# sc_psr_condition

sc_psr_condition/final_clocks.png
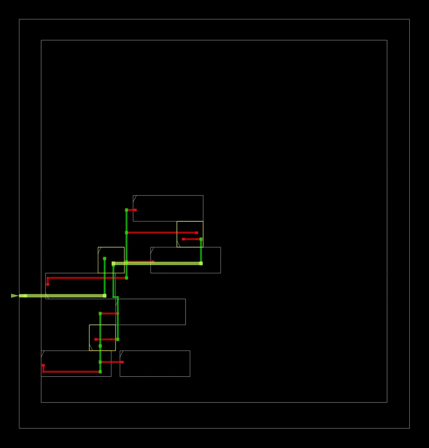
--- src/rtl/sc_psr_condition_pkg.sv ---
// Shared definitions for the PSR / condition-code stage: field widths,
// SPARC branch condition encodings, PSR bit positions and FSM states.
package sc_psr_condition_pkg;

  localparam int DATAWIDTH_PSR  = 4;
  localparam int DATAWIDTH_COND = 4;

  // PSR is stored active-high as {N,Z,V,C}
  localparam int PSR_N = 3;
  localparam int PSR_Z = 2;
  localparam int PSR_V = 1;
  localparam int PSR_C = 0;

  localparam logic [DATAWIDTH_COND-1:0] BN   = 4'b0000;
  localparam logic [DATAWIDTH_COND-1:0] BE   = 4'b0001;
  localparam logic [DATAWIDTH_COND-1:0] BLE  = 4'b0010;
  localparam logic [DATAWIDTH_COND-1:0] BL   = 4'b0011;
  localparam logic [DATAWIDTH_COND-1:0] BLEU = 4'b0100;
  localparam logic [DATAWIDTH_COND-1:0] BCS  = 4'b0101;
  localparam logic [DATAWIDTH_COND-1:0] BNEG = 4'b0110;
  localparam logic [DATAWIDTH_COND-1:0] BVS  = 4'b0111;
  localparam logic [DATAWIDTH_COND-1:0] BA   = 4'b1000;
  localparam logic [DATAWIDTH_COND-1:0] BNE  = 4'b1001;
  localparam logic [DATAWIDTH_COND-1:0] BG   = 4'b1010;
  localparam logic [DATAWIDTH_COND-1:0] BGE  = 4'b1011;
  localparam logic [DATAWIDTH_COND-1:0] BGU  = 4'b1100;
  localparam logic [DATAWIDTH_COND-1:0] BCC  = 4'b1101;
  localparam logic [DATAWIDTH_COND-1:0] BPOS = 4'b1110;
  localparam logic [DATAWIDTH_COND-1:0] BVC  = 4'b1111;

  typedef enum logic {
    ST_IDLE   = 1'b0,
    ST_RESULT = 1'b1
  } state_t;

endpackage

--- src/rtl/sc_psr_condition_cond_eval.sv ---
// Purely combinational SPARC branch-condition evaluator: {psr, cond} -> taken.
module sc_cond_eval
  import sc_psr_condition_pkg::*;
(
  input  logic [DATAWIDTH_PSR-1:0]  i_psr,
  input  logic [DATAWIDTH_COND-1:0] i_cond,
  output logic                      o_taken
);

  logic w_n;
  logic w_z;
  logic w_v;
  logic w_c;

  assign w_n = i_psr[PSR_N];
  assign w_z = i_psr[PSR_Z];
  assign w_v = i_psr[PSR_V];
  assign w_c = i_psr[PSR_C];

  always_comb begin
    o_taken = 1'b0;
    case (i_cond)
      BN:      o_taken = 1'b0;
      BE:      o_taken = w_z;
      BLE:     o_taken = w_z | (w_n ^ w_v);
      BL:      o_taken = w_n ^ w_v;
      BLEU:    o_taken = w_c | w_z;
      BCS:     o_taken = w_c;
      BNEG:    o_taken = w_n;
      BVS:     o_taken = w_v;
      BA:      o_taken = 1'b1;
      BNE:     o_taken = ~w_z;
      BG:      o_taken = ~(w_z | (w_n ^ w_v));
      BGE:     o_taken = ~(w_n ^ w_v);
      BGU:     o_taken = ~(w_c | w_z);
      BCC:     o_taken = ~w_c;
      BPOS:    o_taken = ~w_n;
      BVC:     o_taken = ~w_v;
      default: o_taken = 1'b0;
    endcase
  end

endmodule

--- src/rtl/sc_psr_condition.sv ---
// PSR / condition-code stage: captures ALU flags, supports direct PSR writes,
// and returns a registered branch decision with a one-cycle valid pulse.
module sc_psr_condition
  import sc_psr_condition_pkg::*;
(
  input  logic                      SC_PSR_CLOCK_50,
  input  logic                      SC_PSR_RESET_InHigh,
  input  logic                      SC_PSR_negative_InLow,
  input  logic                      SC_PSR_zero_InLow,
  input  logic                      SC_PSR_overflow_InLow,
  input  logic                      SC_PSR_carry_InLow,
  input  logic                      SC_PSR_setcc_InHigh,
  input  logic                      SC_PSR_load_InHigh,
  input  logic                      SC_PSR_write_InHigh,
  input  logic [DATAWIDTH_PSR-1:0]  SC_PSR_data_InBUS,
  input  logic [DATAWIDTH_COND-1:0] SC_PSR_cond_InBUS,
  input  logic                      SC_PSR_eval_InHigh,
  output logic [DATAWIDTH_PSR-1:0]  SC_PSR_data_OutBUS,
  output logic                      SC_PSR_taken_OutHigh,
  output logic                      SC_PSR_valid_OutHigh
);

  logic [DATAWIDTH_PSR-1:0] r_psr;
  logic [DATAWIDTH_PSR-1:0] w_psrNext;
  logic [DATAWIDTH_PSR-1:0] w_aluFlags;
  logic                     w_capture;
  logic                     w_condTaken;
  logic                     r_taken;
  state_t                   r_state;
  state_t                   w_stateNext;

  assign w_aluFlags = ~{SC_PSR_negative_InLow, SC_PSR_zero_InLow,
                        SC_PSR_overflow_InLow, SC_PSR_carry_InLow};
  assign w_capture  = SC_PSR_load_InHigh & SC_PSR_setcc_InHigh;

  // Direct write beats flag capture; reset is applied in the register below
  always_comb begin
    w_psrNext = r_psr;
    if (SC_PSR_write_InHigh) begin
      w_psrNext = SC_PSR_data_InBUS;
    end else if (w_capture) begin
      w_psrNext = w_aluFlags;
    end
  end

  // Branches see same-cycle flag updates by evaluating the next-PSR value
  sc_cond_eval u_condEval (
    .i_psr   (w_psrNext),
    .i_cond  (SC_PSR_cond_InBUS),
    .o_taken (w_condTaken)
  );

  always_ff @(posedge SC_PSR_CLOCK_50) begin
    if (SC_PSR_RESET_InHigh) begin
      r_psr <= '0;
    end else begin
      r_psr <= w_psrNext;
    end
  end

  always_ff @(posedge SC_PSR_CLOCK_50) begin
    if (SC_PSR_RESET_InHigh) begin
      r_taken <= 1'b0;
    end else if (SC_PSR_eval_InHigh) begin
      r_taken <= w_condTaken;
    end
  end

  always_comb begin
    w_stateNext = r_state;
    case (r_state)
      ST_IDLE:   if (SC_PSR_eval_InHigh) w_stateNext = ST_RESULT;
      ST_RESULT: if (!SC_PSR_eval_InHigh) w_stateNext = ST_IDLE;
      default:   w_stateNext = ST_IDLE;
    endcase
  end

  always_ff @(posedge SC_PSR_CLOCK_50) begin
    if (SC_PSR_RESET_InHigh) begin
      r_state <= ST_IDLE;
    end else begin
      r_state <= w_stateNext;
    end
  end

  assign SC_PSR_data_OutBUS   = r_psr;
  assign SC_PSR_taken_OutHigh = r_taken;
  assign SC_PSR_valid_OutHigh = (r_state == ST_RESULT);

endmodule

--- config.mk ---
export PLATFORM = sky130hd
export DESIGN_NAME = sc_psr_condition
export DESIGN_NICKNAME = d
export VERILOG_FILES = /design/src/rtl/sc_psr_condition_pkg.sv /design/src/rtl/sc_psr_condition_cond_eval.sv /design/src/rtl/sc_psr_condition.sv
export SDC_FILE = /design/constraint.sdc
export NUM_CORES = 1
export LEC_CHECK = 0
export ABC_AREA = 1
export CAP_MARGIN = 20
export CORE_AREA = 2 2 39 41
export DETAILED_ROUTE_END_ITERATION = 8
export DIE_AREA = 0 0 41 43
export GPL_ROUTABILITY_DRIVEN = 0
export PLACE_DENSITY_LB_ADDON = 0.08
export SYNTH_ARGS = -nofsm -noshare
export SYNTH_HDL_FRONTEND = slang
export SYNTH_SLANG_ARGS = --single-unit
export TNS_END_PERCENT = 5
--- constraint.sdc ---
create_clock -name SC_PSR_CLOCK_50 -period 2.17 [get_ports SC_PSR_CLOCK_50]
set_clock_uncertainty 0.2 [all_clocks]
set_input_delay 0.217 -clock SC_PSR_CLOCK_50 [delete_from_list [all_inputs] [get_ports SC_PSR_CLOCK_50]]
set_output_delay 0.217 -clock SC_PSR_CLOCK_50 [all_outputs]
set_load 0.01 [all_outputs]
==> impl_metrics.ini <==
; implementation run metrics
[hold_path]
min_to = SC_PSR_taken_OutHigh$_SDFFE_PP0P_
min-delay-path-class = flop to flop

[clock_network]
clk_pin_slew_ps = 50
h-tree-depth = 1
clockBufferDepth = 2
holdBufCountCts = 0

[detailed_routing]
route.detailed.drc = 0
drtIter0Drc = 6

[layout]
nets = 138
largest_reg_flops = 4
inv_count = 12

[yosys]
syn_area_per_cell_sq_um = 5.617
yosys.area_share.aoi_pct = 2.663
ys_ff = 6
topCellsByArea = dfxtp_1 23%, nand2_1 19%, nand3_1 17%
yosys_area_sq_um = 516.7

[power]
power_frac_clock_pct = 28.4
internal-power_w = 0.0002474
comb_power_w = 0.000130
p_sw_share_pct = 29.93

[die]
initCoreUtil_pct = 37.34

[global_routing]
antenna_found_initial = 0
grt_max_degree = 11
track_usage_pct = 17.00

[status]
outcome = complete, no violations

[setup_path]
cp.depth = 14
crit_end = SC_PSR_taken_OutHigh$_SDFFE_PP0P_

[place]
port_buffers = 23

[sta]
fin_setup_tns_ps = 0
About sc_psr_condition/final_clocks.png:
Late-Pin Clk Latency: 240 ps
final-layout clock buffer total: 3
clock sink total: 6


# exec_unit

exec_unit/clock_map.png
Scale bar: 100 um.
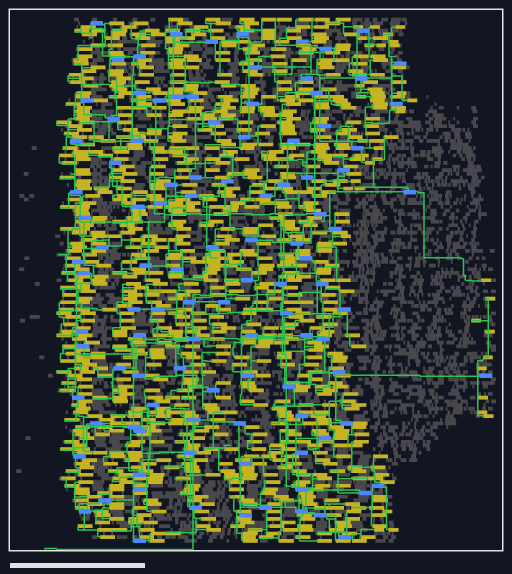
`src/rtl/exec_pkg.sv`:
```
// Shared types for the execute stage: op codes, muldiv FSM states, ABI addresses.
package exec_pkg;

    typedef enum logic [4:0] {
        OP_ADD    = 5'd0,
        OP_SUB    = 5'd1,
        OP_AND    = 5'd2,
        OP_OR     = 5'd3,
        OP_XOR    = 5'd4,
        OP_SLT    = 5'd5,
        OP_SLTU   = 5'd6,
        OP_SLL    = 5'd7,
        OP_SRL    = 5'd8,
        OP_SRA    = 5'd9,
        OP_PASS   = 5'd10,
        OP_R11    = 5'd11,
        OP_R12    = 5'd12,
        OP_R13    = 5'd13,
        OP_R14    = 5'd14,
        OP_R15    = 5'd15,
        OP_MUL    = 5'd16,
        OP_MULH   = 5'd17,
        OP_MULHSU = 5'd18,
        OP_MULHU  = 5'd19,
        OP_DIV    = 5'd20,
        OP_DIVU   = 5'd21,
        OP_REM    = 5'd22,
        OP_REMU   = 5'd23,
        OP_R24    = 5'd24,
        OP_R25    = 5'd25,
        OP_R26    = 5'd26,
        OP_R27    = 5'd27,
        OP_R28    = 5'd28,
        OP_R29    = 5'd29,
        OP_R30    = 5'd30,
        OP_R31    = 5'd31
    } op_t;

    typedef enum logic [1:0] {
        IDLE = 2'd0,
        MUL  = 2'd1,
        DIV  = 2'd2,
        FIX  = 2'd3
    } state_t;

    localparam int A0_ADDR = 10;

endpackage

```
`src/rtl/exec_unit_muldiv_seq.sv`:
```
// Iterative shift-add multiplier / restoring divider, one bit per cycle.
module muldiv_seq
    import exec_pkg::*;
#(
    parameter int ADDR_WIDTH = 5,
    parameter int DATA_WIDTH = 32
) (
    input  logic                  clk_i,
    input  logic                  rst_i,
    input  logic                  start_i,
    input  logic [4:0]            op_i,
    input  logic [DATA_WIDTH-1:0] a_i,
    input  logic [DATA_WIDTH-1:0] b_i,
    input  logic [ADDR_WIDTH-1:0] rd_i,
    input  logic                  we_i,
    output logic                  ready_o,
    output logic                  done_o,
    output logic [DATA_WIDTH-1:0] result_o,
    output logic [ADDR_WIDTH-1:0] rd_o,
    output logic                  we_o
);
    localparam int DW = DATA_WIDTH;
    localparam int CW = $clog2(DATA_WIDTH);

    state_t          state, state_nxt;
    logic [CW-1:0]   cnt;
    logic [DW-1:0]   m;
    logic [2*DW-1:0] acc;
    logic            neg_q, neg_r, hi_sel, rem_sel, is_div, dz;

    logic            a_sgn, b_sgn, sa, sb;
    logic [DW-1:0]   a_mag, b_mag;
    logic [DW:0]     mul_sum, rem_sh, diff;
    logic            q_bit;
    logic [2*DW-1:0] prod;
    logic [DW-1:0]   quo, rem;

    always_comb begin
        a_sgn   = op_i[2] ? ~op_i[0] : (op_i[1:0] != 2'b11);
        b_sgn   = op_i[2] ? ~op_i[0] : ~op_i[1];
        sa      = a_sgn & a_i[DW-1];
        sb      = b_sgn & b_i[DW-1];
        a_mag   = sa ? -a_i : a_i;
        b_mag   = sb ? -b_i : b_i;
        mul_sum = {1'b0, acc[2*DW-1:DW]} + (acc[0] ? {1'b0, m} : '0);
        rem_sh  = {acc[2*DW-1:DW], acc[DW-1]};
        diff    = rem_sh - {1'b0, m};
        q_bit   = ~diff[DW];
    end

    always_comb begin
        state_nxt = state;
        unique case (state)
            IDLE:     if (start_i) state_nxt = op_i[2] ? DIV : MUL;
            MUL, DIV: if (cnt == CW'(DW - 1)) state_nxt = FIX;
            FIX:      state_nxt = IDLE;
            default:  state_nxt = IDLE;
        endcase
    end

    always_ff @(posedge clk_i) begin
        if (rst_i) begin
            state   <= IDLE;
            cnt     <= '0;
            m       <= '0;
            acc     <= '0;
            neg_q   <= 1'b0;
            neg_r   <= 1'b0;
            hi_sel  <= 1'b0;
            rem_sel <= 1'b0;
            is_div  <= 1'b0;
            dz      <= 1'b0;
            rd_o    <= '0;
            we_o    <= 1'b0;
        end else begin
            state <= state_nxt;
            unique case (state)
                IDLE: if (start_i) begin
                    cnt     <= '0;
                    m       <= op_i[2] ? b_mag : a_mag;
                    acc     <= {{DW{1'b0}}, op_i[2] ? a_mag : b_mag};
                    neg_q   <= sa ^ sb;
                    neg_r   <= sa;
                    hi_sel  <= op_i[1:0] != 2'b00;
                    rem_sel <= op_i[1];
                    is_div  <= op_i[2];
                    dz      <= b_i == '0;
                    rd_o    <= rd_i;
                    we_o    <= we_i;
                end
                MUL: begin
                    acc <= {mul_sum, acc[DW-1:1]};
                    cnt <= cnt + CW'(1);
                end
                DIV: begin
                    acc <= {q_bit ? diff[DW-1:0] : rem_sh[DW-1:0],
                            acc[DW-2:0], q_bit};
                    cnt <= cnt + CW'(1);
                end
                default: ;
            endcase
        end
    end

    // Divide by zero forces all-ones quotient; remainder already equals dividend
    always_comb begin
        prod = neg_q ? -acc : acc;
        quo  = dz ? '1 : (neg_q ? -acc[DW-1:0] : acc[DW-1:0]);
        rem  = neg_r ? -acc[2*DW-1:DW] : acc[2*DW-1:DW];
        if (is_div) result_o = rem_sel ? rem : quo;
        else        result_o = hi_sel ? prod[2*DW-1:DW] : prod[DW-1:0];
    end

    assign ready_o = state == IDLE;
    assign done_o  = state == FIX;

endmodule

```
`src/rtl/exec_unit.sv`:
```
// Execute stage: register file, single-cycle ALU, optional iterative MUL/DIV.
// Define EXEC_MULDIV_EN to build in the muldiv engine.
module exec_unit
    import exec_pkg::*;
#(
    parameter int ADDR_WIDTH = 5,
    parameter int DATA_WIDTH = 32
) (
    input  logic                  clk_i,
    input  logic                  rst_i,
    input  logic                  valid_i,
    output logic                  ready_o,
    input  logic [4:0]            op_i,
    input  logic [ADDR_WIDTH-1:0] rs1_i,
    input  logic [ADDR_WIDTH-1:0] rs2_i,
    input  logic [ADDR_WIDTH-1:0] rd_i,
    input  logic                  reg_write_i,
    input  logic                  alu_src_i,
    input  logic [DATA_WIDTH-1:0] imm_op_i,
    output logic                  valid_o,
    output logic [DATA_WIDTH-1:0] result_o,
    output logic                  eq_o,
    output logic [DATA_WIDTH-1:0] a0_o
);
    localparam int SW = $clog2(DATA_WIDTH);

    logic [DATA_WIDTH-1:0] regs [2**ADDR_WIDTH];
    logic [DATA_WIDTH-1:0] rs1_val, rs2_val, op2, alu_res, wr_data;
    logic [SW-1:0]         shamt;
    logic [ADDR_WIDTH-1:0] wr_addr;
    logic                  accept, res_ok, wr_en;

    assign rs1_val = regs[rs1_i];
    assign rs2_val = regs[rs2_i];
    assign op2     = alu_src_i ? imm_op_i : rs2_val;
    assign shamt   = op2[SW-1:0];
    assign accept  = valid_i && ready_o;
    assign a0_o    = regs[ADDR_WIDTH'(A0_ADDR)];

    always_comb begin
        alu_res = '0;
        unique case (op_t'(op_i))
            OP_ADD:  alu_res = rs1_val + op2;
            OP_SUB:  alu_res = rs1_val - op2;
            OP_AND:  alu_res = rs1_val & op2;
            OP_OR:   alu_res = rs1_val | op2;
            OP_XOR:  alu_res = rs1_val ^ op2;
            OP_SLT:  alu_res = DATA_WIDTH'($signed(rs1_val) < $signed(op2));
            OP_SLTU: alu_res = DATA_WIDTH'(rs1_val < op2);
            OP_SLL:  alu_res = rs1_val << shamt;
            OP_SRL:  alu_res = rs1_val >> shamt;
            OP_SRA:  alu_res = DATA_WIDTH'($signed(rs1_val) >>> shamt);
            OP_PASS: alu_res = op2;
            default: alu_res = '0;
        endcase
    end

`ifdef EXEC_MULDIV_EN
    logic                  md_start, md_done, md_we;
    logic [DATA_WIDTH-1:0] md_res;
    logic [ADDR_WIDTH-1:0] md_rd;

    assign md_start = accept && op_i[4] && !op_i[3];

    muldiv_seq #(
        .ADDR_WIDTH(ADDR_WIDTH),
        .DATA_WIDTH(DATA_WIDTH)
    ) u_muldiv (
        .clk_i    (clk_i),
        .rst_i    (rst_i),
        .start_i  (md_start),
        .op_i     (op_i),
        .a_i      (rs1_val),
        .b_i      (op2),
        .rd_i     (rd_i),
        .we_i     (reg_write_i),
        .ready_o  (ready_o),
        .done_o   (md_done),
        .result_o (md_res),
        .rd_o     (md_rd),
        .we_o     (md_we)
    );
`else
    assign ready_o = 1'b1;
`endif

    always_comb begin
        res_ok  = accept;
        wr_en   = accept && reg_write_i;
        wr_addr = rd_i;
        wr_data = alu_res;
`ifdef EXEC_MULDIV_EN
        // A muldiv op only retires from FIX; ready_o is low there, so no clash
        if (md_start) begin
            res_ok = 1'b0;
            wr_en  = 1'b0;
        end
        if (md_done) begin
            res_ok  = 1'b1;
            wr_en   = md_we;
            wr_addr = md_rd;
            wr_data = md_res;
        end
`endif
    end

    always_ff @(posedge clk_i) begin
        if (rst_i) begin
            for (int i = 0; i < 2**ADDR_WIDTH; i++) regs[i] <= '0;
            valid_o  <= 1'b0;
            result_o <= '0;
            eq_o     <= 1'b0;
        end else begin
            valid_o <= res_ok;
            if (res_ok) begin
                result_o <= wr_data;
                eq_o     <= wr_data == '0;
            end
            if (wr_en && wr_addr != '0) regs[wr_addr] <= wr_data;
        end
    end

endmodule

```
`config.mk`:
```
export PLATFORM = sky130hd
export DESIGN_NAME = exec_unit
export DESIGN_NICKNAME = d
export VERILOG_FILES = /design/src/rtl/exec_pkg.sv /design/src/rtl/exec_unit_muldiv_seq.sv /design/src/rtl/exec_unit.sv
export SDC_FILE = /design/constraint.sdc
export NUM_CORES = 2
export LEC_CHECK = 0
export ABC_AREA = 0
export CORE_ASPECT_RATIO = 1.1
export CORE_MARGIN = 4
export CORE_UTILIZATION = 45
export DETAILED_ROUTE_END_ITERATION = 12
export PLACE_DENSITY = 0.61
export SYNTH_ARGS = -nofsm -noshare
export SYNTH_HDL_FRONTEND = slang
export SYNTH_HIERARCHICAL = 1
export SYNTH_SLANG_ARGS = --single-unit
```
`constraint.sdc`:
```
create_clock -name clk_i -period 11 [get_ports clk_i]
set_input_delay 2.2 -clock clk_i [delete_from_list [all_inputs] [get_ports clk_i]]
set_output_delay 2.2 -clock clk_i [all_outputs]
set_load 0.01 [all_outputs]
```
==> impl_metrics.ini <==
; implementation run metrics
[global_routing]
antenna_found_initial = 10

[status]
outcome = complete, no violations

[layout]
clkCellAreaFrac_pct = 4.902
area.sequential_sq_um = 31430
layout_top_cell = nor2_1
lay_top_cells = 1199 x nor2_1, 1024 x edfxtp_1, 475 x mux2i_1

[sta]
clock_skew_ps = 35.17

[place]
dp_hpwl_um = 159100

[clock_network]
cts.sinks = 1058
holdBufCountCts = 0
post-cts-setup-buffers = 0

[yosys]
synth.distinct_cells = 96
yosys_area_sq_um = 62930

[power]
comb_power_w = 0.00257
pg_seq_w = 0.00466

[setup_path]
cp.arrival_ps = 10440
path_cells = clkdlybuf4s50_1 -> nor3b_2 -> a22oi_1 -> and4_1 -> inv_1 -> ha_1 -> a21oi_1 -> o21ai_0 -> a32oi_1 -> o21ai_0 -> o41ai_1 -> a211oi_1 -> a211oi_1 -> o21bai_1 -> a21o_1 -> a221o_1 -> a211oi_4 -> buf_4 -> nand3_1 -> nor3_1 -> a22o_1

[die]
taps = 1812

[flow_run]
maxCapViolCount = 0
About exec_unit/clock_map.png:
- flip-flops: yellow (count 1058)
- clock wires: green (length 13500 um)
- cells driving clock nets: blue (count 106)
- routed clock nets: 107
Late-Pin Clk Latency: 740 ps
P_clk: 0.00367 W
Clock Power Share: 33.6%


# slave_rx

$ cat src/rtl/slave_rx_pkg.sv
// Shared definitions for the I2C write-only slave receiver.
//   state_e            : receiver FSM states
//   SLAVE_ADDR_DEFAULT : 7-bit address answered when not overridden
//   I2C_RW_WRITE       : value of the R/W bit for a master write
//   addr_hit()         : address byte decode (7-bit match and write direction)
package slave_rx_pkg;

    typedef enum logic [2:0] {
        ST_IDLE,
        ST_ADDR,
        ST_ADDR_ACK,
        ST_DATA,
        ST_DATA_ACK,
        ST_IGNORE
    } state_e;

    localparam logic [6:0] SLAVE_ADDR_DEFAULT = 7'h2A;
    localparam logic       I2C_RW_WRITE       = 1'b0;

    // Address byte is {addr[6:0], rw}; only writes to our address are accepted.
    function automatic logic addr_hit(input logic [7:0] b, input logic [6:0] addr);
        return (b[7:1] == addr) && (b[0] == I2C_RW_WRITE);
    endfunction

endpackage

$ cat src/rtl/rx_word_fifo2.sv
// Two-entry word buffer, FIFO order.
//   clk, rst_n : clock, async active-low reset
//   push_i     : write data_i (accepted when not full, or when full and popping)
//   data_i     : word to store
//   pop_i      : consume the head entry (ignored when empty)
//   data_o     : head entry, forced to 0 while empty
//   full_o     : both entries occupied
//   empty_o    : no entry occupied
module rx_word_fifo2 #(
    parameter int WORD_W = 32
) (
    input  logic              clk,
    input  logic              rst_n,
    input  logic              push_i,
    input  logic [WORD_W-1:0] data_i,
    input  logic              pop_i,
    output logic [WORD_W-1:0] data_o,
    output logic              full_o,
    output logic              empty_o
);

    logic [1:0][WORD_W-1:0] mem_q;
    logic                   wr_q;
    logic                   rd_q;
    logic [1:0]             cnt_q;
    logic                   push_ok;
    logic                   pop_ok;

    assign full_o  = (cnt_q == 2'd2);
    assign empty_o = (cnt_q == 2'd0);
    assign pop_ok  = pop_i && !empty_o;
    // When full, the write slot is the slot being popped, so a same-cycle
    // pop makes room: the head is read combinationally before the edge.
    assign push_ok = push_i && (!full_o || pop_ok);
    assign data_o  = empty_o ? '0 : mem_q[rd_q];

    always_ff @(posedge clk or negedge rst_n) begin
        if (!rst_n) begin
            mem_q <= '0;
            wr_q  <= 1'b0;
            rd_q  <= 1'b0;
            cnt_q <= 2'd0;
        end else begin
            if (push_ok) begin
                mem_q[wr_q] <= data_i;
                wr_q        <= ~wr_q;
            end
            if (pop_ok) begin
                rd_q <= ~rd_q;
            end
            cnt_q <= cnt_q + {1'b0, push_ok} - {1'b0, pop_ok};
        end
    end

endmodule

$ cat src/rtl/slave_rx.sv
// I2C slave receiver: decodes start/stop, matches a 7-bit write address,
// assembles WORD_W-bit words MSB-first and buffers them two deep.
//   clk, rst_n : system clock, async active-low reset
//   SCL, SDA   : bus clock/data from the master (asynchronous, synchronized here)
//   AckOut     : 1 = ACK to the master during the acknowledge bit
//   RXData     : oldest buffered word (0 when none)
//   RXValid    : RXData holds a valid word
//   RXReady    : consumer takes RXData this cycle
//   Busy       : addressed transaction in progress
//   Overflow   : sticky, a completed word was dropped (cleared only by reset)
//   OvfCount   : saturating dropped-word count, present only when the macro
//                SLAVE_RX_OVF_CNT_EN is defined
// WORD_W must be a multiple of 8.
module slave_rx
    import slave_rx_pkg::*;
#(
    parameter logic [6:0] SLAVE_ADDR = SLAVE_ADDR_DEFAULT,
    parameter int         WORD_W     = 32
) (
    input  logic              clk,
    input  logic              rst_n,
    input  logic              SCL,
    input  logic              SDA,
    output logic              AckOut,
    output logic [WORD_W-1:0] RXData,
    output logic              RXValid,
    input  logic              RXReady,
    output logic              Busy,
    output logic              Overflow
`ifdef SLAVE_RX_OVF_CNT_EN
    ,
    output logic [7:0]        OvfCount
`endif
);

    localparam int NBYTES = WORD_W / 8;
    localparam int BCW    = (NBYTES > 1) ? $clog2(NBYTES) : 1;
    localparam logic [BCW-1:0] LAST_BYTE = BCW'(NBYTES - 1);

    // Synchronizers reset to 1 (idle bus) so reset release never looks like
    // a start condition.
    logic [1:0] scl_sync_q, sda_sync_q;
    logic       scl_prev_q, sda_prev_q;
    logic       scl_s, sda_s;
    logic       start_c, stop_c, scl_rise, scl_fall;

    state_e             state_q, state_d;
    logic [2:0]         bitcnt_q, bitcnt_d;
    logic [BCW-1:0]     bytecnt_q, bytecnt_d;
    logic [6:0]         shreg_q, shreg_d;
    logic [WORD_W-1:0]  word_q, word_d;
    logic               ack_q, ack_d;
    logic               ackph_q, ackph_d;   // first falling edge of the ack slot seen
    logic               nack_q, nack_d;     // this ack slot must NACK (word dropped)
    logic               ovf_q;

    logic [7:0]         byte_v;
    logic [WORD_W-1:0]  word_v;
    logic               push, drop, pop;
    logic               fifo_full, fifo_empty;

    assign scl_s    = scl_sync_q[1];
    assign sda_s    = sda_sync_q[1];
    assign start_c  = scl_s && sda_prev_q && !sda_s;
    assign stop_c   = scl_s && !sda_prev_q && sda_s;
    assign scl_rise = scl_s && !scl_prev_q;
    assign scl_fall = !scl_s && scl_prev_q;

    assign byte_v = {shreg_q, sda_s};
    assign word_v = (word_q << 8) | WORD_W'(byte_v);
    assign pop    = RXValid && RXReady;

    always_ff @(posedge clk or negedge rst_n) begin
        if (!rst_n) begin
            scl_sync_q <= 2'b11;
            sda_sync_q <= 2'b11;
            scl_prev_q <= 1'b1;
            sda_prev_q <= 1'b1;
        end else begin
            scl_sync_q <= {scl_sync_q[0], SCL};
            sda_sync_q <= {sda_sync_q[0], SDA};
            scl_prev_q <= scl_s;
            sda_prev_q <= sda_s;
        end
    end

    always_ff @(posedge clk or negedge rst_n) begin
        if (!rst_n) begin
            state_q   <= ST_IDLE;
            bitcnt_q  <= '0;
            bytecnt_q <= '0;
            shreg_q   <= '0;
            word_q    <= '0;
            ack_q     <= 1'b0;
            ackph_q   <= 1'b0;
            nack_q    <= 1'b0;
            ovf_q     <= 1'b0;
        end else begin
            state_q   <= state_d;
            bitcnt_q  <= bitcnt_d;
            bytecnt_q <= bytecnt_d;
            shreg_q   <= shreg_d;
            word_q    <= word_d;
            ack_q     <= ack_d;
            ackph_q   <= ackph_d;
            nack_q    <= nack_d;
            ovf_q     <= ovf_q | drop;
        end
    end

    always_comb begin
        state_d   = state_q;
        bitcnt_d  = bitcnt_q;
        bytecnt_d = bytecnt_q;
        shreg_d   = shreg_q;
        word_d    = word_q;
        ack_d     = ack_q;
        ackph_d   = ackph_q;
        nack_d    = nack_q;
        push      = 1'b0;
        drop      = 1'b0;

        case (state_q)
            ST_ADDR: begin
                if (scl_rise) begin
                    shreg_d  = byte_v[6:0];
                    bitcnt_d = bitcnt_q + 3'd1;
                    if (bitcnt_q == 3'd7) begin
                        state_d = addr_hit(byte_v, SLAVE_ADDR) ? ST_ADDR_ACK : ST_IGNORE;
                        ackph_d = 1'b0;
                        nack_d  = 1'b0;
                    end
                end
            end
            ST_ADDR_ACK, ST_DATA_ACK: begin
                // Drive the ack bit from the falling edge after the 8th bit
                // to the falling edge after the 9th.
                if (scl_fall) begin
                    if (!ackph_q) begin
                        ackph_d = 1'b1;
                        ack_d   = !nack_q;
                    end else begin
                        ackph_d  = 1'b0;
                        ack_d    = 1'b0;
                        nack_d   = 1'b0;
                        bitcnt_d = '0;
                        state_d  = ST_DATA;
                    end
                end
            end
            ST_DATA: begin
                if (scl_rise) begin
                    shreg_d  = byte_v[6:0];
                    bitcnt_d = bitcnt_q + 3'd1;
                    if (bitcnt_q == 3'd7) begin
                        word_d  = word_v;
                        state_d = ST_DATA_ACK;
                        ackph_d = 1'b0;
                        if (bytecnt_q == LAST_BYTE) begin
                            bytecnt_d = '0;
                            if (!fifo_full || pop) begin
                                push = 1'b1;
                            end else begin
                                // No room: lose the word and NACK its last byte;
                                // the ack slot is still tracked so bit timing
                                // stays aligned with the master.
                                drop   = 1'b1;
                                nack_d = 1'b1;
                            end
                        end else begin
                            bytecnt_d = bytecnt_q + 1'b1;
                        end
                    end
                end
            end
            default: ;  // ST_IDLE, ST_IGNORE wait for start/stop
        endcase

        if (stop_c || start_c) begin
            state_d   = start_c ? ST_ADDR : ST_IDLE;
            bitcnt_d  = '0;
            bytecnt_d = '0;
            shreg_d   = '0;
            word_d    = '0;
            ack_d     = 1'b0;
            ackph_d   = 1'b0;
            nack_d    = 1'b0;
        end
    end

    rx_word_fifo2 #(.WORD_W(WORD_W)) u_fifo (
        .clk     (clk),
        .rst_n   (rst_n),
        .push_i  (push),
        .data_i  (word_v),
        .pop_i   (pop),
        .data_o  (RXData),
        .full_o  (fifo_full),
        .empty_o (fifo_empty)
    );

    assign RXValid  = !fifo_empty;
    assign AckOut   = ack_q;
    assign Overflow = ovf_q;
    assign Busy     = (state_q == ST_ADDR_ACK) || (state_q == ST_DATA) ||
                      (state_q == ST_DATA_ACK);

`ifdef SLAVE_RX_OVF_CNT_EN
    logic [7:0] ovf_cnt_q;

    always_ff @(posedge clk or negedge rst_n) begin
        if (!rst_n) begin
            ovf_cnt_q <= 8'd0;
        end else if (drop && ovf_cnt_q != 8'hFF) begin
            ovf_cnt_q <= ovf_cnt_q + 8'd1;
        end
    end

    assign OvfCount = ovf_cnt_q;
`endif

endmodule

$ cat config.mk
export PLATFORM = sky130hd
export DESIGN_NAME = slave_rx
export DESIGN_NICKNAME = d
export VERILOG_FILES = /design/src/rtl/slave_rx_pkg.sv /design/src/rtl/rx_word_fifo2.sv /design/src/rtl/slave_rx.sv
export SDC_FILE = /design/constraint.sdc
export NUM_CORES = 1
export LEC_CHECK = 0
export ABC_AREA = 1
export CORE_ASPECT_RATIO = 0.75
export CORE_MARGIN = 2
export CORE_UTILIZATION = 35
export DETAILED_ROUTE_END_ITERATION = 10
export PLACE_DENSITY = 0.53
export SYNTH_ARGS = -nofsm -noshare
export SYNTH_HDL_FRONTEND = slang
export SYNTH_SLANG_ARGS = --single-unit
$ cat constraint.sdc
create_clock -name clk -period 3.2 [get_ports clk]
set_input_delay 0.64 -clock clk [delete_from_list [all_inputs] [get_ports clk]]
set_output_delay 0.64 -clock clk [all_outputs]
set_load 0.01 [all_outputs]
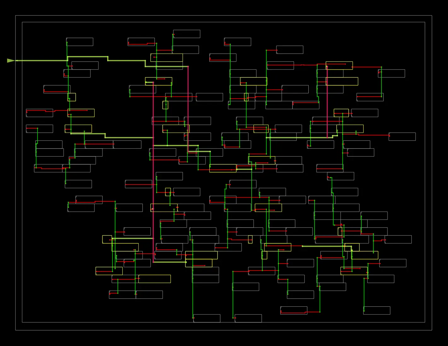
slave_rx/final_clocks.png
final-layout clock buffer total: 23
Fin Clk Skew: 7.887 ps

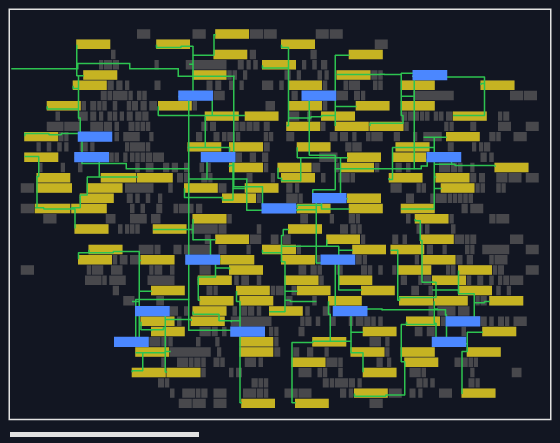
slave_rx/clock_map.png
Scale bar: 50 um.
- flip-flops: yellow (count 117)
- clock wires: green (length 1520 um)
- cells driving clock nets: blue (count 17)
- routed clock nets: 18
- flops lie: all over the die

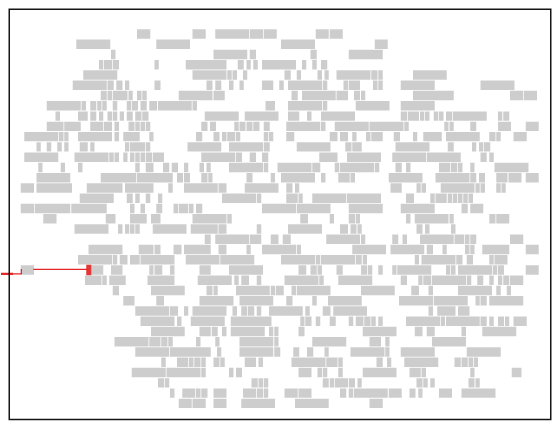
slave_rx/port_nets.png
- RXReady: red (bits 1; direction input; edge left; end cells 1; buffers 1; wire 18.2 um)
Top Ports: 41
Port Buffers: 40

==> impl_metrics.ini <==
; implementation run metrics
[global_routing]
met3_usage_pct = 4.473
grt_first_pass_wirelength_um = 19510
grt-ovfl-total = 0

[layout]
nets = 602
nonClkBufAreaFrac_pct = 8.167
top_register = u_fifo.mem_q
reg_top3 = u_fifo.mem_q x64, word_q x24, shreg_q x7
num-multi-input-gates = 351

[hold_path]
min_to = scl_sync_q[1]$_DFF_PN1_
min-delay-start = scl_sync_q[0]$_DFF_PN1_

[die]
die_y_um = 108.4
initCoreUtil_pct = 35.52

[detailed_routing]
first_pass_iters = 4
met2_wirelength_um = 5061

[setup_path]
critPathLaunchType = flop
cp.arrival_ps = 2060

[yosys]
most_common_cell = nand2_1
edf_count = 0
async_flop_share_pct = 100.0
synth_adder_area_share_pct = 1.231

[power]
power_frac_clock_pct = 44.9
p_leak_nw = 2.729

[clock_network]
cts-root-buf = clkbuf_16
numCtsBuffers = 17

[sta]
fin_crit_ps = 2698
rsz0062_at_grt = no

[status]
outcome = complete, no violations

# reg_dump_unit

reg_dump_unit/gate_families.png
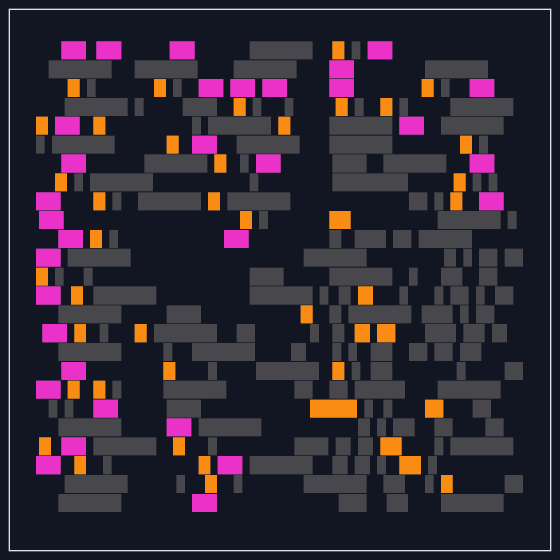
reg_dump_unit/final_clocks.png
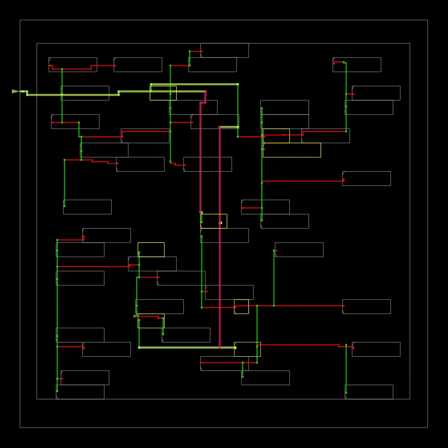
File: src/rtl/reg_dump_unit_pkg.sv
// Shared definitions for the register dump unit: state encodings, index
// width and the helper mapping a word index onto a register address.
package reg_dump_unit_pkg;

    localparam int unsigned DUMP_IDX_W = 6;

    // Word index 0 carries the PC; index k carries x(k-1).
    localparam logic [DUMP_IDX_W-1:0] PC_IDX = '0;

    typedef enum logic [1:0] {
        ST_IDLE    = 2'd0,
        ST_CAPTURE = 2'd1,
        ST_SEND    = 2'd2,
        ST_DONE    = 2'd3
    } dump_state_t;

    // Register-file address for a word index (only meaningful for idx >= 1).
    function automatic logic [4:0] idx_to_raddr(input logic [DUMP_IDX_W-1:0] idx);
        logic [DUMP_IDX_W-1:0] w_dec;
        w_dec = idx - 1'b1;
        return w_dec[4:0];
    endfunction

endpackage

File: src/rtl/reg_dump_unit_rise_detect.sv
// Rising-edge detector for the dump request level. The delayed copy resets
// to 0, so a level already high at reset release reads as a rising edge.
module rise_detect (
    input  logic clk,
    input  logic rst,
    input  logic in,
    output logic pulse
);

    logic r_in_q;

    // Delayed copy of the input level.
    always_ff @(posedge clk or negedge rst) begin
        if (!rst) begin
            r_in_q <= 1'b0;
        end else begin
            r_in_q <= in;
        end
    end

    assign pulse = in & ~r_in_q;

endmodule

File: src/rtl/reg_dump_unit.sv
// Post-run observation stage: on a rising edge of debug it stalls the core,
// snapshots the PC and streams PC followed by x0..x(NREGS-1) over a
// valid/ready word interface, reading registers through a debug read port.
module reg_dump_unit
    import reg_dump_unit_pkg::*;
#(
    parameter int unsigned XLEN  = 32,
    parameter int unsigned NREGS = 32
) (
    input  logic            clk,
    input  logic            rst,
    input  logic            debug,
    input  logic [XLEN-1:0] pc_in,
    output logic [4:0]      rf_raddr,
    input  logic [XLEN-1:0] rf_rdata,
    output logic            cpu_stall,
    output logic            dump_valid,
    input  logic            dump_ready,
    output logic [XLEN-1:0] dump_data,
    output logic [5:0]      dump_idx,
    output logic            dump_last,
    output logic            busy,
    output logic            done
);

    localparam logic [DUMP_IDX_W-1:0] LAST_IDX = DUMP_IDX_W'(NREGS);

    dump_state_t           r_state;
    dump_state_t           w_next_state;
    logic                  w_trigger;
    logic                  w_handshake;
    logic                  w_is_last;
    logic [XLEN-1:0]       r_data;
    logic [DUMP_IDX_W-1:0] r_idx;

    rise_detect u_rise_detect (
        .clk   (clk),
        .rst   (rst),
        .in    (debug),
        .pulse (w_trigger)
    );

    assign w_handshake = (r_state == ST_SEND) & dump_ready;
    assign w_is_last   = (r_idx == LAST_IDX);

    // State register.
    always_ff @(posedge clk or negedge rst) begin
        if (!rst) begin
            r_state <= ST_IDLE;
        end else begin
            r_state <= w_next_state;
        end
    end

    // Next-state logic; triggers are only honoured in IDLE, never queued.
    always_comb begin
        w_next_state = r_state;
        case (r_state)
            ST_IDLE: begin
                if (w_trigger) begin
                    w_next_state = ST_SEND;
                end
            end
            ST_CAPTURE: begin
                w_next_state = ST_SEND;
            end
            ST_SEND: begin
                if (w_handshake) begin
                    w_next_state = w_is_last ? ST_DONE : ST_CAPTURE;
                end
            end
            ST_DONE: begin
                w_next_state = ST_IDLE;
            end
            default: begin
                w_next_state = ST_IDLE;
            end
        endcase
    end

    // Output decode from state; data and index come from the datapath registers.
    always_comb begin
        cpu_stall  = 1'b0;
        busy       = 1'b0;
        dump_valid = 1'b0;
        dump_last  = 1'b0;
        done       = 1'b0;
        rf_raddr   = '0;
        case (r_state)
            ST_CAPTURE: begin
                cpu_stall = 1'b1;
                busy      = 1'b1;
                rf_raddr  = idx_to_raddr(r_idx);
            end
            ST_SEND: begin
                cpu_stall  = 1'b1;
                busy       = 1'b1;
                dump_valid = 1'b1;
                dump_last  = w_is_last;
            end
            ST_DONE: begin
                cpu_stall = 1'b1;
                busy      = 1'b1;
                done      = 1'b1;
            end
            default: begin
                cpu_stall = 1'b0;
            end
        endcase
    end

    // Word datapath: PC snapshot on trigger, register capture, index advance.
    always_ff @(posedge clk or negedge rst) begin
        if (!rst) begin
            r_data <= '0;
            r_idx  <= '0;
        end else begin
            case (r_state)
                ST_IDLE: begin
                    if (w_trigger) begin
                        r_data <= pc_in;
                        r_idx  <= PC_IDX;
                    end
                end
                ST_CAPTURE: begin
                    r_data <= rf_rdata;
                end
                ST_SEND: begin
                    if (w_handshake && !w_is_last) begin
                        r_idx <= r_idx + 1'b1;
                    end
                end
                default: begin
                    r_idx <= r_idx;
                end
            endcase
        end
    end

    assign dump_data = r_data;
    assign dump_idx  = r_idx;

endmodule
File: config.mk
export PLATFORM = sky130hd
export DESIGN_NAME = reg_dump_unit
export DESIGN_NICKNAME = d
export VERILOG_FILES = /design/src/rtl/reg_dump_unit_pkg.sv /design/src/rtl/reg_dump_unit_rise_detect.sv /design/src/rtl/reg_dump_unit.sv
export SDC_FILE = /design/constraint.sdc
export NUM_CORES = 1
export LEC_CHECK = 0
export CAP_MARGIN = 20
export CELL_PAD_IN_SITES_DETAIL_PLACEMENT = 1
export CELL_PAD_IN_SITES_GLOBAL_PLACEMENT = 1
export CORE_MARGIN = 3
export CORE_UTILIZATION = 40
export DETAILED_ROUTE_END_ITERATION = 8
export DONT_BUFFER_PORTS = 1
export PLACE_DENSITY_LB_ADDON = 0.1
export SLEW_MARGIN = 15
export SYNTH_ARGS = -nofsm -noshare
export SYNTH_HDL_FRONTEND = slang
export SYNTH_SLANG_ARGS = --single-unit
File: constraint.sdc
create_clock -name clk -period 2.34 [get_ports clk]
set_input_delay 0.468 -clock clk [delete_from_list [all_inputs] [get_ports clk]]
set_output_delay 0.468 -clock clk [all_outputs]
set_load 0.05 [all_outputs]
==> impl_metrics.ini <==
; implementation run metrics
[status]
outcome = complete, no violations

[clock_network]
numCtsBuffers = 5
cts_tree = yes
h-tree-depth = 2

[flow_run]
tool_warnings = 28

[power]
maxPowerGroup = sequential cells

[detailed_routing]
drtAntennaViolNets = 0
wl_um = 5137
met3_length_um = 396

[setup_path]
worstPathRequired_ps = 1870
critPathTopFamily = flip-flops

[place]
port_buffers = 0

[yosys]
async_flop_share_pct = 100.0
yosys_warnings = 0
ys_seq_share_pct = 49.61
synthCells = 211
ys_sh_mux_pct = 15.49

[sta]
hold-worst-slack_ps = 12.33
fin_setup_tns_ps = 0

[die]
core_sq_um = 4848
num_rows = 25

[layout]
clkCellAreaFrac_pct = 5.106
Notes on reg_dump_unit/gate_families.png above:
- multiplexers: magenta (cells 32; most used mux2i_1; where all over the die)
- inverting AOI/OAI gates: orange (cells 43; most used o21ai_0; where all over the die)
logic share of the area: 41.28%
Layout Cells excl Fill: 287

Notes on reg_dump_unit/final_clocks.png above:
flop count: 41
P_clk: 0.000597 W
Late-Pin Clk Latency: 290 ps
clock sink total: 41


# comma_aligner

comma_aligner/metal_stack.png
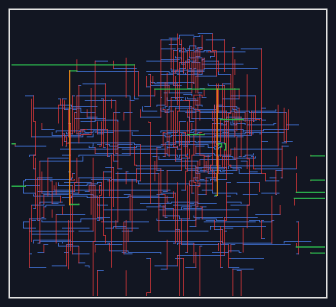
comma_aligner/clock_map.png
Scale bar: 20 um.
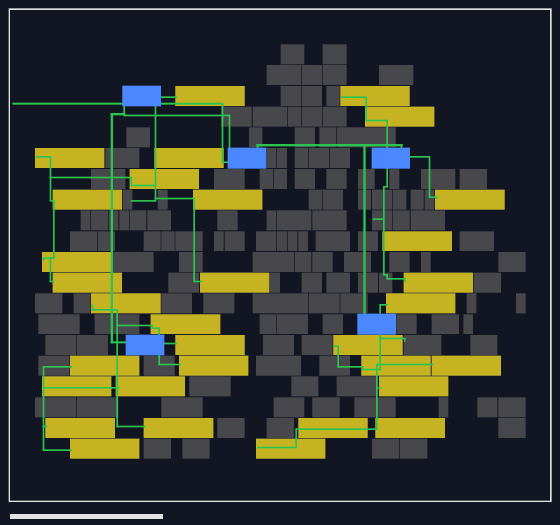
===== config.mk =====
export PLATFORM = sky130hd
export DESIGN_NAME = comma_aligner
export DESIGN_NICKNAME = d
export VERILOG_FILES = /design/src/rtl/comma_aligner.sv
export SDC_FILE = /design/constraint.sdc
export NUM_CORES = 1
export LEC_CHECK = 0
export CAP_MARGIN = 40
export CELL_PAD_IN_SITES_DETAIL_PLACEMENT = 0
export CELL_PAD_IN_SITES_GLOBAL_PLACEMENT = 1
export CORE_ASPECT_RATIO = 0.9
export CORE_MARGIN = 3
export CORE_UTILIZATION = 45
export DETAILED_ROUTE_END_ITERATION = 12
export GPL_ROUTABILITY_DRIVEN = 0
export PLACE_DENSITY = 0.87
export SLEW_MARGIN = 25
export SYNTH_ARGS = -nofsm -noshare
export SYNTH_HDL_FRONTEND = slang
export SYNTH_SLANG_ARGS = --single-unit

===== constraint.sdc =====
create_clock -name i_Clk -period 2.4 [get_ports i_Clk]
set_input_delay 0.48 -clock i_Clk [delete_from_list [all_inputs] [get_ports i_Clk]]
set_output_delay 0.48 -clock i_Clk [all_outputs]
set_load 0.01 [all_outputs]

===== src/rtl/comma_aligner.sv =====
// comma_aligner: K28.5 word aligner with lock acquisition/loss tracking.
// Optional SYMBOL_CHECK_EN adds ones-count code checking and error-driven unlock.
module comma_aligner #(
  parameter int unsigned LOCK_COMMAS = 3,
  parameter int unsigned MAX_ERRS    = 4
) (
  input  logic       i_Clk,
  input  logic       i_Rst_n,
  input  logic       i_Bit,
  input  logic       i_Bit_En,
  output logic [9:0] o_Symbol,
  output logic       o_Valid,
  output logic       o_Is_Comma,
  output logic       o_Lock,
  output logic       o_Code_Err
);

  localparam logic [1:0] S_HUNT = 2'd0;
  localparam logic [1:0] S_CONF = 2'd1;
  localparam logic [1:0] S_LOCK = 2'd2;

  localparam logic [9:0] K_RDM = 10'b0011111010;
  localparam logic [9:0] K_RDP = 10'b1100000101;

  localparam logic [3:0] LC = 4'(LOCK_COMMAS);

  if (LOCK_COMMAS < 1 || LOCK_COMMAS > 15) begin : g_bad_lc
    $error("LOCK_COMMAS out of range 1..15");
  end
  if (MAX_ERRS < 1 || MAX_ERRS > 15) begin : g_bad_me
    $error("MAX_ERRS out of range 1..15");
  end

  logic [9:0] r_sr;
  logic [3:0] r_bcnt;
  logic [3:0] r_ccnt;
  logic [1:0] r_state;
  logic [9:0] r_sym;
  logic       r_valid;
  logic       r_is_comma;
  logic       r_lock;

  logic [9:0] w_next_sr;
  logic       w_comma;
  logic       w_bnd;
  logic [3:0] w_ccnt_inc;
  logic [1:0] w_state_n;
  logic [3:0] w_ccnt_n;
  logic       w_realign;
  logic       w_emit;

  assign w_next_sr  = {r_sr[8:0], i_Bit};
  assign w_comma    = i_Bit_En &&
                      (w_next_sr == K_RDM || w_next_sr == K_RDP);
  assign w_bnd      = i_Bit_En && (r_bcnt == 4'd9);
  assign w_ccnt_inc = r_ccnt + 4'd1;

`ifdef SYMBOL_CHECK_EN
  localparam logic [3:0] ME = 4'(MAX_ERRS);

  logic [3:0] r_ecnt;
  logic       r_code_err;
  logic [3:0] w_ones;
  logic       w_bad;
  logic [3:0] w_ecnt_inc;
  logic [3:0] w_ecnt_n;
  logic       w_err;

  assign w_ones     = 4'($countones(w_next_sr));
  assign w_bad      = (w_ones < 4'd4) || (w_ones > 4'd6);
  assign w_ecnt_inc = r_ecnt + 4'd1;
`endif

  // Alignment FSM: comma realignment has priority over boundary handling
  always_comb begin
    w_state_n = r_state;
    w_ccnt_n  = r_ccnt;
    w_realign = 1'b0;
    w_emit    = 1'b0;
`ifdef SYMBOL_CHECK_EN
    w_ecnt_n  = r_ecnt;
    w_err     = 1'b0;
`endif
    if (i_Bit_En) begin
      unique case (r_state)
        S_HUNT: begin
          if (w_comma) begin
            w_realign = 1'b1;
            w_ccnt_n  = 4'd1;
            if (LC == 4'd1) begin
              w_state_n = S_LOCK;
              w_emit    = 1'b1;
            end else begin
              w_state_n = S_CONF;
            end
          end
        end
        S_CONF: begin
          if (w_comma) begin
            if (w_bnd) begin
              w_ccnt_n = w_ccnt_inc;
              if (w_ccnt_inc >= LC) begin
                w_state_n = S_LOCK;
                w_emit    = 1'b1;
              end
            end else begin
              w_ccnt_n  = 4'd1;
              w_realign = 1'b1;
            end
          end
        end
        S_LOCK: begin
          if (w_comma && !w_bnd) begin
            w_state_n = S_CONF;
            w_ccnt_n  = 4'd1;
            w_realign = 1'b1;
          end else if (w_bnd) begin
            w_emit = 1'b1;
`ifdef SYMBOL_CHECK_EN
            if (w_bad) begin
              w_err    = 1'b1;
              w_ecnt_n = w_ecnt_inc;
              if (w_ecnt_inc == ME) begin
                w_state_n = S_HUNT;
                w_ccnt_n  = 4'd0;
              end
            end else begin
              w_ecnt_n = 4'd0;
            end
`endif
          end
        end
        default: begin
          w_state_n = S_HUNT;
          w_ccnt_n  = 4'd0;
        end
      endcase
    end
  end

  // Shift register, counters, state and symbol output registers
  always_ff @(posedge i_Clk or negedge i_Rst_n) begin
    if (!i_Rst_n) begin
      r_sr       <= '0;
      r_bcnt     <= '0;
      r_ccnt     <= '0;
      r_state    <= S_HUNT;
      r_sym      <= '0;
      r_valid    <= 1'b0;
      r_is_comma <= 1'b0;
      r_lock     <= 1'b0;
    end else begin
      r_valid <= 1'b0;
      if (i_Bit_En) begin
        r_sr    <= w_next_sr;
        r_state <= w_state_n;
        r_ccnt  <= w_ccnt_n;
        r_lock  <= (w_state_n == S_LOCK);
        if (w_realign || w_bnd) begin
          r_bcnt <= 4'd0;
        end else begin
          r_bcnt <= r_bcnt + 4'd1;
        end
        if (w_emit) begin
          r_sym      <= w_next_sr;
          r_valid    <= 1'b1;
          r_is_comma <= w_comma;
        end
      end
    end
  end

`ifdef SYMBOL_CHECK_EN
  // Consecutive-error counter and per-symbol error flag
  always_ff @(posedge i_Clk or negedge i_Rst_n) begin
    if (!i_Rst_n) begin
      r_ecnt     <= '0;
      r_code_err <= 1'b0;
    end else if (i_Bit_En) begin
      if (w_state_n == S_LOCK) begin
        r_ecnt <= w_ecnt_n;
      end else begin
        r_ecnt <= 4'd0;
      end
      if (w_emit) begin
        r_code_err <= w_err;
      end
    end
  end

  assign o_Code_Err = r_code_err;
`else
  assign o_Code_Err = 1'b0;
`endif

  assign o_Symbol   = r_sym;
  assign o_Valid    = r_valid;
  assign o_Is_Comma = r_is_comma;
  assign o_Lock     = r_lock;

endmodule

==> impl_metrics.ini <==
; implementation run metrics
[status]
outcome = complete, no violations

[setup_path]
critPathLaunch = r_ccnt[0]$_DFFE_PN0P_
critPathTopFamily = AND-OR/OR-AND gates
critPathMaxStageDelay_ps = 530
cp.depth = 8
critPathLaunchType = flop
r2r_setup_slack_ps = 60
cp.arrival_ps = 2510

[flow_run]
tool_warnings = 33

[layout]
layout-drive-gt1-share_pct = 27.49
combGateArea_sq_um = 863.3
clkCellAreaFrac_pct = 4.480
seq_share_pct = 38.23
num-multi-input-gates = 97
final_area_sq_um = 2095

[power]
maxPowerGroup = sequential cells

[global_routing]
grt_max_degree = 33
grt_first_pass_wirelength_um = 5658

[sta]
hold_violations = 0
setup_violations = 0
rsz0062_at_grt = yes

[yosys]
xor_area_share_pct = 1.031
top_area_cell = dfrtp_1
fp_nets = 155

[die]
num_rows = 20

[clock_network]
post-cts-setup-buffers = 0

[detailed_routing]
drtAntennaViolNets = 0

[hold_path]
min-delay-start = o_Lock$_DFFE_PN0P_
## Picture notes: comma_aligner/metal_stack.png
- met4: orange (wire length 53.7 um)
- met1: blue (wire length 1650 um)
- met3: green (wire length 94.0 um)
- met2: red (wire length 1590 um)

## Picture notes: comma_aligner/clock_map.png
- clock wires: green (length 390 um)
- cells driving clock nets: blue (count 5)
- flip-flops: yellow (count 32)
- routed clock nets: 6


# pos_cell_reader_flat

pos_cell_reader_flat/clock_map.png
Scale bar: 50 um.
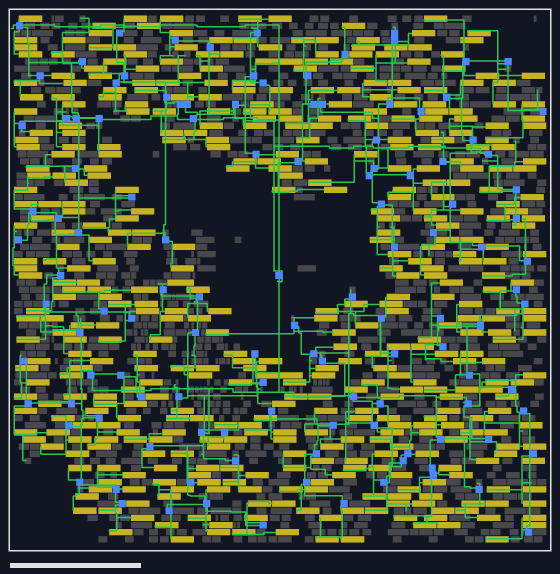
pos_cell_reader_flat/gate_families.png
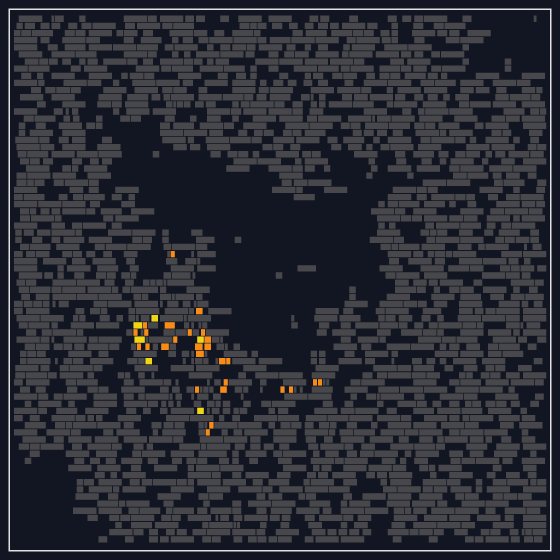
## src/rtl/pos_cell_reader_if.sv

```systemverilog
// Memory read port and output stream of the cell position reader.
// master = reader side, slave = memory/consumer side.
interface pos_cell_reader_if #(
  parameter int DATA_WIDTH = 96,
  parameter int ADDR_WIDTH = 8
);
  logic [ADDR_WIDTH-1:0] mem_addr;
  logic                  mem_rden;
  logic                  mem_wren;
  logic [DATA_WIDTH-1:0] mem_q;
  logic [DATA_WIDTH-1:0] out_data;
  logic [ADDR_WIDTH-1:0] out_index;
  logic                  out_last;
  logic                  out_valid;
  logic                  out_ready;

  modport master (
    output mem_addr, mem_rden, mem_wren,
    input  mem_q,
    output out_data, out_index, out_last, out_valid,
    input  out_ready
  );

  modport slave (
    input  mem_addr, mem_rden, mem_wren,
    output mem_q,
    input  out_data, out_index, out_last, out_valid,
    output out_ready
  );
endinterface

```

## src/rtl/pos_cell_reader.sv

```systemverilog
// Streams one cell's particle positions (count at address 0, words at 1..count) through a credit-limited FIFO.
// Optional count range check: define POS_READER_COUNT_CHECK_EN.
//
// state    | meaning
// IDLE     | waiting for start
// CNT_REQ  | read of count word (address 0) issued
// CNT_WAIT | waiting for count word; latch it
// STREAM   | issuing particle reads while credit allows
// DRAIN    | all reads issued, emptying pipeline and FIFO
// DONE     | one-cycle done pulse
module pos_cell_reader #(
  parameter int DATA_WIDTH   = 96,
  parameter int PARTICLE_NUM = 220,
  parameter int ADDR_WIDTH   = 8,
  parameter int FIFO_DEPTH   = 4
) (
  input  logic clk,
  input  logic rst_n,
  input  logic start,
  output logic busy,
  output logic done,
  output logic count_err,
  pos_cell_reader_if.master bus
);

  localparam int PTR_W = $clog2(FIFO_DEPTH);
  localparam int CNT_W = PTR_W + 1;
  localparam logic [ADDR_WIDTH-1:0] MAX_COUNT = ADDR_WIDTH'(PARTICLE_NUM - 1);

  typedef enum logic [2:0] {IDLE, CNT_REQ, CNT_WAIT, STREAM, DRAIN, DONE} state_t;

  state_t state, state_nxt;

  logic [ADDR_WIDTH-1:0] count;
  logic [ADDR_WIDTH-1:0] rd_ptr;
  logic [ADDR_WIDTH-1:0] addr_hold;
  logic [ADDR_WIDTH-1:0] cnt_in;
  logic                  cnt_seen;
  logic                  cnt_ret;
  logic [1:0]            rd_vld;
  logic [ADDR_WIDTH-1:0] rd_idx [2];

  logic [DATA_WIDTH-1:0] fifo_data [FIFO_DEPTH];
  logic [ADDR_WIDTH-1:0] fifo_idx  [FIFO_DEPTH];
  logic [FIFO_DEPTH-1:0] fifo_last;
  logic [PTR_W-1:0]      wr_ptr;
  logic [PTR_W-1:0]      head_ptr;
  logic [CNT_W-1:0]      fifo_cnt;
  logic [CNT_W:0]        occ;
  logic                  credit_ok;
  logic                  issue;
  logic                  push;
  logic                  pop;

  assign cnt_ret   = rd_vld[1] && (state == CNT_WAIT);
  assign push      = rd_vld[1] && (state == STREAM || state == DRAIN);
  assign pop       = (fifo_cnt != '0) && bus.out_ready;
  // Conservative credit: pops in this cycle are not counted, inflight reads are.
  assign occ       = {1'b0, fifo_cnt} + (CNT_W+1)'(rd_vld[0]) + (CNT_W+1)'(rd_vld[1]);
  assign credit_ok = occ < (CNT_W+1)'(FIFO_DEPTH);

`ifdef POS_READER_COUNT_CHECK_EN
  logic count_err_q;
  logic cnt_over;
  assign cnt_over = bus.mem_q[ADDR_WIDTH-1:0] > MAX_COUNT;
  assign cnt_in   = cnt_over ? MAX_COUNT : bus.mem_q[ADDR_WIDTH-1:0];
  always_ff @(posedge clk or negedge rst_n) begin
    if (!rst_n)                      count_err_q <= 1'b0;
    else if (state == IDLE && start) count_err_q <= 1'b0;
    else if (cnt_ret)                count_err_q <= cnt_over;
  end
  assign count_err = count_err_q;
`else
  assign cnt_in    = bus.mem_q[ADDR_WIDTH-1:0];
  assign count_err = 1'b0;
`endif

  always_ff @(posedge clk or negedge rst_n) begin
    if (!rst_n) state <= IDLE;
    else        state <= state_nxt;
  end

  always_comb begin
    state_nxt = state;
    unique case (state)
      IDLE:     if (start) state_nxt = CNT_REQ;
      CNT_REQ:  state_nxt = CNT_WAIT;
      // Nonzero count streams straight away; zero count finishes from the latched value.
      CNT_WAIT: begin
        if (cnt_ret && cnt_in != '0)         state_nxt = STREAM;
        else if (cnt_seen && count == '0)    state_nxt = DONE;
      end
      STREAM:   if (issue && rd_ptr == count) state_nxt = DRAIN;
      DRAIN: begin
        if (rd_vld == 2'b00 && (fifo_cnt == '0 || (fifo_cnt == CNT_W'(1) && pop)))
          state_nxt = DONE;
      end
      DONE:     state_nxt = IDLE;
      default:  state_nxt = IDLE;
    endcase
  end

  always_comb begin
    busy         = (state != IDLE);
    done         = (state == DONE);
    issue        = (state == STREAM) && credit_ok;
    bus.mem_rden = (state == CNT_REQ) || issue;
    bus.mem_wren = 1'b0;
    if (state == CNT_REQ) bus.mem_addr = '0;
    else if (issue)       bus.mem_addr = rd_ptr;
    else                  bus.mem_addr = addr_hold;
  end

  always_ff @(posedge clk or negedge rst_n) begin
    if (!rst_n) begin
      count     <= '0;
      rd_ptr    <= '0;
      addr_hold <= '0;
      cnt_seen  <= 1'b0;
      rd_vld    <= 2'b00;
      rd_idx[0] <= '0;
      rd_idx[1] <= '0;
    end else begin
      addr_hold <= bus.mem_addr;
      rd_vld    <= {rd_vld[0], bus.mem_rden};
      rd_idx[0] <= bus.mem_addr;
      rd_idx[1] <= rd_idx[0];
      if (state == IDLE && start) cnt_seen <= 1'b0;
      if (cnt_ret) begin
        count    <= cnt_in;
        rd_ptr   <= ADDR_WIDTH'(1);
        cnt_seen <= 1'b1;
      end else if (issue) begin
        rd_ptr <= rd_ptr + ADDR_WIDTH'(1);
      end
    end
  end

  always_ff @(posedge clk or negedge rst_n) begin
    if (!rst_n) begin
      for (int i = 0; i < FIFO_DEPTH; i++) begin
        fifo_data[i] <= '0;
        fifo_idx[i]  <= '0;
      end
      fifo_last <= '0;
      wr_ptr    <= '0;
      head_ptr  <= '0;
      fifo_cnt  <= '0;
    end else begin
      if (push) begin
        fifo_data[wr_ptr] <= bus.mem_q;
        fifo_idx[wr_ptr]  <= rd_idx[1];
        fifo_last[wr_ptr] <= (rd_idx[1] == count);
        wr_ptr            <= wr_ptr + PTR_W'(1);
      end
      if (pop) head_ptr <= head_ptr + PTR_W'(1);
      fifo_cnt <= fifo_cnt + CNT_W'(push) - CNT_W'(pop);
    end
  end

  assign bus.out_valid = (fifo_cnt != '0);
  assign bus.out_data  = fifo_data[head_ptr];
  assign bus.out_index = fifo_idx[head_ptr];
  assign bus.out_last  = fifo_last[head_ptr];

endmodule
```

## src/flat_wrapper.sv

```systemverilog
// flat-port wrapper written by rule: the top's interface ports become plain ports
module pos_cell_reader_flat 
#(
  parameter int DATA_WIDTH   = 96,
  parameter int PARTICLE_NUM = 220,
  parameter int ADDR_WIDTH   = 8,
  parameter int FIFO_DEPTH   = 4
)
  (clk, rst_n, start, busy, done, count_err, bus_mem_addr, bus_mem_rden, bus_mem_wren, bus_mem_q, bus_out_data, bus_out_index, bus_out_last, bus_out_valid, bus_out_ready);
  pos_cell_reader_if #(.DATA_WIDTH(DATA_WIDTH), .ADDR_WIDTH(ADDR_WIDTH)) bus_i ();
  input  logic clk;
  input  logic rst_n;
  input  logic start;
  output logic busy;
  output logic done;
  output logic count_err;
  output wire logic [$bits(bus_i.mem_addr)-1:0] bus_mem_addr;
  output wire logic [$bits(bus_i.mem_rden)-1:0] bus_mem_rden;
  output wire logic [$bits(bus_i.mem_wren)-1:0] bus_mem_wren;
  input wire logic [$bits(bus_i.mem_q)-1:0] bus_mem_q;
  output wire logic [$bits(bus_i.out_data)-1:0] bus_out_data;
  output wire logic [$bits(bus_i.out_index)-1:0] bus_out_index;
  output wire logic [$bits(bus_i.out_last)-1:0] bus_out_last;
  output wire logic [$bits(bus_i.out_valid)-1:0] bus_out_valid;
  input wire logic [$bits(bus_i.out_ready)-1:0] bus_out_ready;
  assign bus_mem_addr = bus_i.mem_addr;
  assign bus_mem_rden = bus_i.mem_rden;
  assign bus_mem_wren = bus_i.mem_wren;
  assign bus_i.mem_q = bus_mem_q;
  assign bus_out_data = bus_i.out_data;
  assign bus_out_index = bus_i.out_index;
  assign bus_out_last = bus_i.out_last;
  assign bus_out_valid = bus_i.out_valid;
  assign bus_i.out_ready = bus_out_ready;
  pos_cell_reader #(.DATA_WIDTH(DATA_WIDTH), .PARTICLE_NUM(PARTICLE_NUM), .ADDR_WIDTH(ADDR_WIDTH), .FIFO_DEPTH(FIFO_DEPTH)) u_core (.clk(clk), .rst_n(rst_n), .start(start), .busy(busy), .done(done), .count_err(count_err), .bus(bus_i));
endmodule
```

## config.mk

```make
export PLATFORM = sky130hd
export DESIGN_NAME = pos_cell_reader_flat
export DESIGN_NICKNAME = d
export VERILOG_FILES = /design/src/rtl/pos_cell_reader_if.sv /design/src/rtl/pos_cell_reader.sv /design/src/flat_wrapper.sv
export SDC_FILE = /design/constraint.sdc
export NUM_CORES = 1
export LEC_CHECK = 0
export ABC_CLOCK_PERIOD_IN_PS = 6500
export CORE_UTILIZATION = 50
export CTS_BUF_LIST = sky130_fd_sc_hd__clkbuf_4
export DETAILED_ROUTE_END_ITERATION = 10
export MAX_ROUTING_LAYER = met4
export PLACE_DENSITY_LB_ADDON = 0.3
export SYNTH_ARGS = -nofsm -noshare
export SYNTH_HDL_FRONTEND = slang
export SYNTH_SLANG_ARGS = --single-unit
```

## constraint.sdc

```tcl
create_clock -name clk -period 6.5 [get_ports clk]
set_clock_uncertainty 0.05 [all_clocks]
set_input_delay 1.625 -clock clk [delete_from_list [all_inputs] [get_ports clk]]
set_output_delay 1.625 -clock clk [all_outputs]
set_load 0.05 [all_outputs]
```

==> impl_metrics.ini <==
; implementation run metrics
[status]
outcome = complete, no violations

[global_routing]
grt_first_pass_wirelength_um = 70880
top_usage_layer = met2

[detailed_routing]
route.detailed.drc = 0
first_pass_iters = 4

[setup_path]
cpMaxStageDelayCell = clkdlybuf4s50_1
cp.arrival_ps = 3770
cp.depth = 7
worstPathRequired_ps = 4830
path_cells = ha_1 -> a21oi_1 -> o21bai_1 -> a21o_1 -> mux2i_1 -> nor2_1 -> clkdlybuf4s50_1

[yosys]
topCombFamilyByArea = multiplexers
yosys_warnings = 0
most_common_cell = dfrtp_1
synth.distinct_cells = 45
ys_seq_share_pct = 55.93

[layout]
combGateArea_sq_um = 8692
top_register = u_core.fifo_data
reg_top3 = u_core.fifo_data x384, u_core.fifo_idx x32
nets = 1604

[hold_path]
whs_path_depth = 0

[die]
num_io_pins = 219

[clock_network]
clkLatencyLatePin_ps = 850
post-cts-setup-buffers = 0
holdBufCountCts = 0

[place]
port_buffers = 216
About pos_cell_reader_flat/clock_map.png:
- clock wires: green (length 6530 um)
- cells driving clock nets: blue (count 120)
- flip-flops: yellow (count 465)
- routed clock nets: 121
P_clk: 0.00248 W
Clock Power Share: 27.6%

About pos_cell_reader_flat/gate_families.png:
- inverting AOI/OAI gates: orange (cells 27; most used o21ai_0)
- AND-OR and OR-AND gates: yellow (cells 6; most used a21o_1; where left middle)


# stack_tos_sequencer

stack_tos_sequencer/port_nets.png
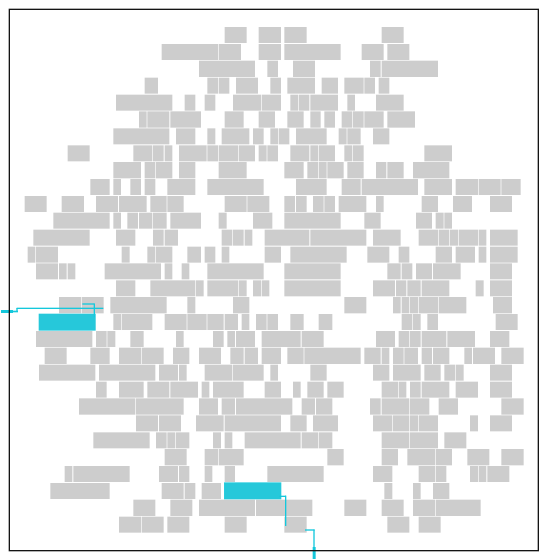
--- src/rtl/stack_seq_pkg.sv ---
// Shared definitions for the stack/TOS sequencer: opcodes, FSM states,
// datapath select/strobe encodings and the per-state strobe decode.
package stack_seq_pkg;

    localparam logic [2:0] OP_NOP       = 3'b000;
    localparam logic [2:0] OP_PUSH_ARG  = 3'b001;
    localparam logic [2:0] OP_PUSH_DATA = 3'b010;
    localparam logic [2:0] OP_PUSH_ALU  = 3'b011;
    localparam logic [2:0] OP_POP       = 3'b100;
    localparam logic [2:0] OP_LOAD      = 3'b101;
    localparam logic [2:0] OP_STORE     = 3'b110;
    localparam logic [2:0] OP_RST_SP    = 3'b111;

    localparam logic [1:0] SRC_ALU    = 2'b00;
    localparam logic [1:0] SRC_MEMEXT = 2'b01;
    localparam logic [1:0] SRC_DATA   = 2'b10;
    localparam logic [1:0] SRC_ARG    = 2'b11;

    localparam logic [1:0] REG_NONE = 2'b00;
    localparam logic [1:0] REG_RD   = 2'b01;
    localparam logic [1:0] REG_WR   = 2'b10;
    localparam logic [1:0] REG_RW   = 2'b11;

    typedef enum logic [3:0] {
        S_IDLE,
        S_NOP,
        S_PLD,
        S_PWR,
        S_PINC,
        S_DEC,
        S_RWAIT,
        S_RLD,
        S_ADR,
        S_MWAIT,
        S_MLD,
        S_MWL,
        S_MWR,
        S_RSP,
        S_REJ
    } state_t;

    typedef struct packed {
        logic       done;
        logic       err;
        logic [1:0] sel_mux_stack;
        logic [1:0] ctrl_reg_stack;
        logic [1:0] ctrl_reg_mem_ext;
        logic       sel_mux_tos;
        logic       ctrl_reg_tos;
        logic       ctrl_stack;
        logic       ctrl_mem_ext;
        logic       ctrl_reg_addr;
    } strobe_t;

    // Stack-write source for the push leg; LOAD pushes the mem-ext read register.
    function automatic logic [1:0] push_src(input logic [2:0] op);
        logic [1:0] src;
        case (op)
            OP_PUSH_ARG:  src = SRC_ARG;
            OP_PUSH_DATA: src = SRC_DATA;
            OP_LOAD:      src = SRC_MEMEXT;
            default:      src = SRC_ALU;
        endcase
        return src;
    endfunction

    // Strobe pattern for a state; op disambiguates the shared push/pop legs.
    function automatic strobe_t decode_strobes(input state_t st, input logic [2:0] op);
        strobe_t s;
        s = '0;
        case (st)
            S_NOP:   s.done = 1'b1;
            S_PLD: begin
                s.sel_mux_stack  = push_src(op);
                s.ctrl_reg_stack = REG_WR;
            end
            S_PWR: begin
                s.sel_mux_stack = push_src(op);
                s.ctrl_stack    = 1'b1;
            end
            S_PINC: begin
                s.sel_mux_stack = push_src(op);
                s.sel_mux_tos   = 1'b1;
                s.ctrl_reg_tos  = 1'b1;
                s.done          = 1'b1;
            end
            S_DEC: begin
                s.sel_mux_tos  = 1'b1;
                s.ctrl_reg_tos = 1'b1;
            end
            S_RLD: begin
                s.ctrl_reg_stack = REG_RD;
                s.done           = (op == OP_POP);
            end
            S_ADR:   s.ctrl_reg_addr    = 1'b1;
            S_MLD:   s.ctrl_reg_mem_ext = REG_RD;
            S_MWL:   s.ctrl_reg_mem_ext = REG_WR;
            S_MWR: begin
                s.ctrl_mem_ext = 1'b1;
                s.done         = 1'b1;
            end
            S_RSP: begin
                s.sel_mux_tos  = 1'b1;
                s.ctrl_reg_tos = 1'b1;
                s.done         = 1'b1;
            end
            S_REJ:   s.err = 1'b1;
            default: s = '0;
        endcase
        return s;
    endfunction

endpackage

--- src/rtl/stack_depth_tracker.sv ---
// Stack entry counter with increment/decrement/clear and full/empty flags.
module stack_depth_tracker #(
    parameter int DEPTH_WIDTH = 13,
    parameter int STACK_DEPTH = 4096
) (
    input  logic                   clk_i,
    input  logic                   reset_i,
    input  logic                   inc_i,
    input  logic                   dec_i,
    input  logic                   clr_i,
    output logic [DEPTH_WIDTH-1:0] depth_o,
    output logic                   full_o,
    output logic                   empty_o
);

    localparam logic [DEPTH_WIDTH-1:0] DEPTH_MAX = DEPTH_WIDTH'(STACK_DEPTH);
    localparam logic [DEPTH_WIDTH-1:0] DEPTH_ONE = DEPTH_WIDTH'(1);

    logic [DEPTH_WIDTH-1:0] depth_q;

    // Count entries; clear has priority, simultaneous inc/dec cancel.
    always_ff @(posedge clk_i or posedge reset_i) begin
        if (reset_i) begin
            depth_q <= '0;
        end else if (clr_i) begin
            depth_q <= '0;
        end else if (inc_i && !dec_i) begin
            depth_q <= depth_q + DEPTH_ONE;
        end else if (dec_i && !inc_i) begin
            depth_q <= depth_q - DEPTH_ONE;
        end
    end

    assign depth_o = depth_q;
    assign full_o  = (depth_q == DEPTH_MAX);
    assign empty_o = (depth_q == '0);

endmodule

--- src/rtl/stack_tos_sequencer.sv ---
// Stack/TOS datapath sequencer: push, pop, external load/store, SP reset.
// Optional build macro STACK_SEQ_GUARD_EN rejects pushes when full and
// pops when empty with an err pulse; otherwise depth saturates silently.
module stack_tos_sequencer
    import stack_seq_pkg::*;
#(
    parameter int ADDR_WIDTH  = 12,
    parameter int STACK_DEPTH = 4096
) (
    input  logic                  clk,
    input  logic                  reset,
    input  logic                  cmd_valid,
    input  logic [2:0]            cmd_op,
    output logic                  cmd_ready,
    output logic                  done,
    output logic                  err,
    output logic                  busy,
    output logic [ADDR_WIDTH:0]   depth,
    input  logic [ADDR_WIDTH-1:0] tos_in,
    output logic [ADDR_WIDTH-1:0] tos_return,
    output logic [1:0]            SEL_MUX_STACK,
    output logic [1:0]            CTRL_REG_STACK,
    output logic [1:0]            CTRL_REG_MEM_EXT,
    output logic                  SEL_MUX_TOS,
    output logic                  CTRL_REG_TOS,
    output logic                  CTRL_STACK,
    output logic                  CTRL_MEM_EXT,
    output logic                  CTRL_REG_ADDR
);

    localparam logic [ADDR_WIDTH-1:0] TOS_ONE = ADDR_WIDTH'(1);

    state_t     state_q, state_d;
    logic [2:0] op_q, op_d;
    strobe_t    strb_q;
    logic       cmd_ready_q;
    logic       busy_q;
    logic       accept;
    logic       reject;
    logic       full, empty;
    logic       depth_inc, depth_dec, depth_clr;

    assign accept = cmd_valid && cmd_ready_q;

`ifdef STACK_SEQ_GUARD_EN
    assign reject = (((cmd_op == OP_PUSH_ARG) || (cmd_op == OP_PUSH_DATA) ||
                      (cmd_op == OP_PUSH_ALU) || (cmd_op == OP_LOAD)) && full) ||
                    (((cmd_op == OP_POP) || (cmd_op == OP_STORE)) && empty);
`else
    assign reject = 1'b0;
`endif

    // Next-state: command dispatch in IDLE, then fixed walks through each leg.
    always_comb begin
        state_d = state_q;
        op_d    = op_q;
        case (state_q)
            S_IDLE: begin
                if (accept) begin
                    op_d = cmd_op;
                    if (reject) begin
                        state_d = S_REJ;
                    end else begin
                        case (cmd_op)
                            OP_NOP:                               state_d = S_NOP;
                            OP_PUSH_ARG, OP_PUSH_DATA, OP_PUSH_ALU: state_d = S_PLD;
                            OP_POP:                               state_d = S_DEC;
                            OP_LOAD, OP_STORE:                    state_d = S_ADR;
                            default:                              state_d = S_RSP;
                        endcase
                    end
                end
            end
            S_PLD:   state_d = S_PWR;
            S_PWR:   state_d = S_PINC;
            S_DEC:   state_d = S_RWAIT;
            S_RWAIT: state_d = S_RLD;
            S_RLD:   state_d = (op_q == OP_STORE) ? S_MWL : S_IDLE;
            S_ADR:   state_d = (op_q == OP_LOAD) ? S_MWAIT : S_DEC;
            S_MWAIT: state_d = S_MLD;
            S_MLD:   state_d = S_PLD;
            S_MWL:   state_d = S_MWR;
            default: state_d = S_IDLE;
        endcase
    end

    // State, latched opcode and registered strobes decoded from the next state.
    always_ff @(posedge clk or posedge reset) begin
        if (reset) begin
            state_q     <= S_IDLE;
            op_q        <= OP_NOP;
            strb_q      <= '0;
            cmd_ready_q <= 1'b1;
            busy_q      <= 1'b0;
        end else begin
            state_q     <= state_d;
            op_q        <= op_d;
            strb_q      <= decode_strobes(state_d, op_d);
            cmd_ready_q <= (state_d == S_IDLE);
            busy_q      <= (state_d != S_IDLE);
        end
    end

    // Next TOS value for the datapath mux; zero whenever the mux ignores it.
    always_comb begin
        tos_return = '0;
        case (state_q)
            S_PINC:  tos_return = tos_in + TOS_ONE;
            S_DEC:   tos_return = tos_in - TOS_ONE;
            default: tos_return = '0;
        endcase
    end

    // Gating with full/empty keeps the count saturated when rejection is off.
    assign depth_inc = (state_q == S_PINC) && !full;
    assign depth_dec = (state_q == S_RLD) && !empty;
    assign depth_clr = (state_q == S_RSP);

    stack_depth_tracker #(
        .DEPTH_WIDTH (ADDR_WIDTH + 1),
        .STACK_DEPTH (STACK_DEPTH)
    ) u_depth (
        .clk_i   (clk),
        .reset_i (reset),
        .inc_i   (depth_inc),
        .dec_i   (depth_dec),
        .clr_i   (depth_clr),
        .depth_o (depth),
        .full_o  (full),
        .empty_o (empty)
    );

    assign cmd_ready        = cmd_ready_q;
    assign busy             = busy_q;
    assign done             = strb_q.done;
    assign err              = strb_q.err;
    assign SEL_MUX_STACK    = strb_q.sel_mux_stack;
    assign CTRL_REG_STACK   = strb_q.ctrl_reg_stack;
    assign CTRL_REG_MEM_EXT = strb_q.ctrl_reg_mem_ext;
    assign SEL_MUX_TOS      = strb_q.sel_mux_tos;
    assign CTRL_REG_TOS     = strb_q.ctrl_reg_tos;
    assign CTRL_STACK       = strb_q.ctrl_stack;
    assign CTRL_MEM_EXT     = strb_q.ctrl_mem_ext;
    assign CTRL_REG_ADDR    = strb_q.ctrl_reg_addr;

endmodule

--- config.mk ---
export PLATFORM = sky130hd
export DESIGN_NAME = stack_tos_sequencer
export DESIGN_NICKNAME = d
export VERILOG_FILES = /design/src/rtl/stack_seq_pkg.sv /design/src/rtl/stack_depth_tracker.sv /design/src/rtl/stack_tos_sequencer.sv
export SDC_FILE = /design/constraint.sdc
export NUM_CORES = 1
export LEC_CHECK = 0
export CAP_MARGIN = 20
export CORE_AREA = 2 2 83 85
export DETAILED_ROUTE_END_ITERATION = 8
export DIE_AREA = 0 0 85 87
export MAX_ROUTING_LAYER = met4
export PLACE_DENSITY = 0.65
export RECOVER_POWER = 25
export SYNTH_ARGS = -nofsm -noshare
export SYNTH_HDL_FRONTEND = slang
export SYNTH_SLANG_ARGS = --single-unit
--- constraint.sdc ---
create_clock -name clk -period 3.2 [get_ports clk]
set_input_delay 0.32 -clock clk [delete_from_list [all_inputs] [get_ports clk]]
set_output_delay 0.32 -clock clk [all_outputs]
set_load 0.01 [all_outputs]
==> impl_metrics.ini <==
; implementation run metrics
[flow_run]
maxCapViolCount = 1

[power]
powerDensity_nw_per_um2 = 937.2
comb_power_w = 0.00218
power.total_w = 0.003295

[yosys]
async_flop_share_pct = 100.0
edf_count = 0
xor_area_share_pct = 7.571
yosysTopAreaCellShare_pct = 32.45
syn_area_per_cell_sq_um = 8.930
common_cells = 36 x nor2_1, 33 x dfrtp_1, 21 x ha_1

[detailed_routing]
met2_wirelength_um = 2964

[layout]
nets = 404
finalNonFillerCells = 444
layout_top_cell = clkdlybuf4s50_1
nonClkBufAreaFrac_pct = 21.53
seq_cells = 34

[clock_network]
cts_tree = yes
h-tree-depth = 2

[setup_path]
end_kind = output port
cp.depth = 12

[sta]
hold_violations = 0
clock_skew_ps = 6.926
setup_violations = 0
drv_slew = 35

[status]
outcome = finished, violations left
violations = max-capacitance violations, max-slew violations
Notes on stack_tos_sequencer/port_nets.png above:
- CTRL_REG_STACK: cyan (bits 2; direction output; edge 1 left, 1 bottom; end cells 2; buffers 2; wire 28.8 um)
Top Ports: 58
Port Buffers: 57


# scan_sequencer

scan_sequencer/metal_stack.png
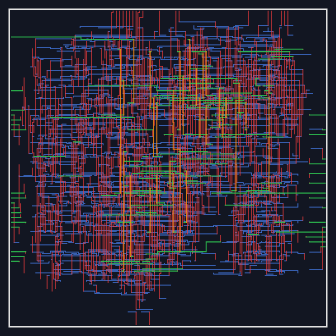
scan_sequencer/port_nets.png
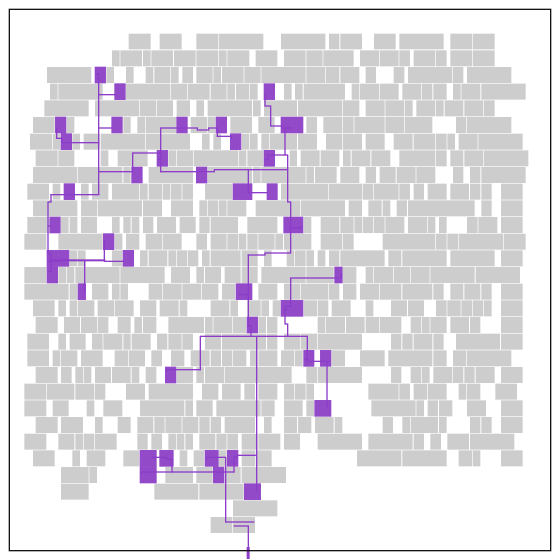
`config.mk`:
```
export PLATFORM = sky130hd
export DESIGN_NAME = scan_sequencer
export DESIGN_NICKNAME = d
export VERILOG_FILES = /design/src/rtl/scan_sequencer.sv
export SDC_FILE = /design/constraint.sdc
export NUM_CORES = 1
export LEC_CHECK = 0
export ABC_CLOCK_PERIOD_IN_PS = 3100
export CORE_MARGIN = 2
export CORE_UTILIZATION = 55
export CTS_CLUSTER_DIAMETER = 100
export DETAILED_ROUTE_END_ITERATION = 8
export PLACE_DENSITY = 0.88
export SYNTH_ARGS = -nofsm -noshare
export SYNTH_HDL_FRONTEND = slang
export SYNTH_SLANG_ARGS = --single-unit
export TNS_END_PERCENT = 100
```
`constraint.sdc`:
```
create_clock -name clk -period 3.1 [get_ports clk]
set_input_delay 0.62 -clock clk [delete_from_list [all_inputs] [get_ports clk]]
set_output_delay 0.62 -clock clk [all_outputs]
set_load 0.05 [all_outputs]
```
`src/rtl/scan_sequencer.sv`:
```
// Raster-scan sequencer: lead-in, active and trail-out rows of programmable width,
// driving per-pixel qualifiers and coordinates from internal X/Y counters.
module scan_sequencer #(
  parameter int X_W = 10,
  parameter int Y_W = 10,
  parameter int M_W = 3
) (
  input  logic           clk,
  input  logic           rst,
  input  logic           start,
  input  logic           abort,
  input  logic [X_W-1:0] cfg_width,
  input  logic [Y_W-1:0] cfg_height,
  input  logic [M_W-1:0] cfg_lead,
  input  logic [M_W-1:0] cfg_trail,
  output logic           row_start,
  output logic           row_end,
  output logic           pixel_valid,
  output logic [X_W-1:0] x,
  output logic [Y_W-1:0] y,
  output logic           frame_done,
  output logic           idle
);

  // state  | meaning
  // IDLE   | waiting for start; frame_done pulses here after a frame
  // LEAD   | scanning lead-in rows, pixel_valid low
  // ACTIVE | scanning active rows, pixel_valid high, y = row index
  // TRAIL  | scanning trail-out rows, pixel_valid low
  typedef enum logic [1:0] {IDLE, LEAD, ACTIVE, TRAIL} state_t;

  localparam int RC_W = (Y_W > M_W) ? Y_W : M_W;

  state_t         state, state_nx;
  logic [X_W-1:0] w_sh;
  logic [Y_W-1:0] h_sh;
  logic [M_W-1:0] t_sh;
  logic [RC_W-1:0] rc, rc_nx;
  logic [X_W-1:0] x_nx, x_inc;
  logic [Y_W-1:0] y_nx;
  logic           rs_nx, re_nx, pv_nx, fd_nx;
  logic           accept, last_col;

  assign idle     = (state == IDLE);
  assign x_inc    = x + X_W'(1);
  assign last_col = (x == w_sh - X_W'(1));
  assign accept   = (state == IDLE) && start && !abort &&
                    (cfg_width != '0) && (cfg_height != '0);

  always_ff @(posedge clk) begin
    if (rst) begin
      state       <= IDLE;
      rc          <= '0;
      x           <= '0;
      y           <= '0;
      row_start   <= 1'b0;
      row_end     <= 1'b0;
      pixel_valid <= 1'b0;
      frame_done  <= 1'b0;
      w_sh        <= '0;
      h_sh        <= '0;
      t_sh        <= '0;
    end else begin
      state       <= state_nx;
      rc          <= rc_nx;
      x           <= x_nx;
      y           <= y_nx;
      row_start   <= rs_nx;
      row_end     <= re_nx;
      pixel_valid <= pv_nx;
      frame_done  <= fd_nx;
      if (accept) begin
        w_sh <= cfg_width;
        h_sh <= cfg_height;
        t_sh <= cfg_trail;
      end
    end
  end

  // rc counts rows remaining in the current phase; zero marks its final row
  always_comb begin
    state_nx = state;
    rc_nx    = rc;
    x_nx     = '0;
    y_nx     = '0;
    rs_nx    = 1'b0;
    re_nx    = 1'b0;
    pv_nx    = 1'b0;
    fd_nx    = 1'b0;
    if (state == IDLE) begin
      if (accept) begin
        rs_nx = 1'b1;
        re_nx = (cfg_width == X_W'(1));
        if (cfg_lead != '0) begin
          state_nx = LEAD;
          rc_nx    = RC_W'(cfg_lead) - RC_W'(1);
        end else begin
          state_nx = ACTIVE;
          rc_nx    = RC_W'(cfg_height) - RC_W'(1);
          pv_nx    = 1'b1;
        end
      end
    end else if (abort) begin
      state_nx = IDLE;
      rc_nx    = '0;
    end else if (!last_col) begin
      x_nx  = x_inc;
      y_nx  = y;
      re_nx = (x_inc == w_sh - X_W'(1));
      pv_nx = (state == ACTIVE);
    end else if (rc != '0) begin
      rc_nx = rc - RC_W'(1);
      rs_nx = 1'b1;
      re_nx = (w_sh == X_W'(1));
      pv_nx = (state == ACTIVE);
      y_nx  = (state == ACTIVE) ? y + Y_W'(1) : '0;
    end else begin
      rs_nx = 1'b1;
      re_nx = (w_sh == X_W'(1));
      case (state)
        LEAD: begin
          state_nx = ACTIVE;
          rc_nx    = RC_W'(h_sh) - RC_W'(1);
          pv_nx    = 1'b1;
        end
        ACTIVE: begin
          if (t_sh != '0) begin
            state_nx = TRAIL;
            rc_nx    = RC_W'(t_sh) - RC_W'(1);
          end else begin
            state_nx = IDLE;
          end
        end
        default: state_nx = IDLE;
      endcase
      if (state_nx == IDLE) begin
        rs_nx = 1'b0;
        re_nx = 1'b0;
        fd_nx = 1'b1;
      end
    end
  end

endmodule

```
==> impl_metrics.ini <==
; implementation run metrics
[status]
outcome = complete, no violations

[sta]
tightest_slew_ps = 853.9
drv_slew = 0

[setup_path]
path_buffers = 3
cp.arrival_ps = 3310
critPathLaunch = cfg_height[1]

[yosys]
ys_seq_share_pct = 30.35
fp_nets = 547
async_flop_share_pct = 0
xor_area_share_pct = 11.90

[global_routing]
met3_usage_pct = 8.200

[clock_network]
cts_tree = yes
clockBufferDepth = 2

[power]
power.total_w = 0.003768
internal-power_w = 0.002109

[detailed_routing]
first_pass_iters = 5
## Picture notes: scan_sequencer/metal_stack.png
- met2: red (wire length 5450 um)
- met1: blue (wire length 4660 um)
- met3: green (wire length 823 um)
- met4: orange (wire length 483 um)
via count: 4192
Tot GR Track Use: 29.34%
drt wl/cell: 16.84 um

## Picture notes: scan_sequencer/port_nets.png
- rst: purple (bits 1; direction input; edge bottom; end cells 41; buffers 2; wire 345 um)


# fetch_queue

<file path="config.mk">
export PLATFORM = sky130hd
export DESIGN_NAME = fetch_queue
export DESIGN_NICKNAME = d
export VERILOG_FILES = /design/src/rtl/fetch_pkg.sv /design/src/rtl/fq_storage.sv /design/src/rtl/fetch_queue.sv
export SDC_FILE = /design/constraint.sdc
export NUM_CORES = 1
export LEC_CHECK = 0
export CORE_MARGIN = 2
export CORE_UTILIZATION = 40
export DETAILED_ROUTE_END_ITERATION = 10
export PLACE_DENSITY = 0.67
export RECOVER_POWER = 100
export SLEW_MARGIN = 40
export SYNTH_ARGS = -nofsm -noshare
export SYNTH_HDL_FRONTEND = slang
export SYNTH_SLANG_ARGS = --single-unit
</file>
<file path="constraint.sdc">
create_clock -name clk -period 5.5 [get_ports clk]
set_input_delay 1.1 -clock clk [delete_from_list [all_inputs] [get_ports clk]]
set_output_delay 1.1 -clock clk [all_outputs]
set_load 0.05 [all_outputs]
</file>
<file path="src/rtl/fetch_pkg.sv">
// Shared types and constants for the instruction prefetch queue.
// Used by fq_storage and fetch_queue.
package fetch_pkg;

  localparam int          INSTR_W   = 32;
  localparam logic [31:0] INIT_ADDR = 32'h0000_3000;
  localparam logic [31:0] PC_STEP   = 32'd4;

  typedef struct packed {
    logic [31:0]        pc;
    logic [INSTR_W-1:0] instr;
  } fq_entry_t;

  // Fetch targets are word aligned; the low two bits of any target are dropped.
  function automatic logic [31:0] align_pc(input logic [31:0] pc);
    return {pc[31:2], 2'b00};
  endfunction

endpackage

</file>
<file path="src/rtl/fq_storage.sv">
// Entry array for the prefetch queue.
// It has one synchronous write port and one combinational read port.
module fq_storage
  import fetch_pkg::*;
#(
  parameter int DEPTH = 4,
  parameter int AW    = $clog2(DEPTH)
) (
  input  logic          clk,
  input  logic          i_we,
  input  logic [AW-1:0] i_waddr,
  input  fq_entry_t     i_wdata,
  input  logic [AW-1:0] i_raddr,
  output fq_entry_t     o_rdata
);

  fq_entry_t r_mem [DEPTH];

  // NOTE: the array is deliberately not reset; the occupancy counter alone decides which slots are meaningful.
  always_ff @(posedge clk) begin
    if (i_we) begin
      r_mem[i_waddr] <= i_wdata;
    end
  end

  assign o_rdata = r_mem[i_raddr];

endmodule

</file>
<file path="src/rtl/fetch_queue.sv">
// Instruction prefetch queue: owns the fetch PC and buffers {pc, instr} pairs for decode.
// Define FETCH_QUEUE_BYPASS_EN for zero-latency pass-through when the queue is empty.
module fetch_queue #(
  parameter logic [31:0] INIT_ADDR = fetch_pkg::INIT_ADDR,
  parameter int          DEPTH     = 4,
  parameter int          CNT_W     = $clog2(DEPTH + 1)
) (
  input  logic             clk,
  input  logic             reset,
  output logic [31:0]      fetch_pc,
  input  logic [31:0]      fetch_instr,
  input  logic             redirect_valid,
  input  logic [31:0]      redirect_pc,
  output logic             out_valid,
  input  logic             out_ready,
  output logic [31:0]      out_pc,
  output logic [31:0]      out_instr,
  output logic [31:0]      out_pc4,
  output logic [CNT_W-1:0] count
);

  import fetch_pkg::*;

  localparam int               AW   = $clog2(DEPTH);
  localparam logic [CNT_W-1:0] FULL = CNT_W'(DEPTH);

  logic [31:0]      r_fetch_pc;
  logic [AW-1:0]    r_rd_ptr;
  logic [AW-1:0]    r_wr_ptr;
  logic [CNT_W-1:0] r_count;
  fq_entry_t        r_hold;

  logic      w_empty;
  logic      w_bypass;
  logic      w_valid;
  logic      w_pop;
  logic      w_push;
  logic      w_store;
  logic      w_unload;
  fq_entry_t w_fetch;
  fq_entry_t w_head;
  fq_entry_t w_out;

  assign w_fetch = '{pc: r_fetch_pc, instr: fetch_instr};
  assign w_empty = (r_count == '0);

`ifdef FETCH_QUEUE_BYPASS_EN
  assign w_bypass = w_empty & ~redirect_valid;
`else
  assign w_bypass = 1'b0;
`endif

  assign w_valid  = ~w_empty | w_bypass;
  assign w_pop    = w_valid & out_ready;
  assign w_push   = ~redirect_valid & ((r_count < FULL) | w_pop);
  // A bypassed entry that decode takes this cycle never touches storage.
  assign w_store  = w_push & ~(w_bypass & w_pop);
  assign w_unload = w_pop & ~w_bypass;

  fq_storage #(
    .DEPTH (DEPTH),
    .AW    (AW)
  ) u_storage (
    .clk     (clk),
    .i_we    (w_store),
    .i_waddr (r_wr_ptr),
    .i_wdata (w_fetch),
    .i_raddr (r_rd_ptr),
    .o_rdata (w_head)
  );

  // When nothing is presentable the outputs keep the last entry decode consumed.
  always_comb begin
    // NOTE: assigning the default first guarantees every path drives w_out, so no latch is inferred.
    w_out = r_hold;
    if (w_bypass) begin
      w_out = w_fetch;
    end else if (!w_empty) begin
      w_out = w_head;
    end
  end

  // NOTE: state updates use non-blocking assignments so every register samples pre-edge values.
  always_ff @(posedge clk) begin
    if (reset) begin
      r_fetch_pc <= INIT_ADDR;
      r_rd_ptr   <= '0;
      r_wr_ptr   <= '0;
      r_count    <= '0;
      r_hold     <= '0;
    end else begin
      if (w_pop) begin
        r_hold <= w_out;
      end
      if (redirect_valid) begin
        r_fetch_pc <= align_pc(redirect_pc);
        r_rd_ptr   <= '0;
        r_wr_ptr   <= '0;
        r_count    <= '0;
      end else begin
        if (w_push) begin
          r_fetch_pc <= r_fetch_pc + PC_STEP;
        end
        if (w_store) begin
          r_wr_ptr <= r_wr_ptr + AW'(1);
        end
        if (w_unload) begin
          r_rd_ptr <= r_rd_ptr + AW'(1);
        end
        r_count <= r_count + CNT_W'(w_store) - CNT_W'(w_unload);
      end
    end
  end

  assign fetch_pc  = r_fetch_pc;
  assign count     = r_count;
  assign out_valid = w_valid;
  assign out_pc    = w_out.pc;
  assign out_instr = w_out.instr;
  assign out_pc4   = w_out.pc + PC_STEP;

  a_count_bound : assert property (@(posedge clk) disable iff (reset) r_count <= FULL);

endmodule

</file>
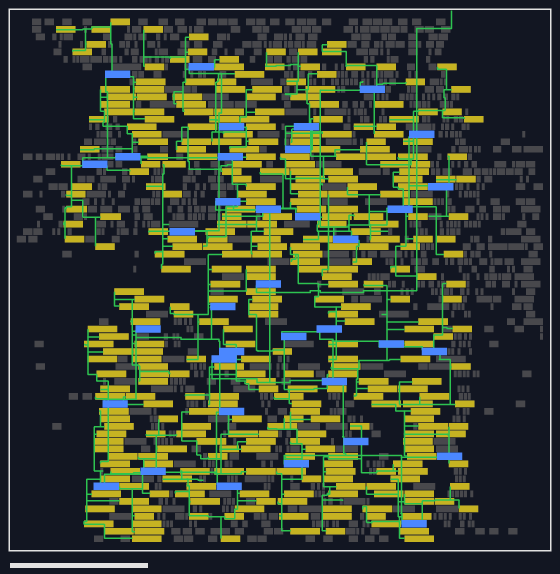
fetch_queue/clock_map.png
Scale bar: 50 um.
- flip-flops: yellow (count 351)
- clock wires: green (length 3830 um)
- cells driving clock nets: blue (count 36)
- routed clock nets: 37
Fin Clk Skew: 10.42 ps
P_clk: 0.00247 W
Clock Power Share: 37.4%
Late-Pin Clk Latency: 500 ps

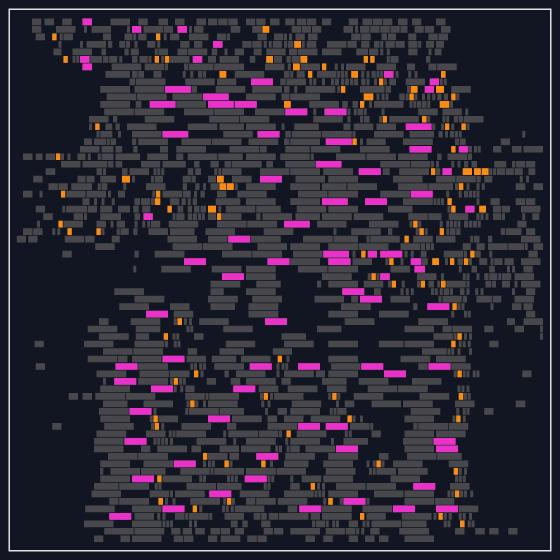
fetch_queue/gate_families.png
- inverting AOI/OAI gates: orange (cells 103; most used a21oi_1)
- multiplexers: magenta (cells 80; most used mux4_2)
most frequent logic cell in the layout: nand2_1
Layout Cells excl Fill: 1849
logic share of the area: 26.56%

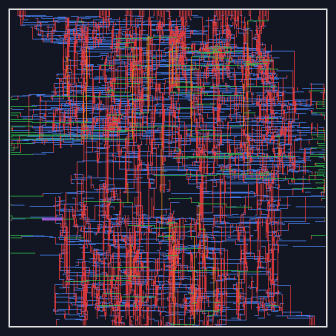
fetch_queue/metal_stack.png
- met1: blue (wire length 15400 um)
- met4: orange (wire length 811 um)
- met2: red (wire length 17500 um)
- met3: green (wire length 2140 um)
- met5: purple (wire length 11.0 um)
Tot GR Track Use: 18.78%
Routed WL: 35830 um
via count: 9794
drt wl/cell: 19.38 um

==> impl_metrics.ini <==
; implementation run metrics
[global_routing]
first_global_vias = 9892
antenna_found_initial = 3

[die]
initCoreUtil_pct = 40.50

[sta]
drv_slew = 222
rsz0062_at_grt = no
setup_violations = 0

[detailed_routing]
drtIter0Drc = 789

[status]
outcome = finished, violations left
violations = max-capacitance violations, max-slew violations

[clock_network]
clk_pin_slew_ps = 60

[yosys]
topCombFamilyByArea = simple AND/OR/NAND/NOR gates

[setup_path]
r2r_setup_slack_ps = 1320
path_buffers = 2

[flow_run]
maxCapViolCount = 4

[layout]
inv_count = 22

[place]
dpl.cell_count = 1782

# cmd_sequencer_flat

cmd_sequencer_flat/port_nets.png
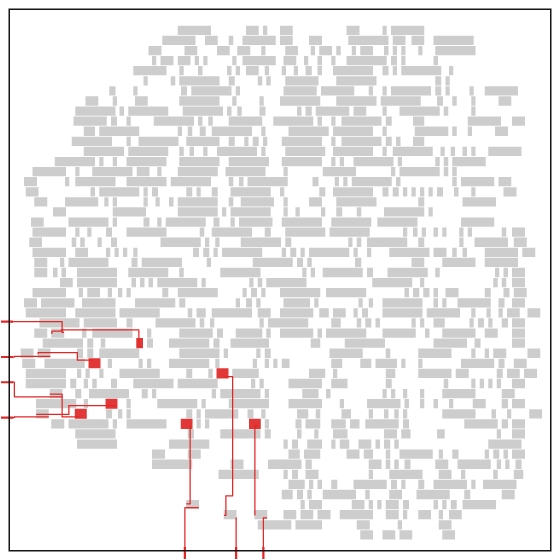
cmd_sequencer_flat/metal_stack.png
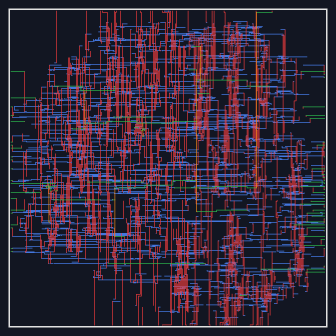
cmd_sequencer_flat/gate_families.png
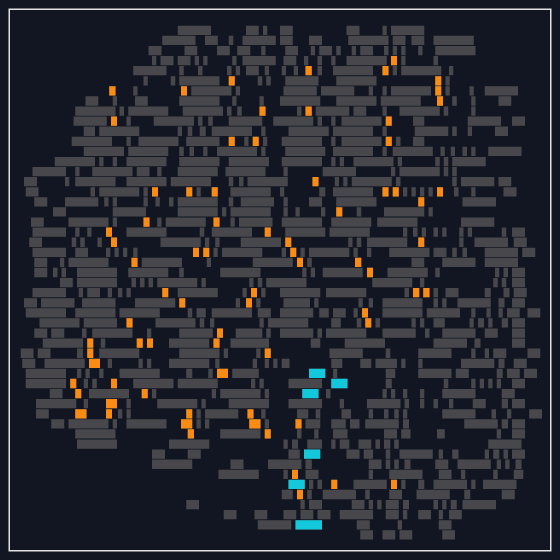
## src/rtl/cpu_pkg.sv

```systemverilog
// Shared command encoding and sequencer state definitions for the command
// sequencer slice.
package cpu_pkg;

  localparam int SUB_W    = 2;
  localparam int MODE_W   = 1;
  localparam int OPC_W    = 4;
  localparam int CMD_W    = OPC_W + MODE_W + SUB_W;
  localparam int MODE_POS = SUB_W;
  localparam int OPC_LSB  = SUB_W + MODE_W;

  // Datapath no-operation: opcode 0, mode bit set, sub-op 0.
  localparam logic [CMD_W-1:0] NOP = 7'b0000100;

  typedef enum logic [2:0] {
    S_IDLE,
    S_ISSUE,
    S_WAIT,
    S_CAPTURE,
    S_HALT
  } seq_state_t;

  function automatic logic [OPC_W-1:0] opcode_of(input logic [CMD_W-1:0] cmd);
    return cmd[OPC_LSB +: OPC_W];
  endfunction

  function automatic logic mode_of(input logic [CMD_W-1:0] cmd);
    return cmd[MODE_POS];
  endfunction

endpackage

```

## src/rtl/cmd_sequencer_if.sv

```systemverilog
// Host command queue, datapath link and result port of the command sequencer.
// Handshakes: a transfer happens on a rising clk edge where valid && ready;
// valid never waits on ready, and in_ready does not depend on in_valid.
interface cmd_sequencer_if #(
  parameter int N     = 8,
  parameter int DEPTH = 4
);
  logic                     in_valid;
  logic                     in_ready;
  logic [6:0]               in_cmd;
  logic [N-1:0]             in_d1;
  logic [N-1:0]             in_d2;
  logic [N-1:0]             in_d3;
  logic [6:0]               cmdout;
  logic [N-1:0]             dout_1;
  logic [N-1:0]             dout_2;
  logic [N-1:0]             dout_3;
  logic [N-1:0]             dp_low;
  logic [N-1:0]             dp_high;
  logic                     dp_zero;
  logic                     dp_error;
  logic                     res_valid;
  logic                     res_ready;
  logic [N-1:0]             res_low;
  logic [N-1:0]             res_high;
  logic                     res_zero;
  logic                     res_error;
  logic                     halt;
  logic                     clear_halt;
  logic [$clog2(DEPTH):0]   count;
  cpu_pkg::seq_state_t      dbg_state;

  modport slave (
    input  in_valid, in_cmd, in_d1, in_d2, in_d3,
    input  dp_low, dp_high, dp_zero, dp_error,
    input  res_ready, clear_halt,
    output in_ready, cmdout, dout_1, dout_2, dout_3,
    output res_valid, res_low, res_high, res_zero, res_error,
    output halt, count, dbg_state
  );

  modport master (
    output in_valid, in_cmd, in_d1, in_d2, in_d3,
    output dp_low, dp_high, dp_zero, dp_error,
    output res_ready, clear_halt,
    input  in_ready, cmdout, dout_1, dout_2, dout_3,
    input  res_valid, res_low, res_high, res_zero, res_error,
    input  halt, count, dbg_state
  );
endinterface

```

## src/rtl/cmd_fifo.sv

```systemverilog
// Circular command queue; pushes are dropped when full, pops when empty.
module cmd_fifo #(
  parameter int W     = 31,
  parameter int DEPTH = 4
) (
  input  logic                   clk,
  input  logic                   rst,
  input  logic                   push,
  input  logic                   pop,
  input  logic [W-1:0]           wdata,
  output logic [W-1:0]           rdata,
  output logic [$clog2(DEPTH):0] count,
  output logic                   full,
  output logic                   empty
);
  localparam int AW = $clog2(DEPTH);

  logic [W-1:0]  mem [DEPTH];
  logic [AW-1:0] wr_ptr;
  logic [AW-1:0] rd_ptr;
  logic          do_push;
  logic          do_pop;

  assign full    = (count == (AW+1)'(DEPTH));
  assign empty   = (count == '0);
  assign do_push = push && !full;
  assign do_pop  = pop && !empty;
  assign rdata   = mem[rd_ptr];

  // DEPTH is a power of two, so pointer overflow is the modulo wrap.
  always_ff @(posedge clk or negedge rst) begin
    if (!rst) begin
      wr_ptr <= '0;
      rd_ptr <= '0;
      count  <= '0;
    end else begin
      if (do_push) wr_ptr <= wr_ptr + 1'b1;
      if (do_pop)  rd_ptr <= rd_ptr + 1'b1;
      case ({do_push, do_pop})
        2'b10:   count <= count + 1'b1;
        2'b01:   count <= count - 1'b1;
        default: count <= count;
      endcase
    end
  end

  always_ff @(posedge clk) begin
    if (do_push) mem[wr_ptr] <= wdata;
  end

endmodule

```

## src/rtl/cmd_sequencer.sv

```systemverilog
// Queues host commands and issues them one at a time to a fixed-latency
// datapath, capturing each result and stopping on a datapath error.
module cmd_sequencer
  import cpu_pkg::*;
#(
  parameter int N     = 8,
  parameter int DEPTH = 4,
  parameter int LAT   = 1
) (
  input logic            clk,
  input logic            rst,
  cmd_sequencer_if.slave sif
);
  localparam int FW = CMD_W + 3*N;
  localparam int CW = (LAT > 1) ? $clog2(LAT) : 1;
  localparam logic [CW-1:0] WAIT_LAST = CW'(LAT - 1);

  seq_state_t state, state_nxt;

  logic [FW-1:0]          head;
  logic [CMD_W-1:0]       head_cmd;
  logic [N-1:0]           head_d1, head_d2, head_d3;
  logic [$clog2(DEPTH):0] fifo_count;
  logic                   full, empty, push, pop, res_write;
  logic [N-1:0]           d1_q, d2_q, d3_q;
  logic [CW-1:0]          wait_cnt;
  logic                   res_valid_q, res_zero_q, res_error_q;
  logic [N-1:0]           res_low_q, res_high_q;

  assign push = sif.in_valid && !full;
  assign {head_cmd, head_d1, head_d2, head_d3} = head;

  cmd_fifo #(.W(FW), .DEPTH(DEPTH)) u_fifo (
    .clk   (clk),
    .rst   (rst),
    .push  (push),
    .pop   (pop),
    .wdata ({sif.in_cmd, sif.in_d1, sif.in_d2, sif.in_d3}),
    .rdata (head),
    .count (fifo_count),
    .full  (full),
    .empty (empty)
  );

  always_ff @(posedge clk or negedge rst) begin
    if (!rst) state <= S_IDLE;
    else      state <= state_nxt;
  end

  always_comb begin
    state_nxt = state;
    pop       = 1'b0;
    res_write = 1'b0;
    case (state)
      S_IDLE:    if (!empty) state_nxt = S_ISSUE;
      S_ISSUE: begin
        pop       = 1'b1;
        state_nxt = S_WAIT;
      end
      // The result slot must be free (or freeing) before the write.
      S_WAIT: begin
        if (wait_cnt == WAIT_LAST && (!res_valid_q || sif.res_ready)) begin
          res_write = 1'b1;
          state_nxt = S_CAPTURE;
        end
      end
      S_CAPTURE: begin
        if (res_error_q)  state_nxt = S_HALT;
        else if (!empty)  state_nxt = S_ISSUE;
        else              state_nxt = S_IDLE;
      end
      S_HALT:    if (sif.clear_halt) state_nxt = S_IDLE;
      default:   state_nxt = S_IDLE;
    endcase
  end

  always_ff @(posedge clk or negedge rst) begin
    if (!rst) begin
      wait_cnt <= '0;
      d1_q     <= '0;
      d2_q     <= '0;
      d3_q     <= '0;
    end else begin
      if (state != S_WAIT)          wait_cnt <= '0;
      else if (wait_cnt != WAIT_LAST) wait_cnt <= wait_cnt + 1'b1;
      if (state == S_ISSUE) begin
        d1_q <= head_d1;
        d2_q <= head_d2;
        d3_q <= head_d3;
      end
    end
  end

  always_ff @(posedge clk or negedge rst) begin
    if (!rst) begin
      res_valid_q <= 1'b0;
      res_low_q   <= '0;
      res_high_q  <= '0;
      res_zero_q  <= 1'b0;
      res_error_q <= 1'b0;
    end else begin
      if (res_write) begin
        res_valid_q <= 1'b1;
        res_low_q   <= sif.dp_low;
        res_high_q  <= sif.dp_high;
        res_zero_q  <= sif.dp_zero;
        res_error_q <= sif.dp_error;
      end else if (res_valid_q && sif.res_ready) begin
        res_valid_q <= 1'b0;
      end
    end
  end

  // Operands follow the head only while issuing; otherwise they hold.
  assign sif.cmdout    = (state == S_ISSUE) ? head_cmd : NOP;
  assign sif.dout_1    = (state == S_ISSUE) ? head_d1  : d1_q;
  assign sif.dout_2    = (state == S_ISSUE) ? head_d2  : d2_q;
  assign sif.dout_3    = (state == S_ISSUE) ? head_d3  : d3_q;
  assign sif.in_ready  = !full;
  assign sif.count     = fifo_count;
  assign sif.halt      = (state == S_HALT);
  assign sif.dbg_state = state;
  assign sif.res_valid = res_valid_q;
  assign sif.res_low   = res_low_q;
  assign sif.res_high  = res_high_q;
  assign sif.res_zero  = res_zero_q;
  assign sif.res_error = res_error_q;

endmodule

```

## src/flat_wrapper.sv

```systemverilog
// flat-port wrapper written by rule: the top's interface ports become plain ports
module cmd_sequencer_flat import cpu_pkg::*;
#(
  parameter int N     = 8,
  parameter int DEPTH = 4,
  parameter int LAT   = 1
)
  (clk, rst, sif_in_valid, sif_in_cmd, sif_in_d1, sif_in_d2, sif_in_d3, sif_dp_low, sif_dp_high, sif_dp_zero, sif_dp_error, sif_res_ready, sif_clear_halt, sif_in_ready, sif_cmdout, sif_dout_1, sif_dout_2, sif_dout_3, sif_res_valid, sif_res_low, sif_res_high, sif_res_zero, sif_res_error, sif_halt, sif_count, sif_dbg_state);
  cmd_sequencer_if #(.N(N), .DEPTH(DEPTH)) sif_i ();
  input logic clk;
  input logic rst;
  input wire logic [$bits(sif_i.in_valid)-1:0] sif_in_valid;
  input wire logic [$bits(sif_i.in_cmd)-1:0] sif_in_cmd;
  input wire logic [$bits(sif_i.in_d1)-1:0] sif_in_d1;
  input wire logic [$bits(sif_i.in_d2)-1:0] sif_in_d2;
  input wire logic [$bits(sif_i.in_d3)-1:0] sif_in_d3;
  input wire logic [$bits(sif_i.dp_low)-1:0] sif_dp_low;
  input wire logic [$bits(sif_i.dp_high)-1:0] sif_dp_high;
  input wire logic [$bits(sif_i.dp_zero)-1:0] sif_dp_zero;
  input wire logic [$bits(sif_i.dp_error)-1:0] sif_dp_error;
  input wire logic [$bits(sif_i.res_ready)-1:0] sif_res_ready;
  input wire logic [$bits(sif_i.clear_halt)-1:0] sif_clear_halt;
  output wire logic [$bits(sif_i.in_ready)-1:0] sif_in_ready;
  output wire logic [$bits(sif_i.cmdout)-1:0] sif_cmdout;
  output wire logic [$bits(sif_i.dout_1)-1:0] sif_dout_1;
  output wire logic [$bits(sif_i.dout_2)-1:0] sif_dout_2;
  output wire logic [$bits(sif_i.dout_3)-1:0] sif_dout_3;
  output wire logic [$bits(sif_i.res_valid)-1:0] sif_res_valid;
  output wire logic [$bits(sif_i.res_low)-1:0] sif_res_low;
  output wire logic [$bits(sif_i.res_high)-1:0] sif_res_high;
  output wire logic [$bits(sif_i.res_zero)-1:0] sif_res_zero;
  output wire logic [$bits(sif_i.res_error)-1:0] sif_res_error;
  output wire logic [$bits(sif_i.halt)-1:0] sif_halt;
  output wire logic [$bits(sif_i.count)-1:0] sif_count;
  output wire logic [$bits(sif_i.dbg_state)-1:0] sif_dbg_state;
  assign sif_i.in_valid = sif_in_valid;
  assign sif_i.in_cmd = sif_in_cmd;
  assign sif_i.in_d1 = sif_in_d1;
  assign sif_i.in_d2 = sif_in_d2;
  assign sif_i.in_d3 = sif_in_d3;
  assign sif_i.dp_low = sif_dp_low;
  assign sif_i.dp_high = sif_dp_high;
  assign sif_i.dp_zero = sif_dp_zero;
  assign sif_i.dp_error = sif_dp_error;
  assign sif_i.res_ready = sif_res_ready;
  assign sif_i.clear_halt = sif_clear_halt;
  assign sif_in_ready = sif_i.in_ready;
  assign sif_cmdout = sif_i.cmdout;
  assign sif_dout_1 = sif_i.dout_1;
  assign sif_dout_2 = sif_i.dout_2;
  assign sif_dout_3 = sif_i.dout_3;
  assign sif_res_valid = sif_i.res_valid;
  assign sif_res_low = sif_i.res_low;
  assign sif_res_high = sif_i.res_high;
  assign sif_res_zero = sif_i.res_zero;
  assign sif_res_error = sif_i.res_error;
  assign sif_halt = sif_i.halt;
  assign sif_count = sif_i.count;
  assign sif_dbg_state = sif_i.dbg_state;
  cmd_sequencer #(.N(N), .DEPTH(DEPTH), .LAT(LAT)) u_core (.clk(clk), .rst(rst), .sif(sif_i));
endmodule
```

## config.mk

```make
export PLATFORM = sky130hd
export DESIGN_NAME = cmd_sequencer_flat
export DESIGN_NICKNAME = d
export VERILOG_FILES = /design/src/rtl/cpu_pkg.sv /design/src/rtl/cmd_sequencer_if.sv /design/src/rtl/cmd_fifo.sv /design/src/rtl/cmd_sequencer.sv /design/src/flat_wrapper.sv
export SDC_FILE = /design/constraint.sdc
export NUM_CORES = 1
export LEC_CHECK = 0
export ABC_AREA = 1
export CAP_MARGIN = 10
export CELL_PAD_IN_SITES_DETAIL_PLACEMENT = 1
export CELL_PAD_IN_SITES_GLOBAL_PLACEMENT = 2
export CORE_MARGIN = 2
export CORE_UTILIZATION = 35
export DETAILED_ROUTE_END_ITERATION = 10
export GPL_ROUTABILITY_DRIVEN = 0
export PLACE_DENSITY = 0.87
export SETUP_SLACK_MARGIN = 0.1
export SLEW_MARGIN = 20
export SYNTH_ARGS = -nofsm -noshare
export SYNTH_HDL_FRONTEND = slang
export SYNTH_SLANG_ARGS = --single-unit
```

## constraint.sdc

```tcl
create_clock -name clk -period 3.4 [get_ports clk]
set_input_delay 0.68 -clock clk [delete_from_list [all_inputs] [get_ports clk]]
set_output_delay 0.68 -clock clk [all_outputs]
set_load 0.01 [all_outputs]
```

==> impl_metrics.ini <==
; implementation run metrics
[global_routing]
use_met1_pct = 20.59
grt_first_pass_wirelength_um = 29220

[place]
dp_slack_ps = 645.6

[power]
p_switching_w = 0.003216
comb_power_w = 0.00358
power_frac_clock_pct = 21.3
p_sw_share_pct = 37.26

[flow_run]
maxCapViolCount = 0

[die]
core_sq_um = 19590
num_rows = 51

[layout]
combGateArea_sq_um = 1744
largest_reg_flops = 124
seq_share_pct = 56.04
clkbuf_count = 18
final_area_sq_um = 9017
buffers = 124

[yosys]
top_area_cell = edfxtp_1
syn_area_per_cell_sq_um = 11.33
topCombFamilyByArea = simple AND/OR/NAND/NOR gates

[status]
outcome = complete, no violations

[detailed_routing]
routed.top_layer = met4
met1_length_um = 7886

[sta]
setup_slack_ps = 308.2

[clock_network]
cts-root-buf = clkbuf_16
clk_pin_slew_ps = 70
About cmd_sequencer_flat/port_nets.png:
- sif_cmdout: red (bits 7; direction output; edge 4 left, 3 bottom; end cells 7; buffers 7; wire 260 um)
Top Ports: 112
Port Buffers: 111

About cmd_sequencer_flat/metal_stack.png:
- met4: orange (wire length 229 um)
- met2: red (wire length 9580 um)
- met1: blue (wire length 7890 um)
- met3: green (wire length 668 um)

About cmd_sequencer_flat/gate_families.png:
- inverting AOI/OAI gates: orange (cells 75; most used o21ai_0)
- adder and majority cells: cyan (cells 6; most used ha_1; where bottom middle)
logic share of the area: 19.34%
most frequent logic cell in the layout: nand2_1
Layout Cells excl Fill: 1011


# bresenham_line_controller

--- config.mk ---
export PLATFORM = sky130hd
export DESIGN_NAME = bresenham_line_controller
export DESIGN_NICKNAME = d
export VERILOG_FILES = /design/src/rtl/bresenham_pkg.sv /design/src/rtl/bresenham_edge_select.sv /design/src/rtl/bresenham_line_controller.sv
export SDC_FILE = /design/constraint.sdc
export NUM_CORES = 1
export LEC_CHECK = 0
export ABC_AREA = 1
export CORE_MARGIN = 1
export CORE_UTILIZATION = 52
export DETAILED_ROUTE_END_ITERATION = 16
export GPL_ROUTABILITY_DRIVEN = 0
export PLACE_DENSITY = 0.94
export SLEW_MARGIN = 20
export SYNTH_ARGS = -nofsm -noshare
export SYNTH_HDL_FRONTEND = slang
export SYNTH_SLANG_ARGS = --single-unit
--- constraint.sdc ---
create_clock -name clk -period 3.42 [get_ports clk]
set_input_delay 0.684 -clock clk [delete_from_list [all_inputs] [get_ports clk]]
set_output_delay 0.684 -clock clk [all_outputs]
set_load 0.02 [all_outputs]
--- src/rtl/bresenham_pkg.sv ---
// Shared types and constants for the Bresenham line controller and its edge mux.
// Vertex fields are packed little-end first: x0, y0, x1, y1, x2, y2.
package bresenham_pkg;

    typedef enum logic [2:0] {
        ST_IDLE,
        ST_DRAW,
        ST_WAIT,
        ST_DONE,
        ST_DONE_WAIT
    } bla_state_t;

    localparam int COORD_W = 8;
    localparam int VERT_W  = 6 * COORD_W;

    localparam int X0_LSB = 0;
    localparam int Y0_LSB = 8;
    localparam int X1_LSB = 16;
    localparam int Y1_LSB = 24;
    localparam int X2_LSB = 32;
    localparam int Y2_LSB = 40;

endpackage

--- src/rtl/bresenham_edge_select.sv ---
// Combinational mux picking the two endpoints of the current polygon edge
// from the latched vertex list. The unused edge code 3 yields all zeros.
module bresenham_edge_select
    import bresenham_pkg::*;
(
    input  logic [VERT_W-1:0]  vertices,
    input  logic [1:0]         edge_idx,
    output logic [COORD_W-1:0] x0,
    output logic [COORD_W-1:0] y0,
    output logic [COORD_W-1:0] x1,
    output logic [COORD_W-1:0] y1
);

    logic [COORD_W-1:0] vx0, vy0, vx1, vy1, vx2, vy2;

    assign vx0 = vertices[X0_LSB +: COORD_W];
    assign vy0 = vertices[Y0_LSB +: COORD_W];
    assign vx1 = vertices[X1_LSB +: COORD_W];
    assign vy1 = vertices[Y1_LSB +: COORD_W];
    assign vx2 = vertices[X2_LSB +: COORD_W];
    assign vy2 = vertices[Y2_LSB +: COORD_W];

    // Edge 0 = v0->v1, edge 1 = v1->v2, edge 2 closes the triangle v2->v0.
    always_comb begin
        x0 = '0;
        y0 = '0;
        x1 = '0;
        y1 = '0;
        case (edge_idx)
            2'd0: begin x0 = vx0; y0 = vy0; x1 = vx1; y1 = vy1; end
            2'd1: begin x0 = vx1; y0 = vy1; x1 = vx2; y1 = vy2; end
            2'd2: begin x0 = vx2; y0 = vy2; x1 = vx0; y1 = vy0; end
            default: ;
        endcase
    end

endmodule

--- src/rtl/bresenham_line_controller.sv ---
// Sequencing FSM that walks the edges of a line or triangle, handing each edge
// to the line drawer and pulsing bla_done once the whole shape is finished.
module bresenham_line_controller
    import bresenham_pkg::*;
(
    input  logic               clk,
    input  logic               n_rst,
    input  logic               bla_en,
    input  logic               vertice_num,
    input  logic [VERT_W-1:0]  coordinates,
    input  logic               draw_done,
    output logic [COORD_W-1:0] x0,
    output logic [COORD_W-1:0] y0,
    output logic [COORD_W-1:0] x1,
    output logic [COORD_W-1:0] y1,
    output logic               draw_en,
    output logic               bla_done
);

    bla_state_t         state, next_state;
    logic [1:0]         edge_idx;
    logic [VERT_W-1:0]  verts;
    logic               tri_mode;
    logic               last_edge;
    logic [COORD_W-1:0] sel_x0, sel_y0, sel_x1, sel_y1;

    assign last_edge = !tri_mode || (edge_idx == 2'd2);

    // Despite its name, n_rst is an active-high synchronous reset.
    always_ff @(posedge clk) begin
        if (n_rst) begin
            state    <= ST_IDLE;
            edge_idx <= 2'd0;
            verts    <= '0;
            tri_mode <= 1'b0;
        end else begin
            state <= next_state;
            if (state == ST_IDLE && bla_en) begin
                verts    <= coordinates;
                tri_mode <= vertice_num;
                edge_idx <= 2'd0;
            end else if (state == ST_WAIT && !last_edge) begin
                edge_idx <= edge_idx + 2'd1;
            end
        end
    end

    always_comb begin
        next_state = state;
        case (state)
            ST_IDLE:      if (bla_en) next_state = ST_DRAW;
            ST_DRAW:      if (draw_done) next_state = ST_WAIT;
            ST_WAIT:      next_state = last_edge ? ST_DONE : ST_DRAW;
            ST_DONE:      next_state = ST_DONE_WAIT;
            ST_DONE_WAIT: next_state = ST_IDLE;
            default:      next_state = ST_IDLE;
        endcase
    end

    bresenham_edge_select u_edge_select (
        .vertices (verts),
        .edge_idx (edge_idx),
        .x0       (sel_x0),
        .y0       (sel_y0),
        .x1       (sel_x1),
        .y1       (sel_y1)
    );

    // Endpoints are only meaningful while the drawer is enabled; zero otherwise.
    always_comb begin
        draw_en  = (state == ST_DRAW);
        bla_done = (state == ST_DONE);
        x0       = draw_en ? sel_x0 : '0;
        y0       = draw_en ? sel_y0 : '0;
        x1       = draw_en ? sel_x1 : '0;
        y1       = draw_en ? sel_y1 : '0;
    end

endmodule

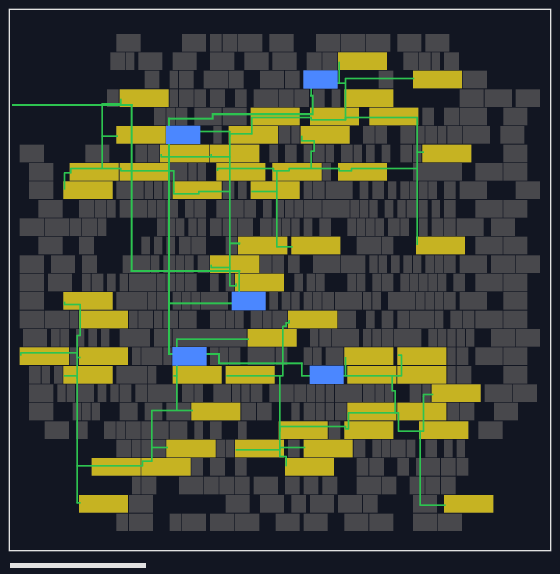
bresenham_line_controller/clock_map.png
Scale bar: 20 um.
- flip-flops: yellow (count 54)
- clock wires: green (length 596 um)
- cells driving clock nets: blue (count 5)
- flops lie: all over the die
- routed clock nets: 6

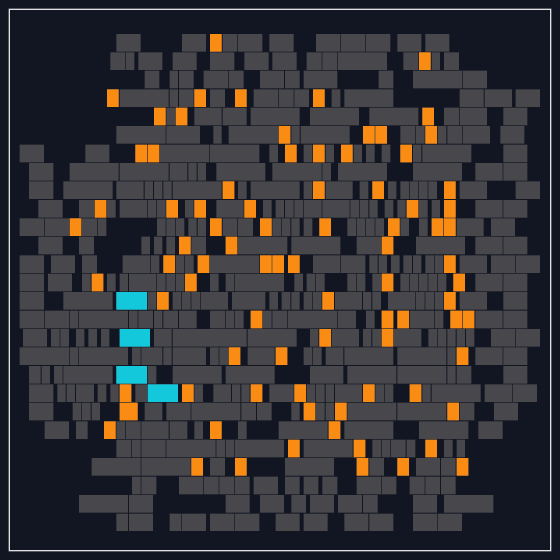
bresenham_line_controller/gate_families.png
- inverting AOI/OAI gates: orange (cells 83; most used a21oi_1)
- adder and majority cells: cyan (cells 4; most used ha_1)

==> impl_metrics.ini <==
; implementation run metrics
[detailed_routing]
drtIter0Drc = 329
routed.top_layer = met4
wl_per_cell_um = 15.15
num_vias = 3297

[power]
p_clk_w = 0.000429
powerDensity_nw_per_um2 = 372.6

[layout]
seq_cells = 54
sh_comb_area_pct = 44.27
lay_top_cells = 152 x nand2_1, 84 x clkdlybuf4s50_1, 81 x a21oi_1
seq_share_pct = 26.71
largest_reg_flops = 48
layout_top_cell = nand2_1

[yosys]
topCombFamilyByArea = simple AND/OR/NAND/NOR gates
xor_area_share_pct = 0
ff_type = dfxtp_1
yosysTopAreaCellShare_pct = 34.50

[status]
outcome = complete, no violations

[setup_path]
reg2reg_from = state[1]$_SDFFE_PP0P_
path_buffers = 3
crit_end = x1[7]

[clock_network]
numCtsBuffers = 5
cts_tree = yes

[die]
num_rows = 27
initCoreUtil_pct = 55.53

[sta]
rsz0062_at_grt = no

[global_routing]
met3_usage_pct = 4.343
track_usage_pct = 27.69
use_met2_pct = 48.72


==> layout pictures side by side <==
Logic cells by family.
image #1
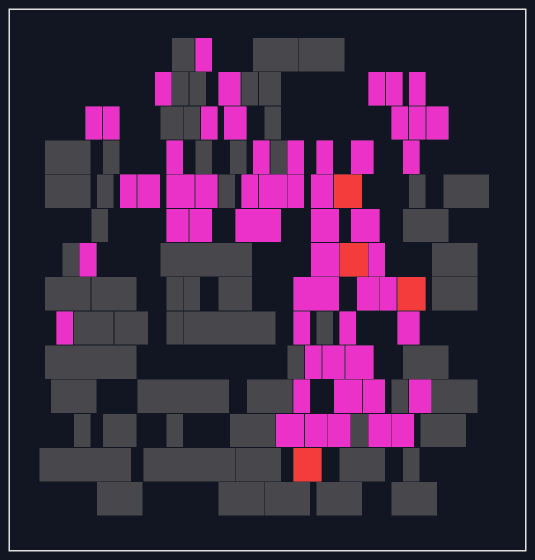
image #2
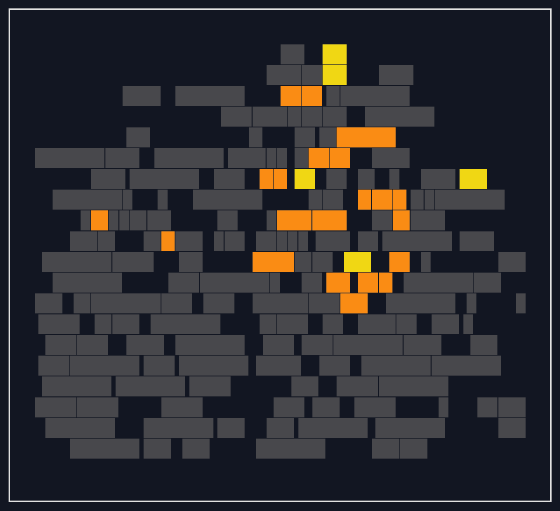
image #3
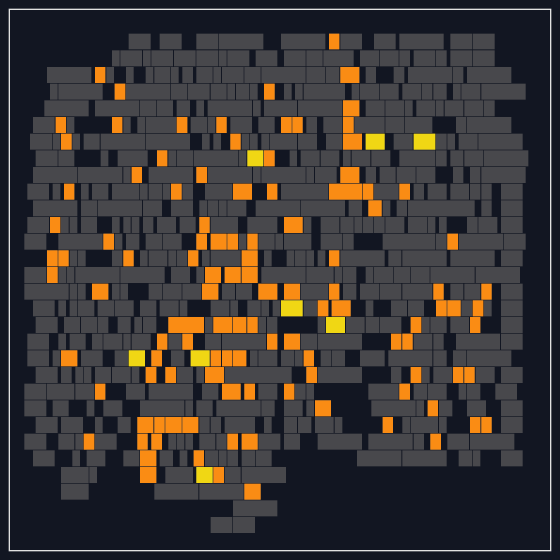
image #4
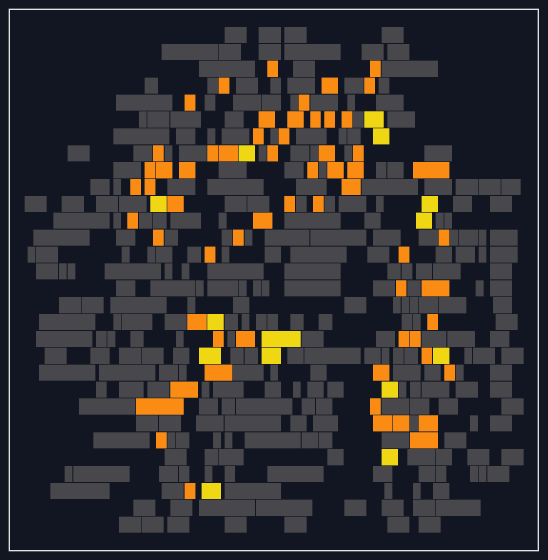
image #5
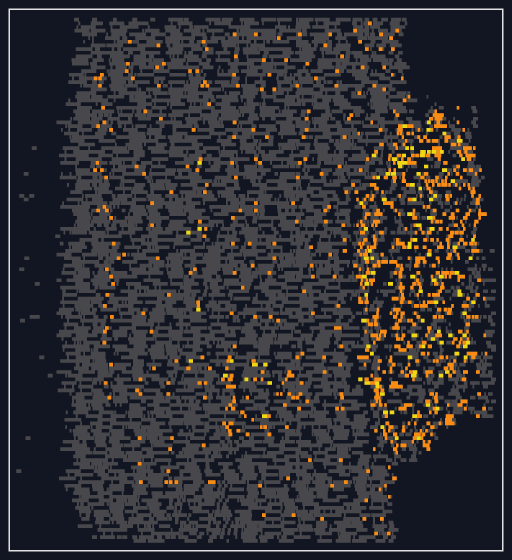
image #6
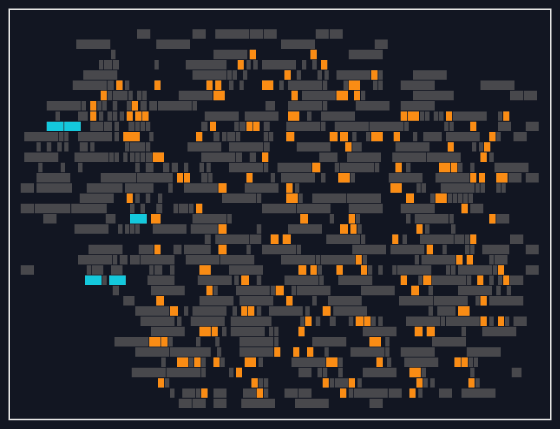
Of these, fewest cells: image #1
For sc_psr_condition, see image #1.
For exec_unit, see image #5.
For scan_sequencer, see image #3.
For stack_tos_sequencer, see image #4.
For comma_aligner, see image #2.
For slave_rx, see image #6.

Key to image #6:
- inverting AOI/OAI gates: orange (cells 142; most used o21ai_1)
- adder and majority cells: cyan (cells 5; most used ha_1; where left middle)


==> layout pictures side by side <==
I/O nets highlighted.
shot_01.png
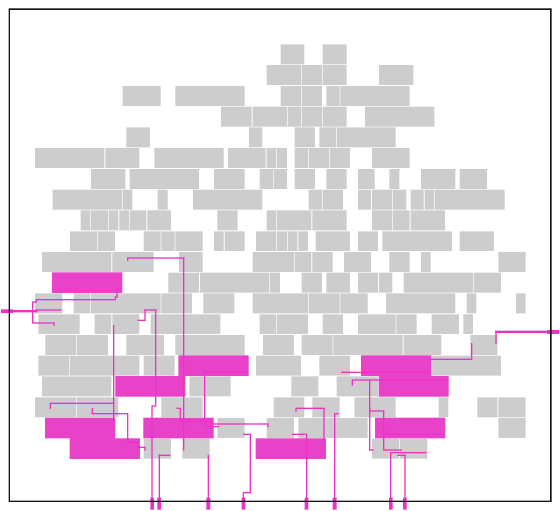
shot_02.png
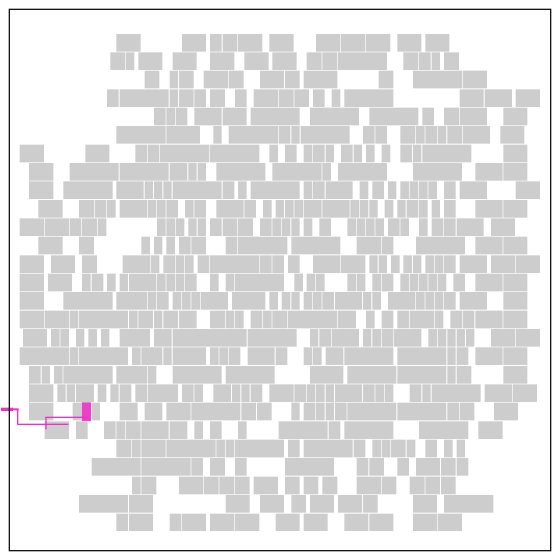
shot_03.png
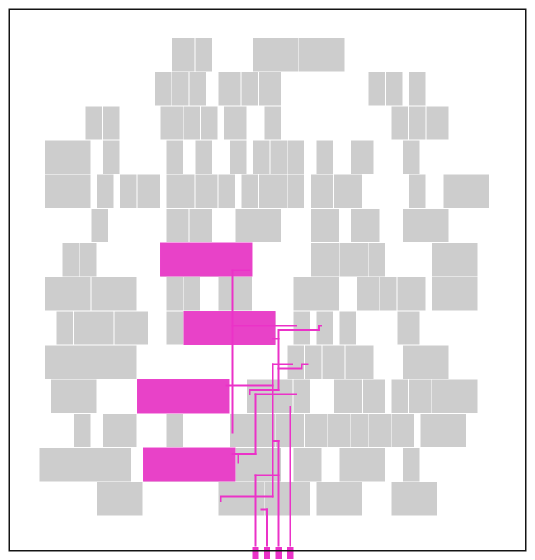
shot_04.png
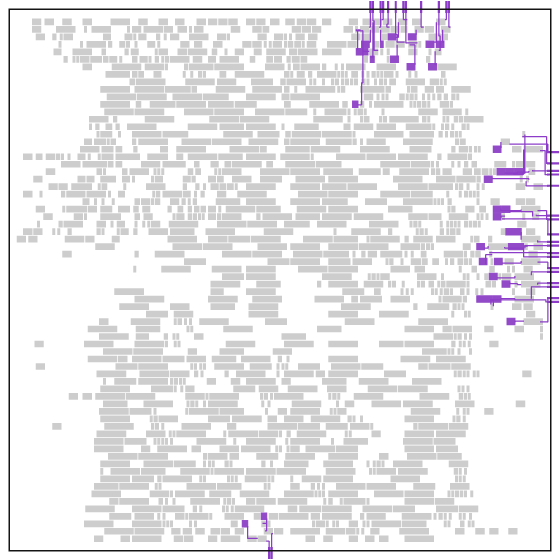
shot_05.png
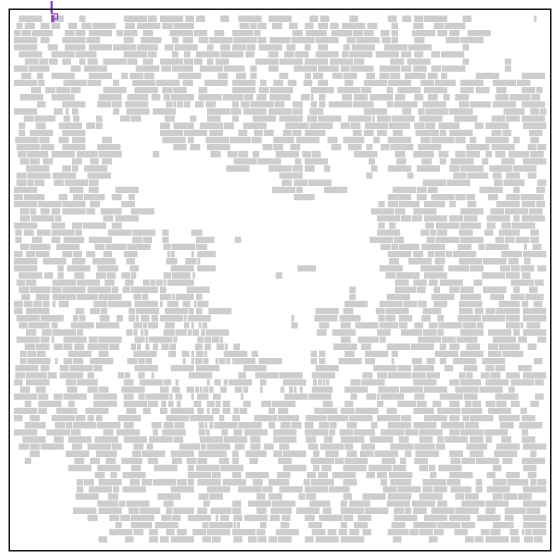
shot_06.png
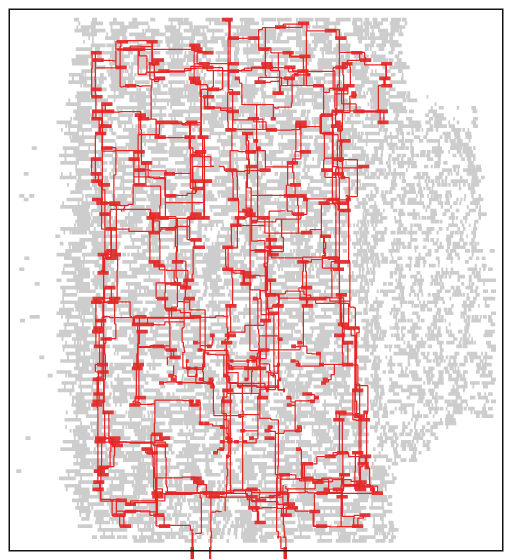
pos_cell_reader_flat is shot_05.png.
exec_unit is shot_06.png.
sc_psr_condition is shot_03.png.
comma_aligner is shot_01.png.
bresenham_line_controller is shot_02.png.
fetch_queue is shot_04.png.

Key to shot_04.png:
- out_pc4: purple (bits 32; direction output; edge 18 right, 12 top, 2 bottom; end cells 32; buffers 32; wire 568 um)

Power figures rest on the tool's default switching activity, not on a simulated workload.
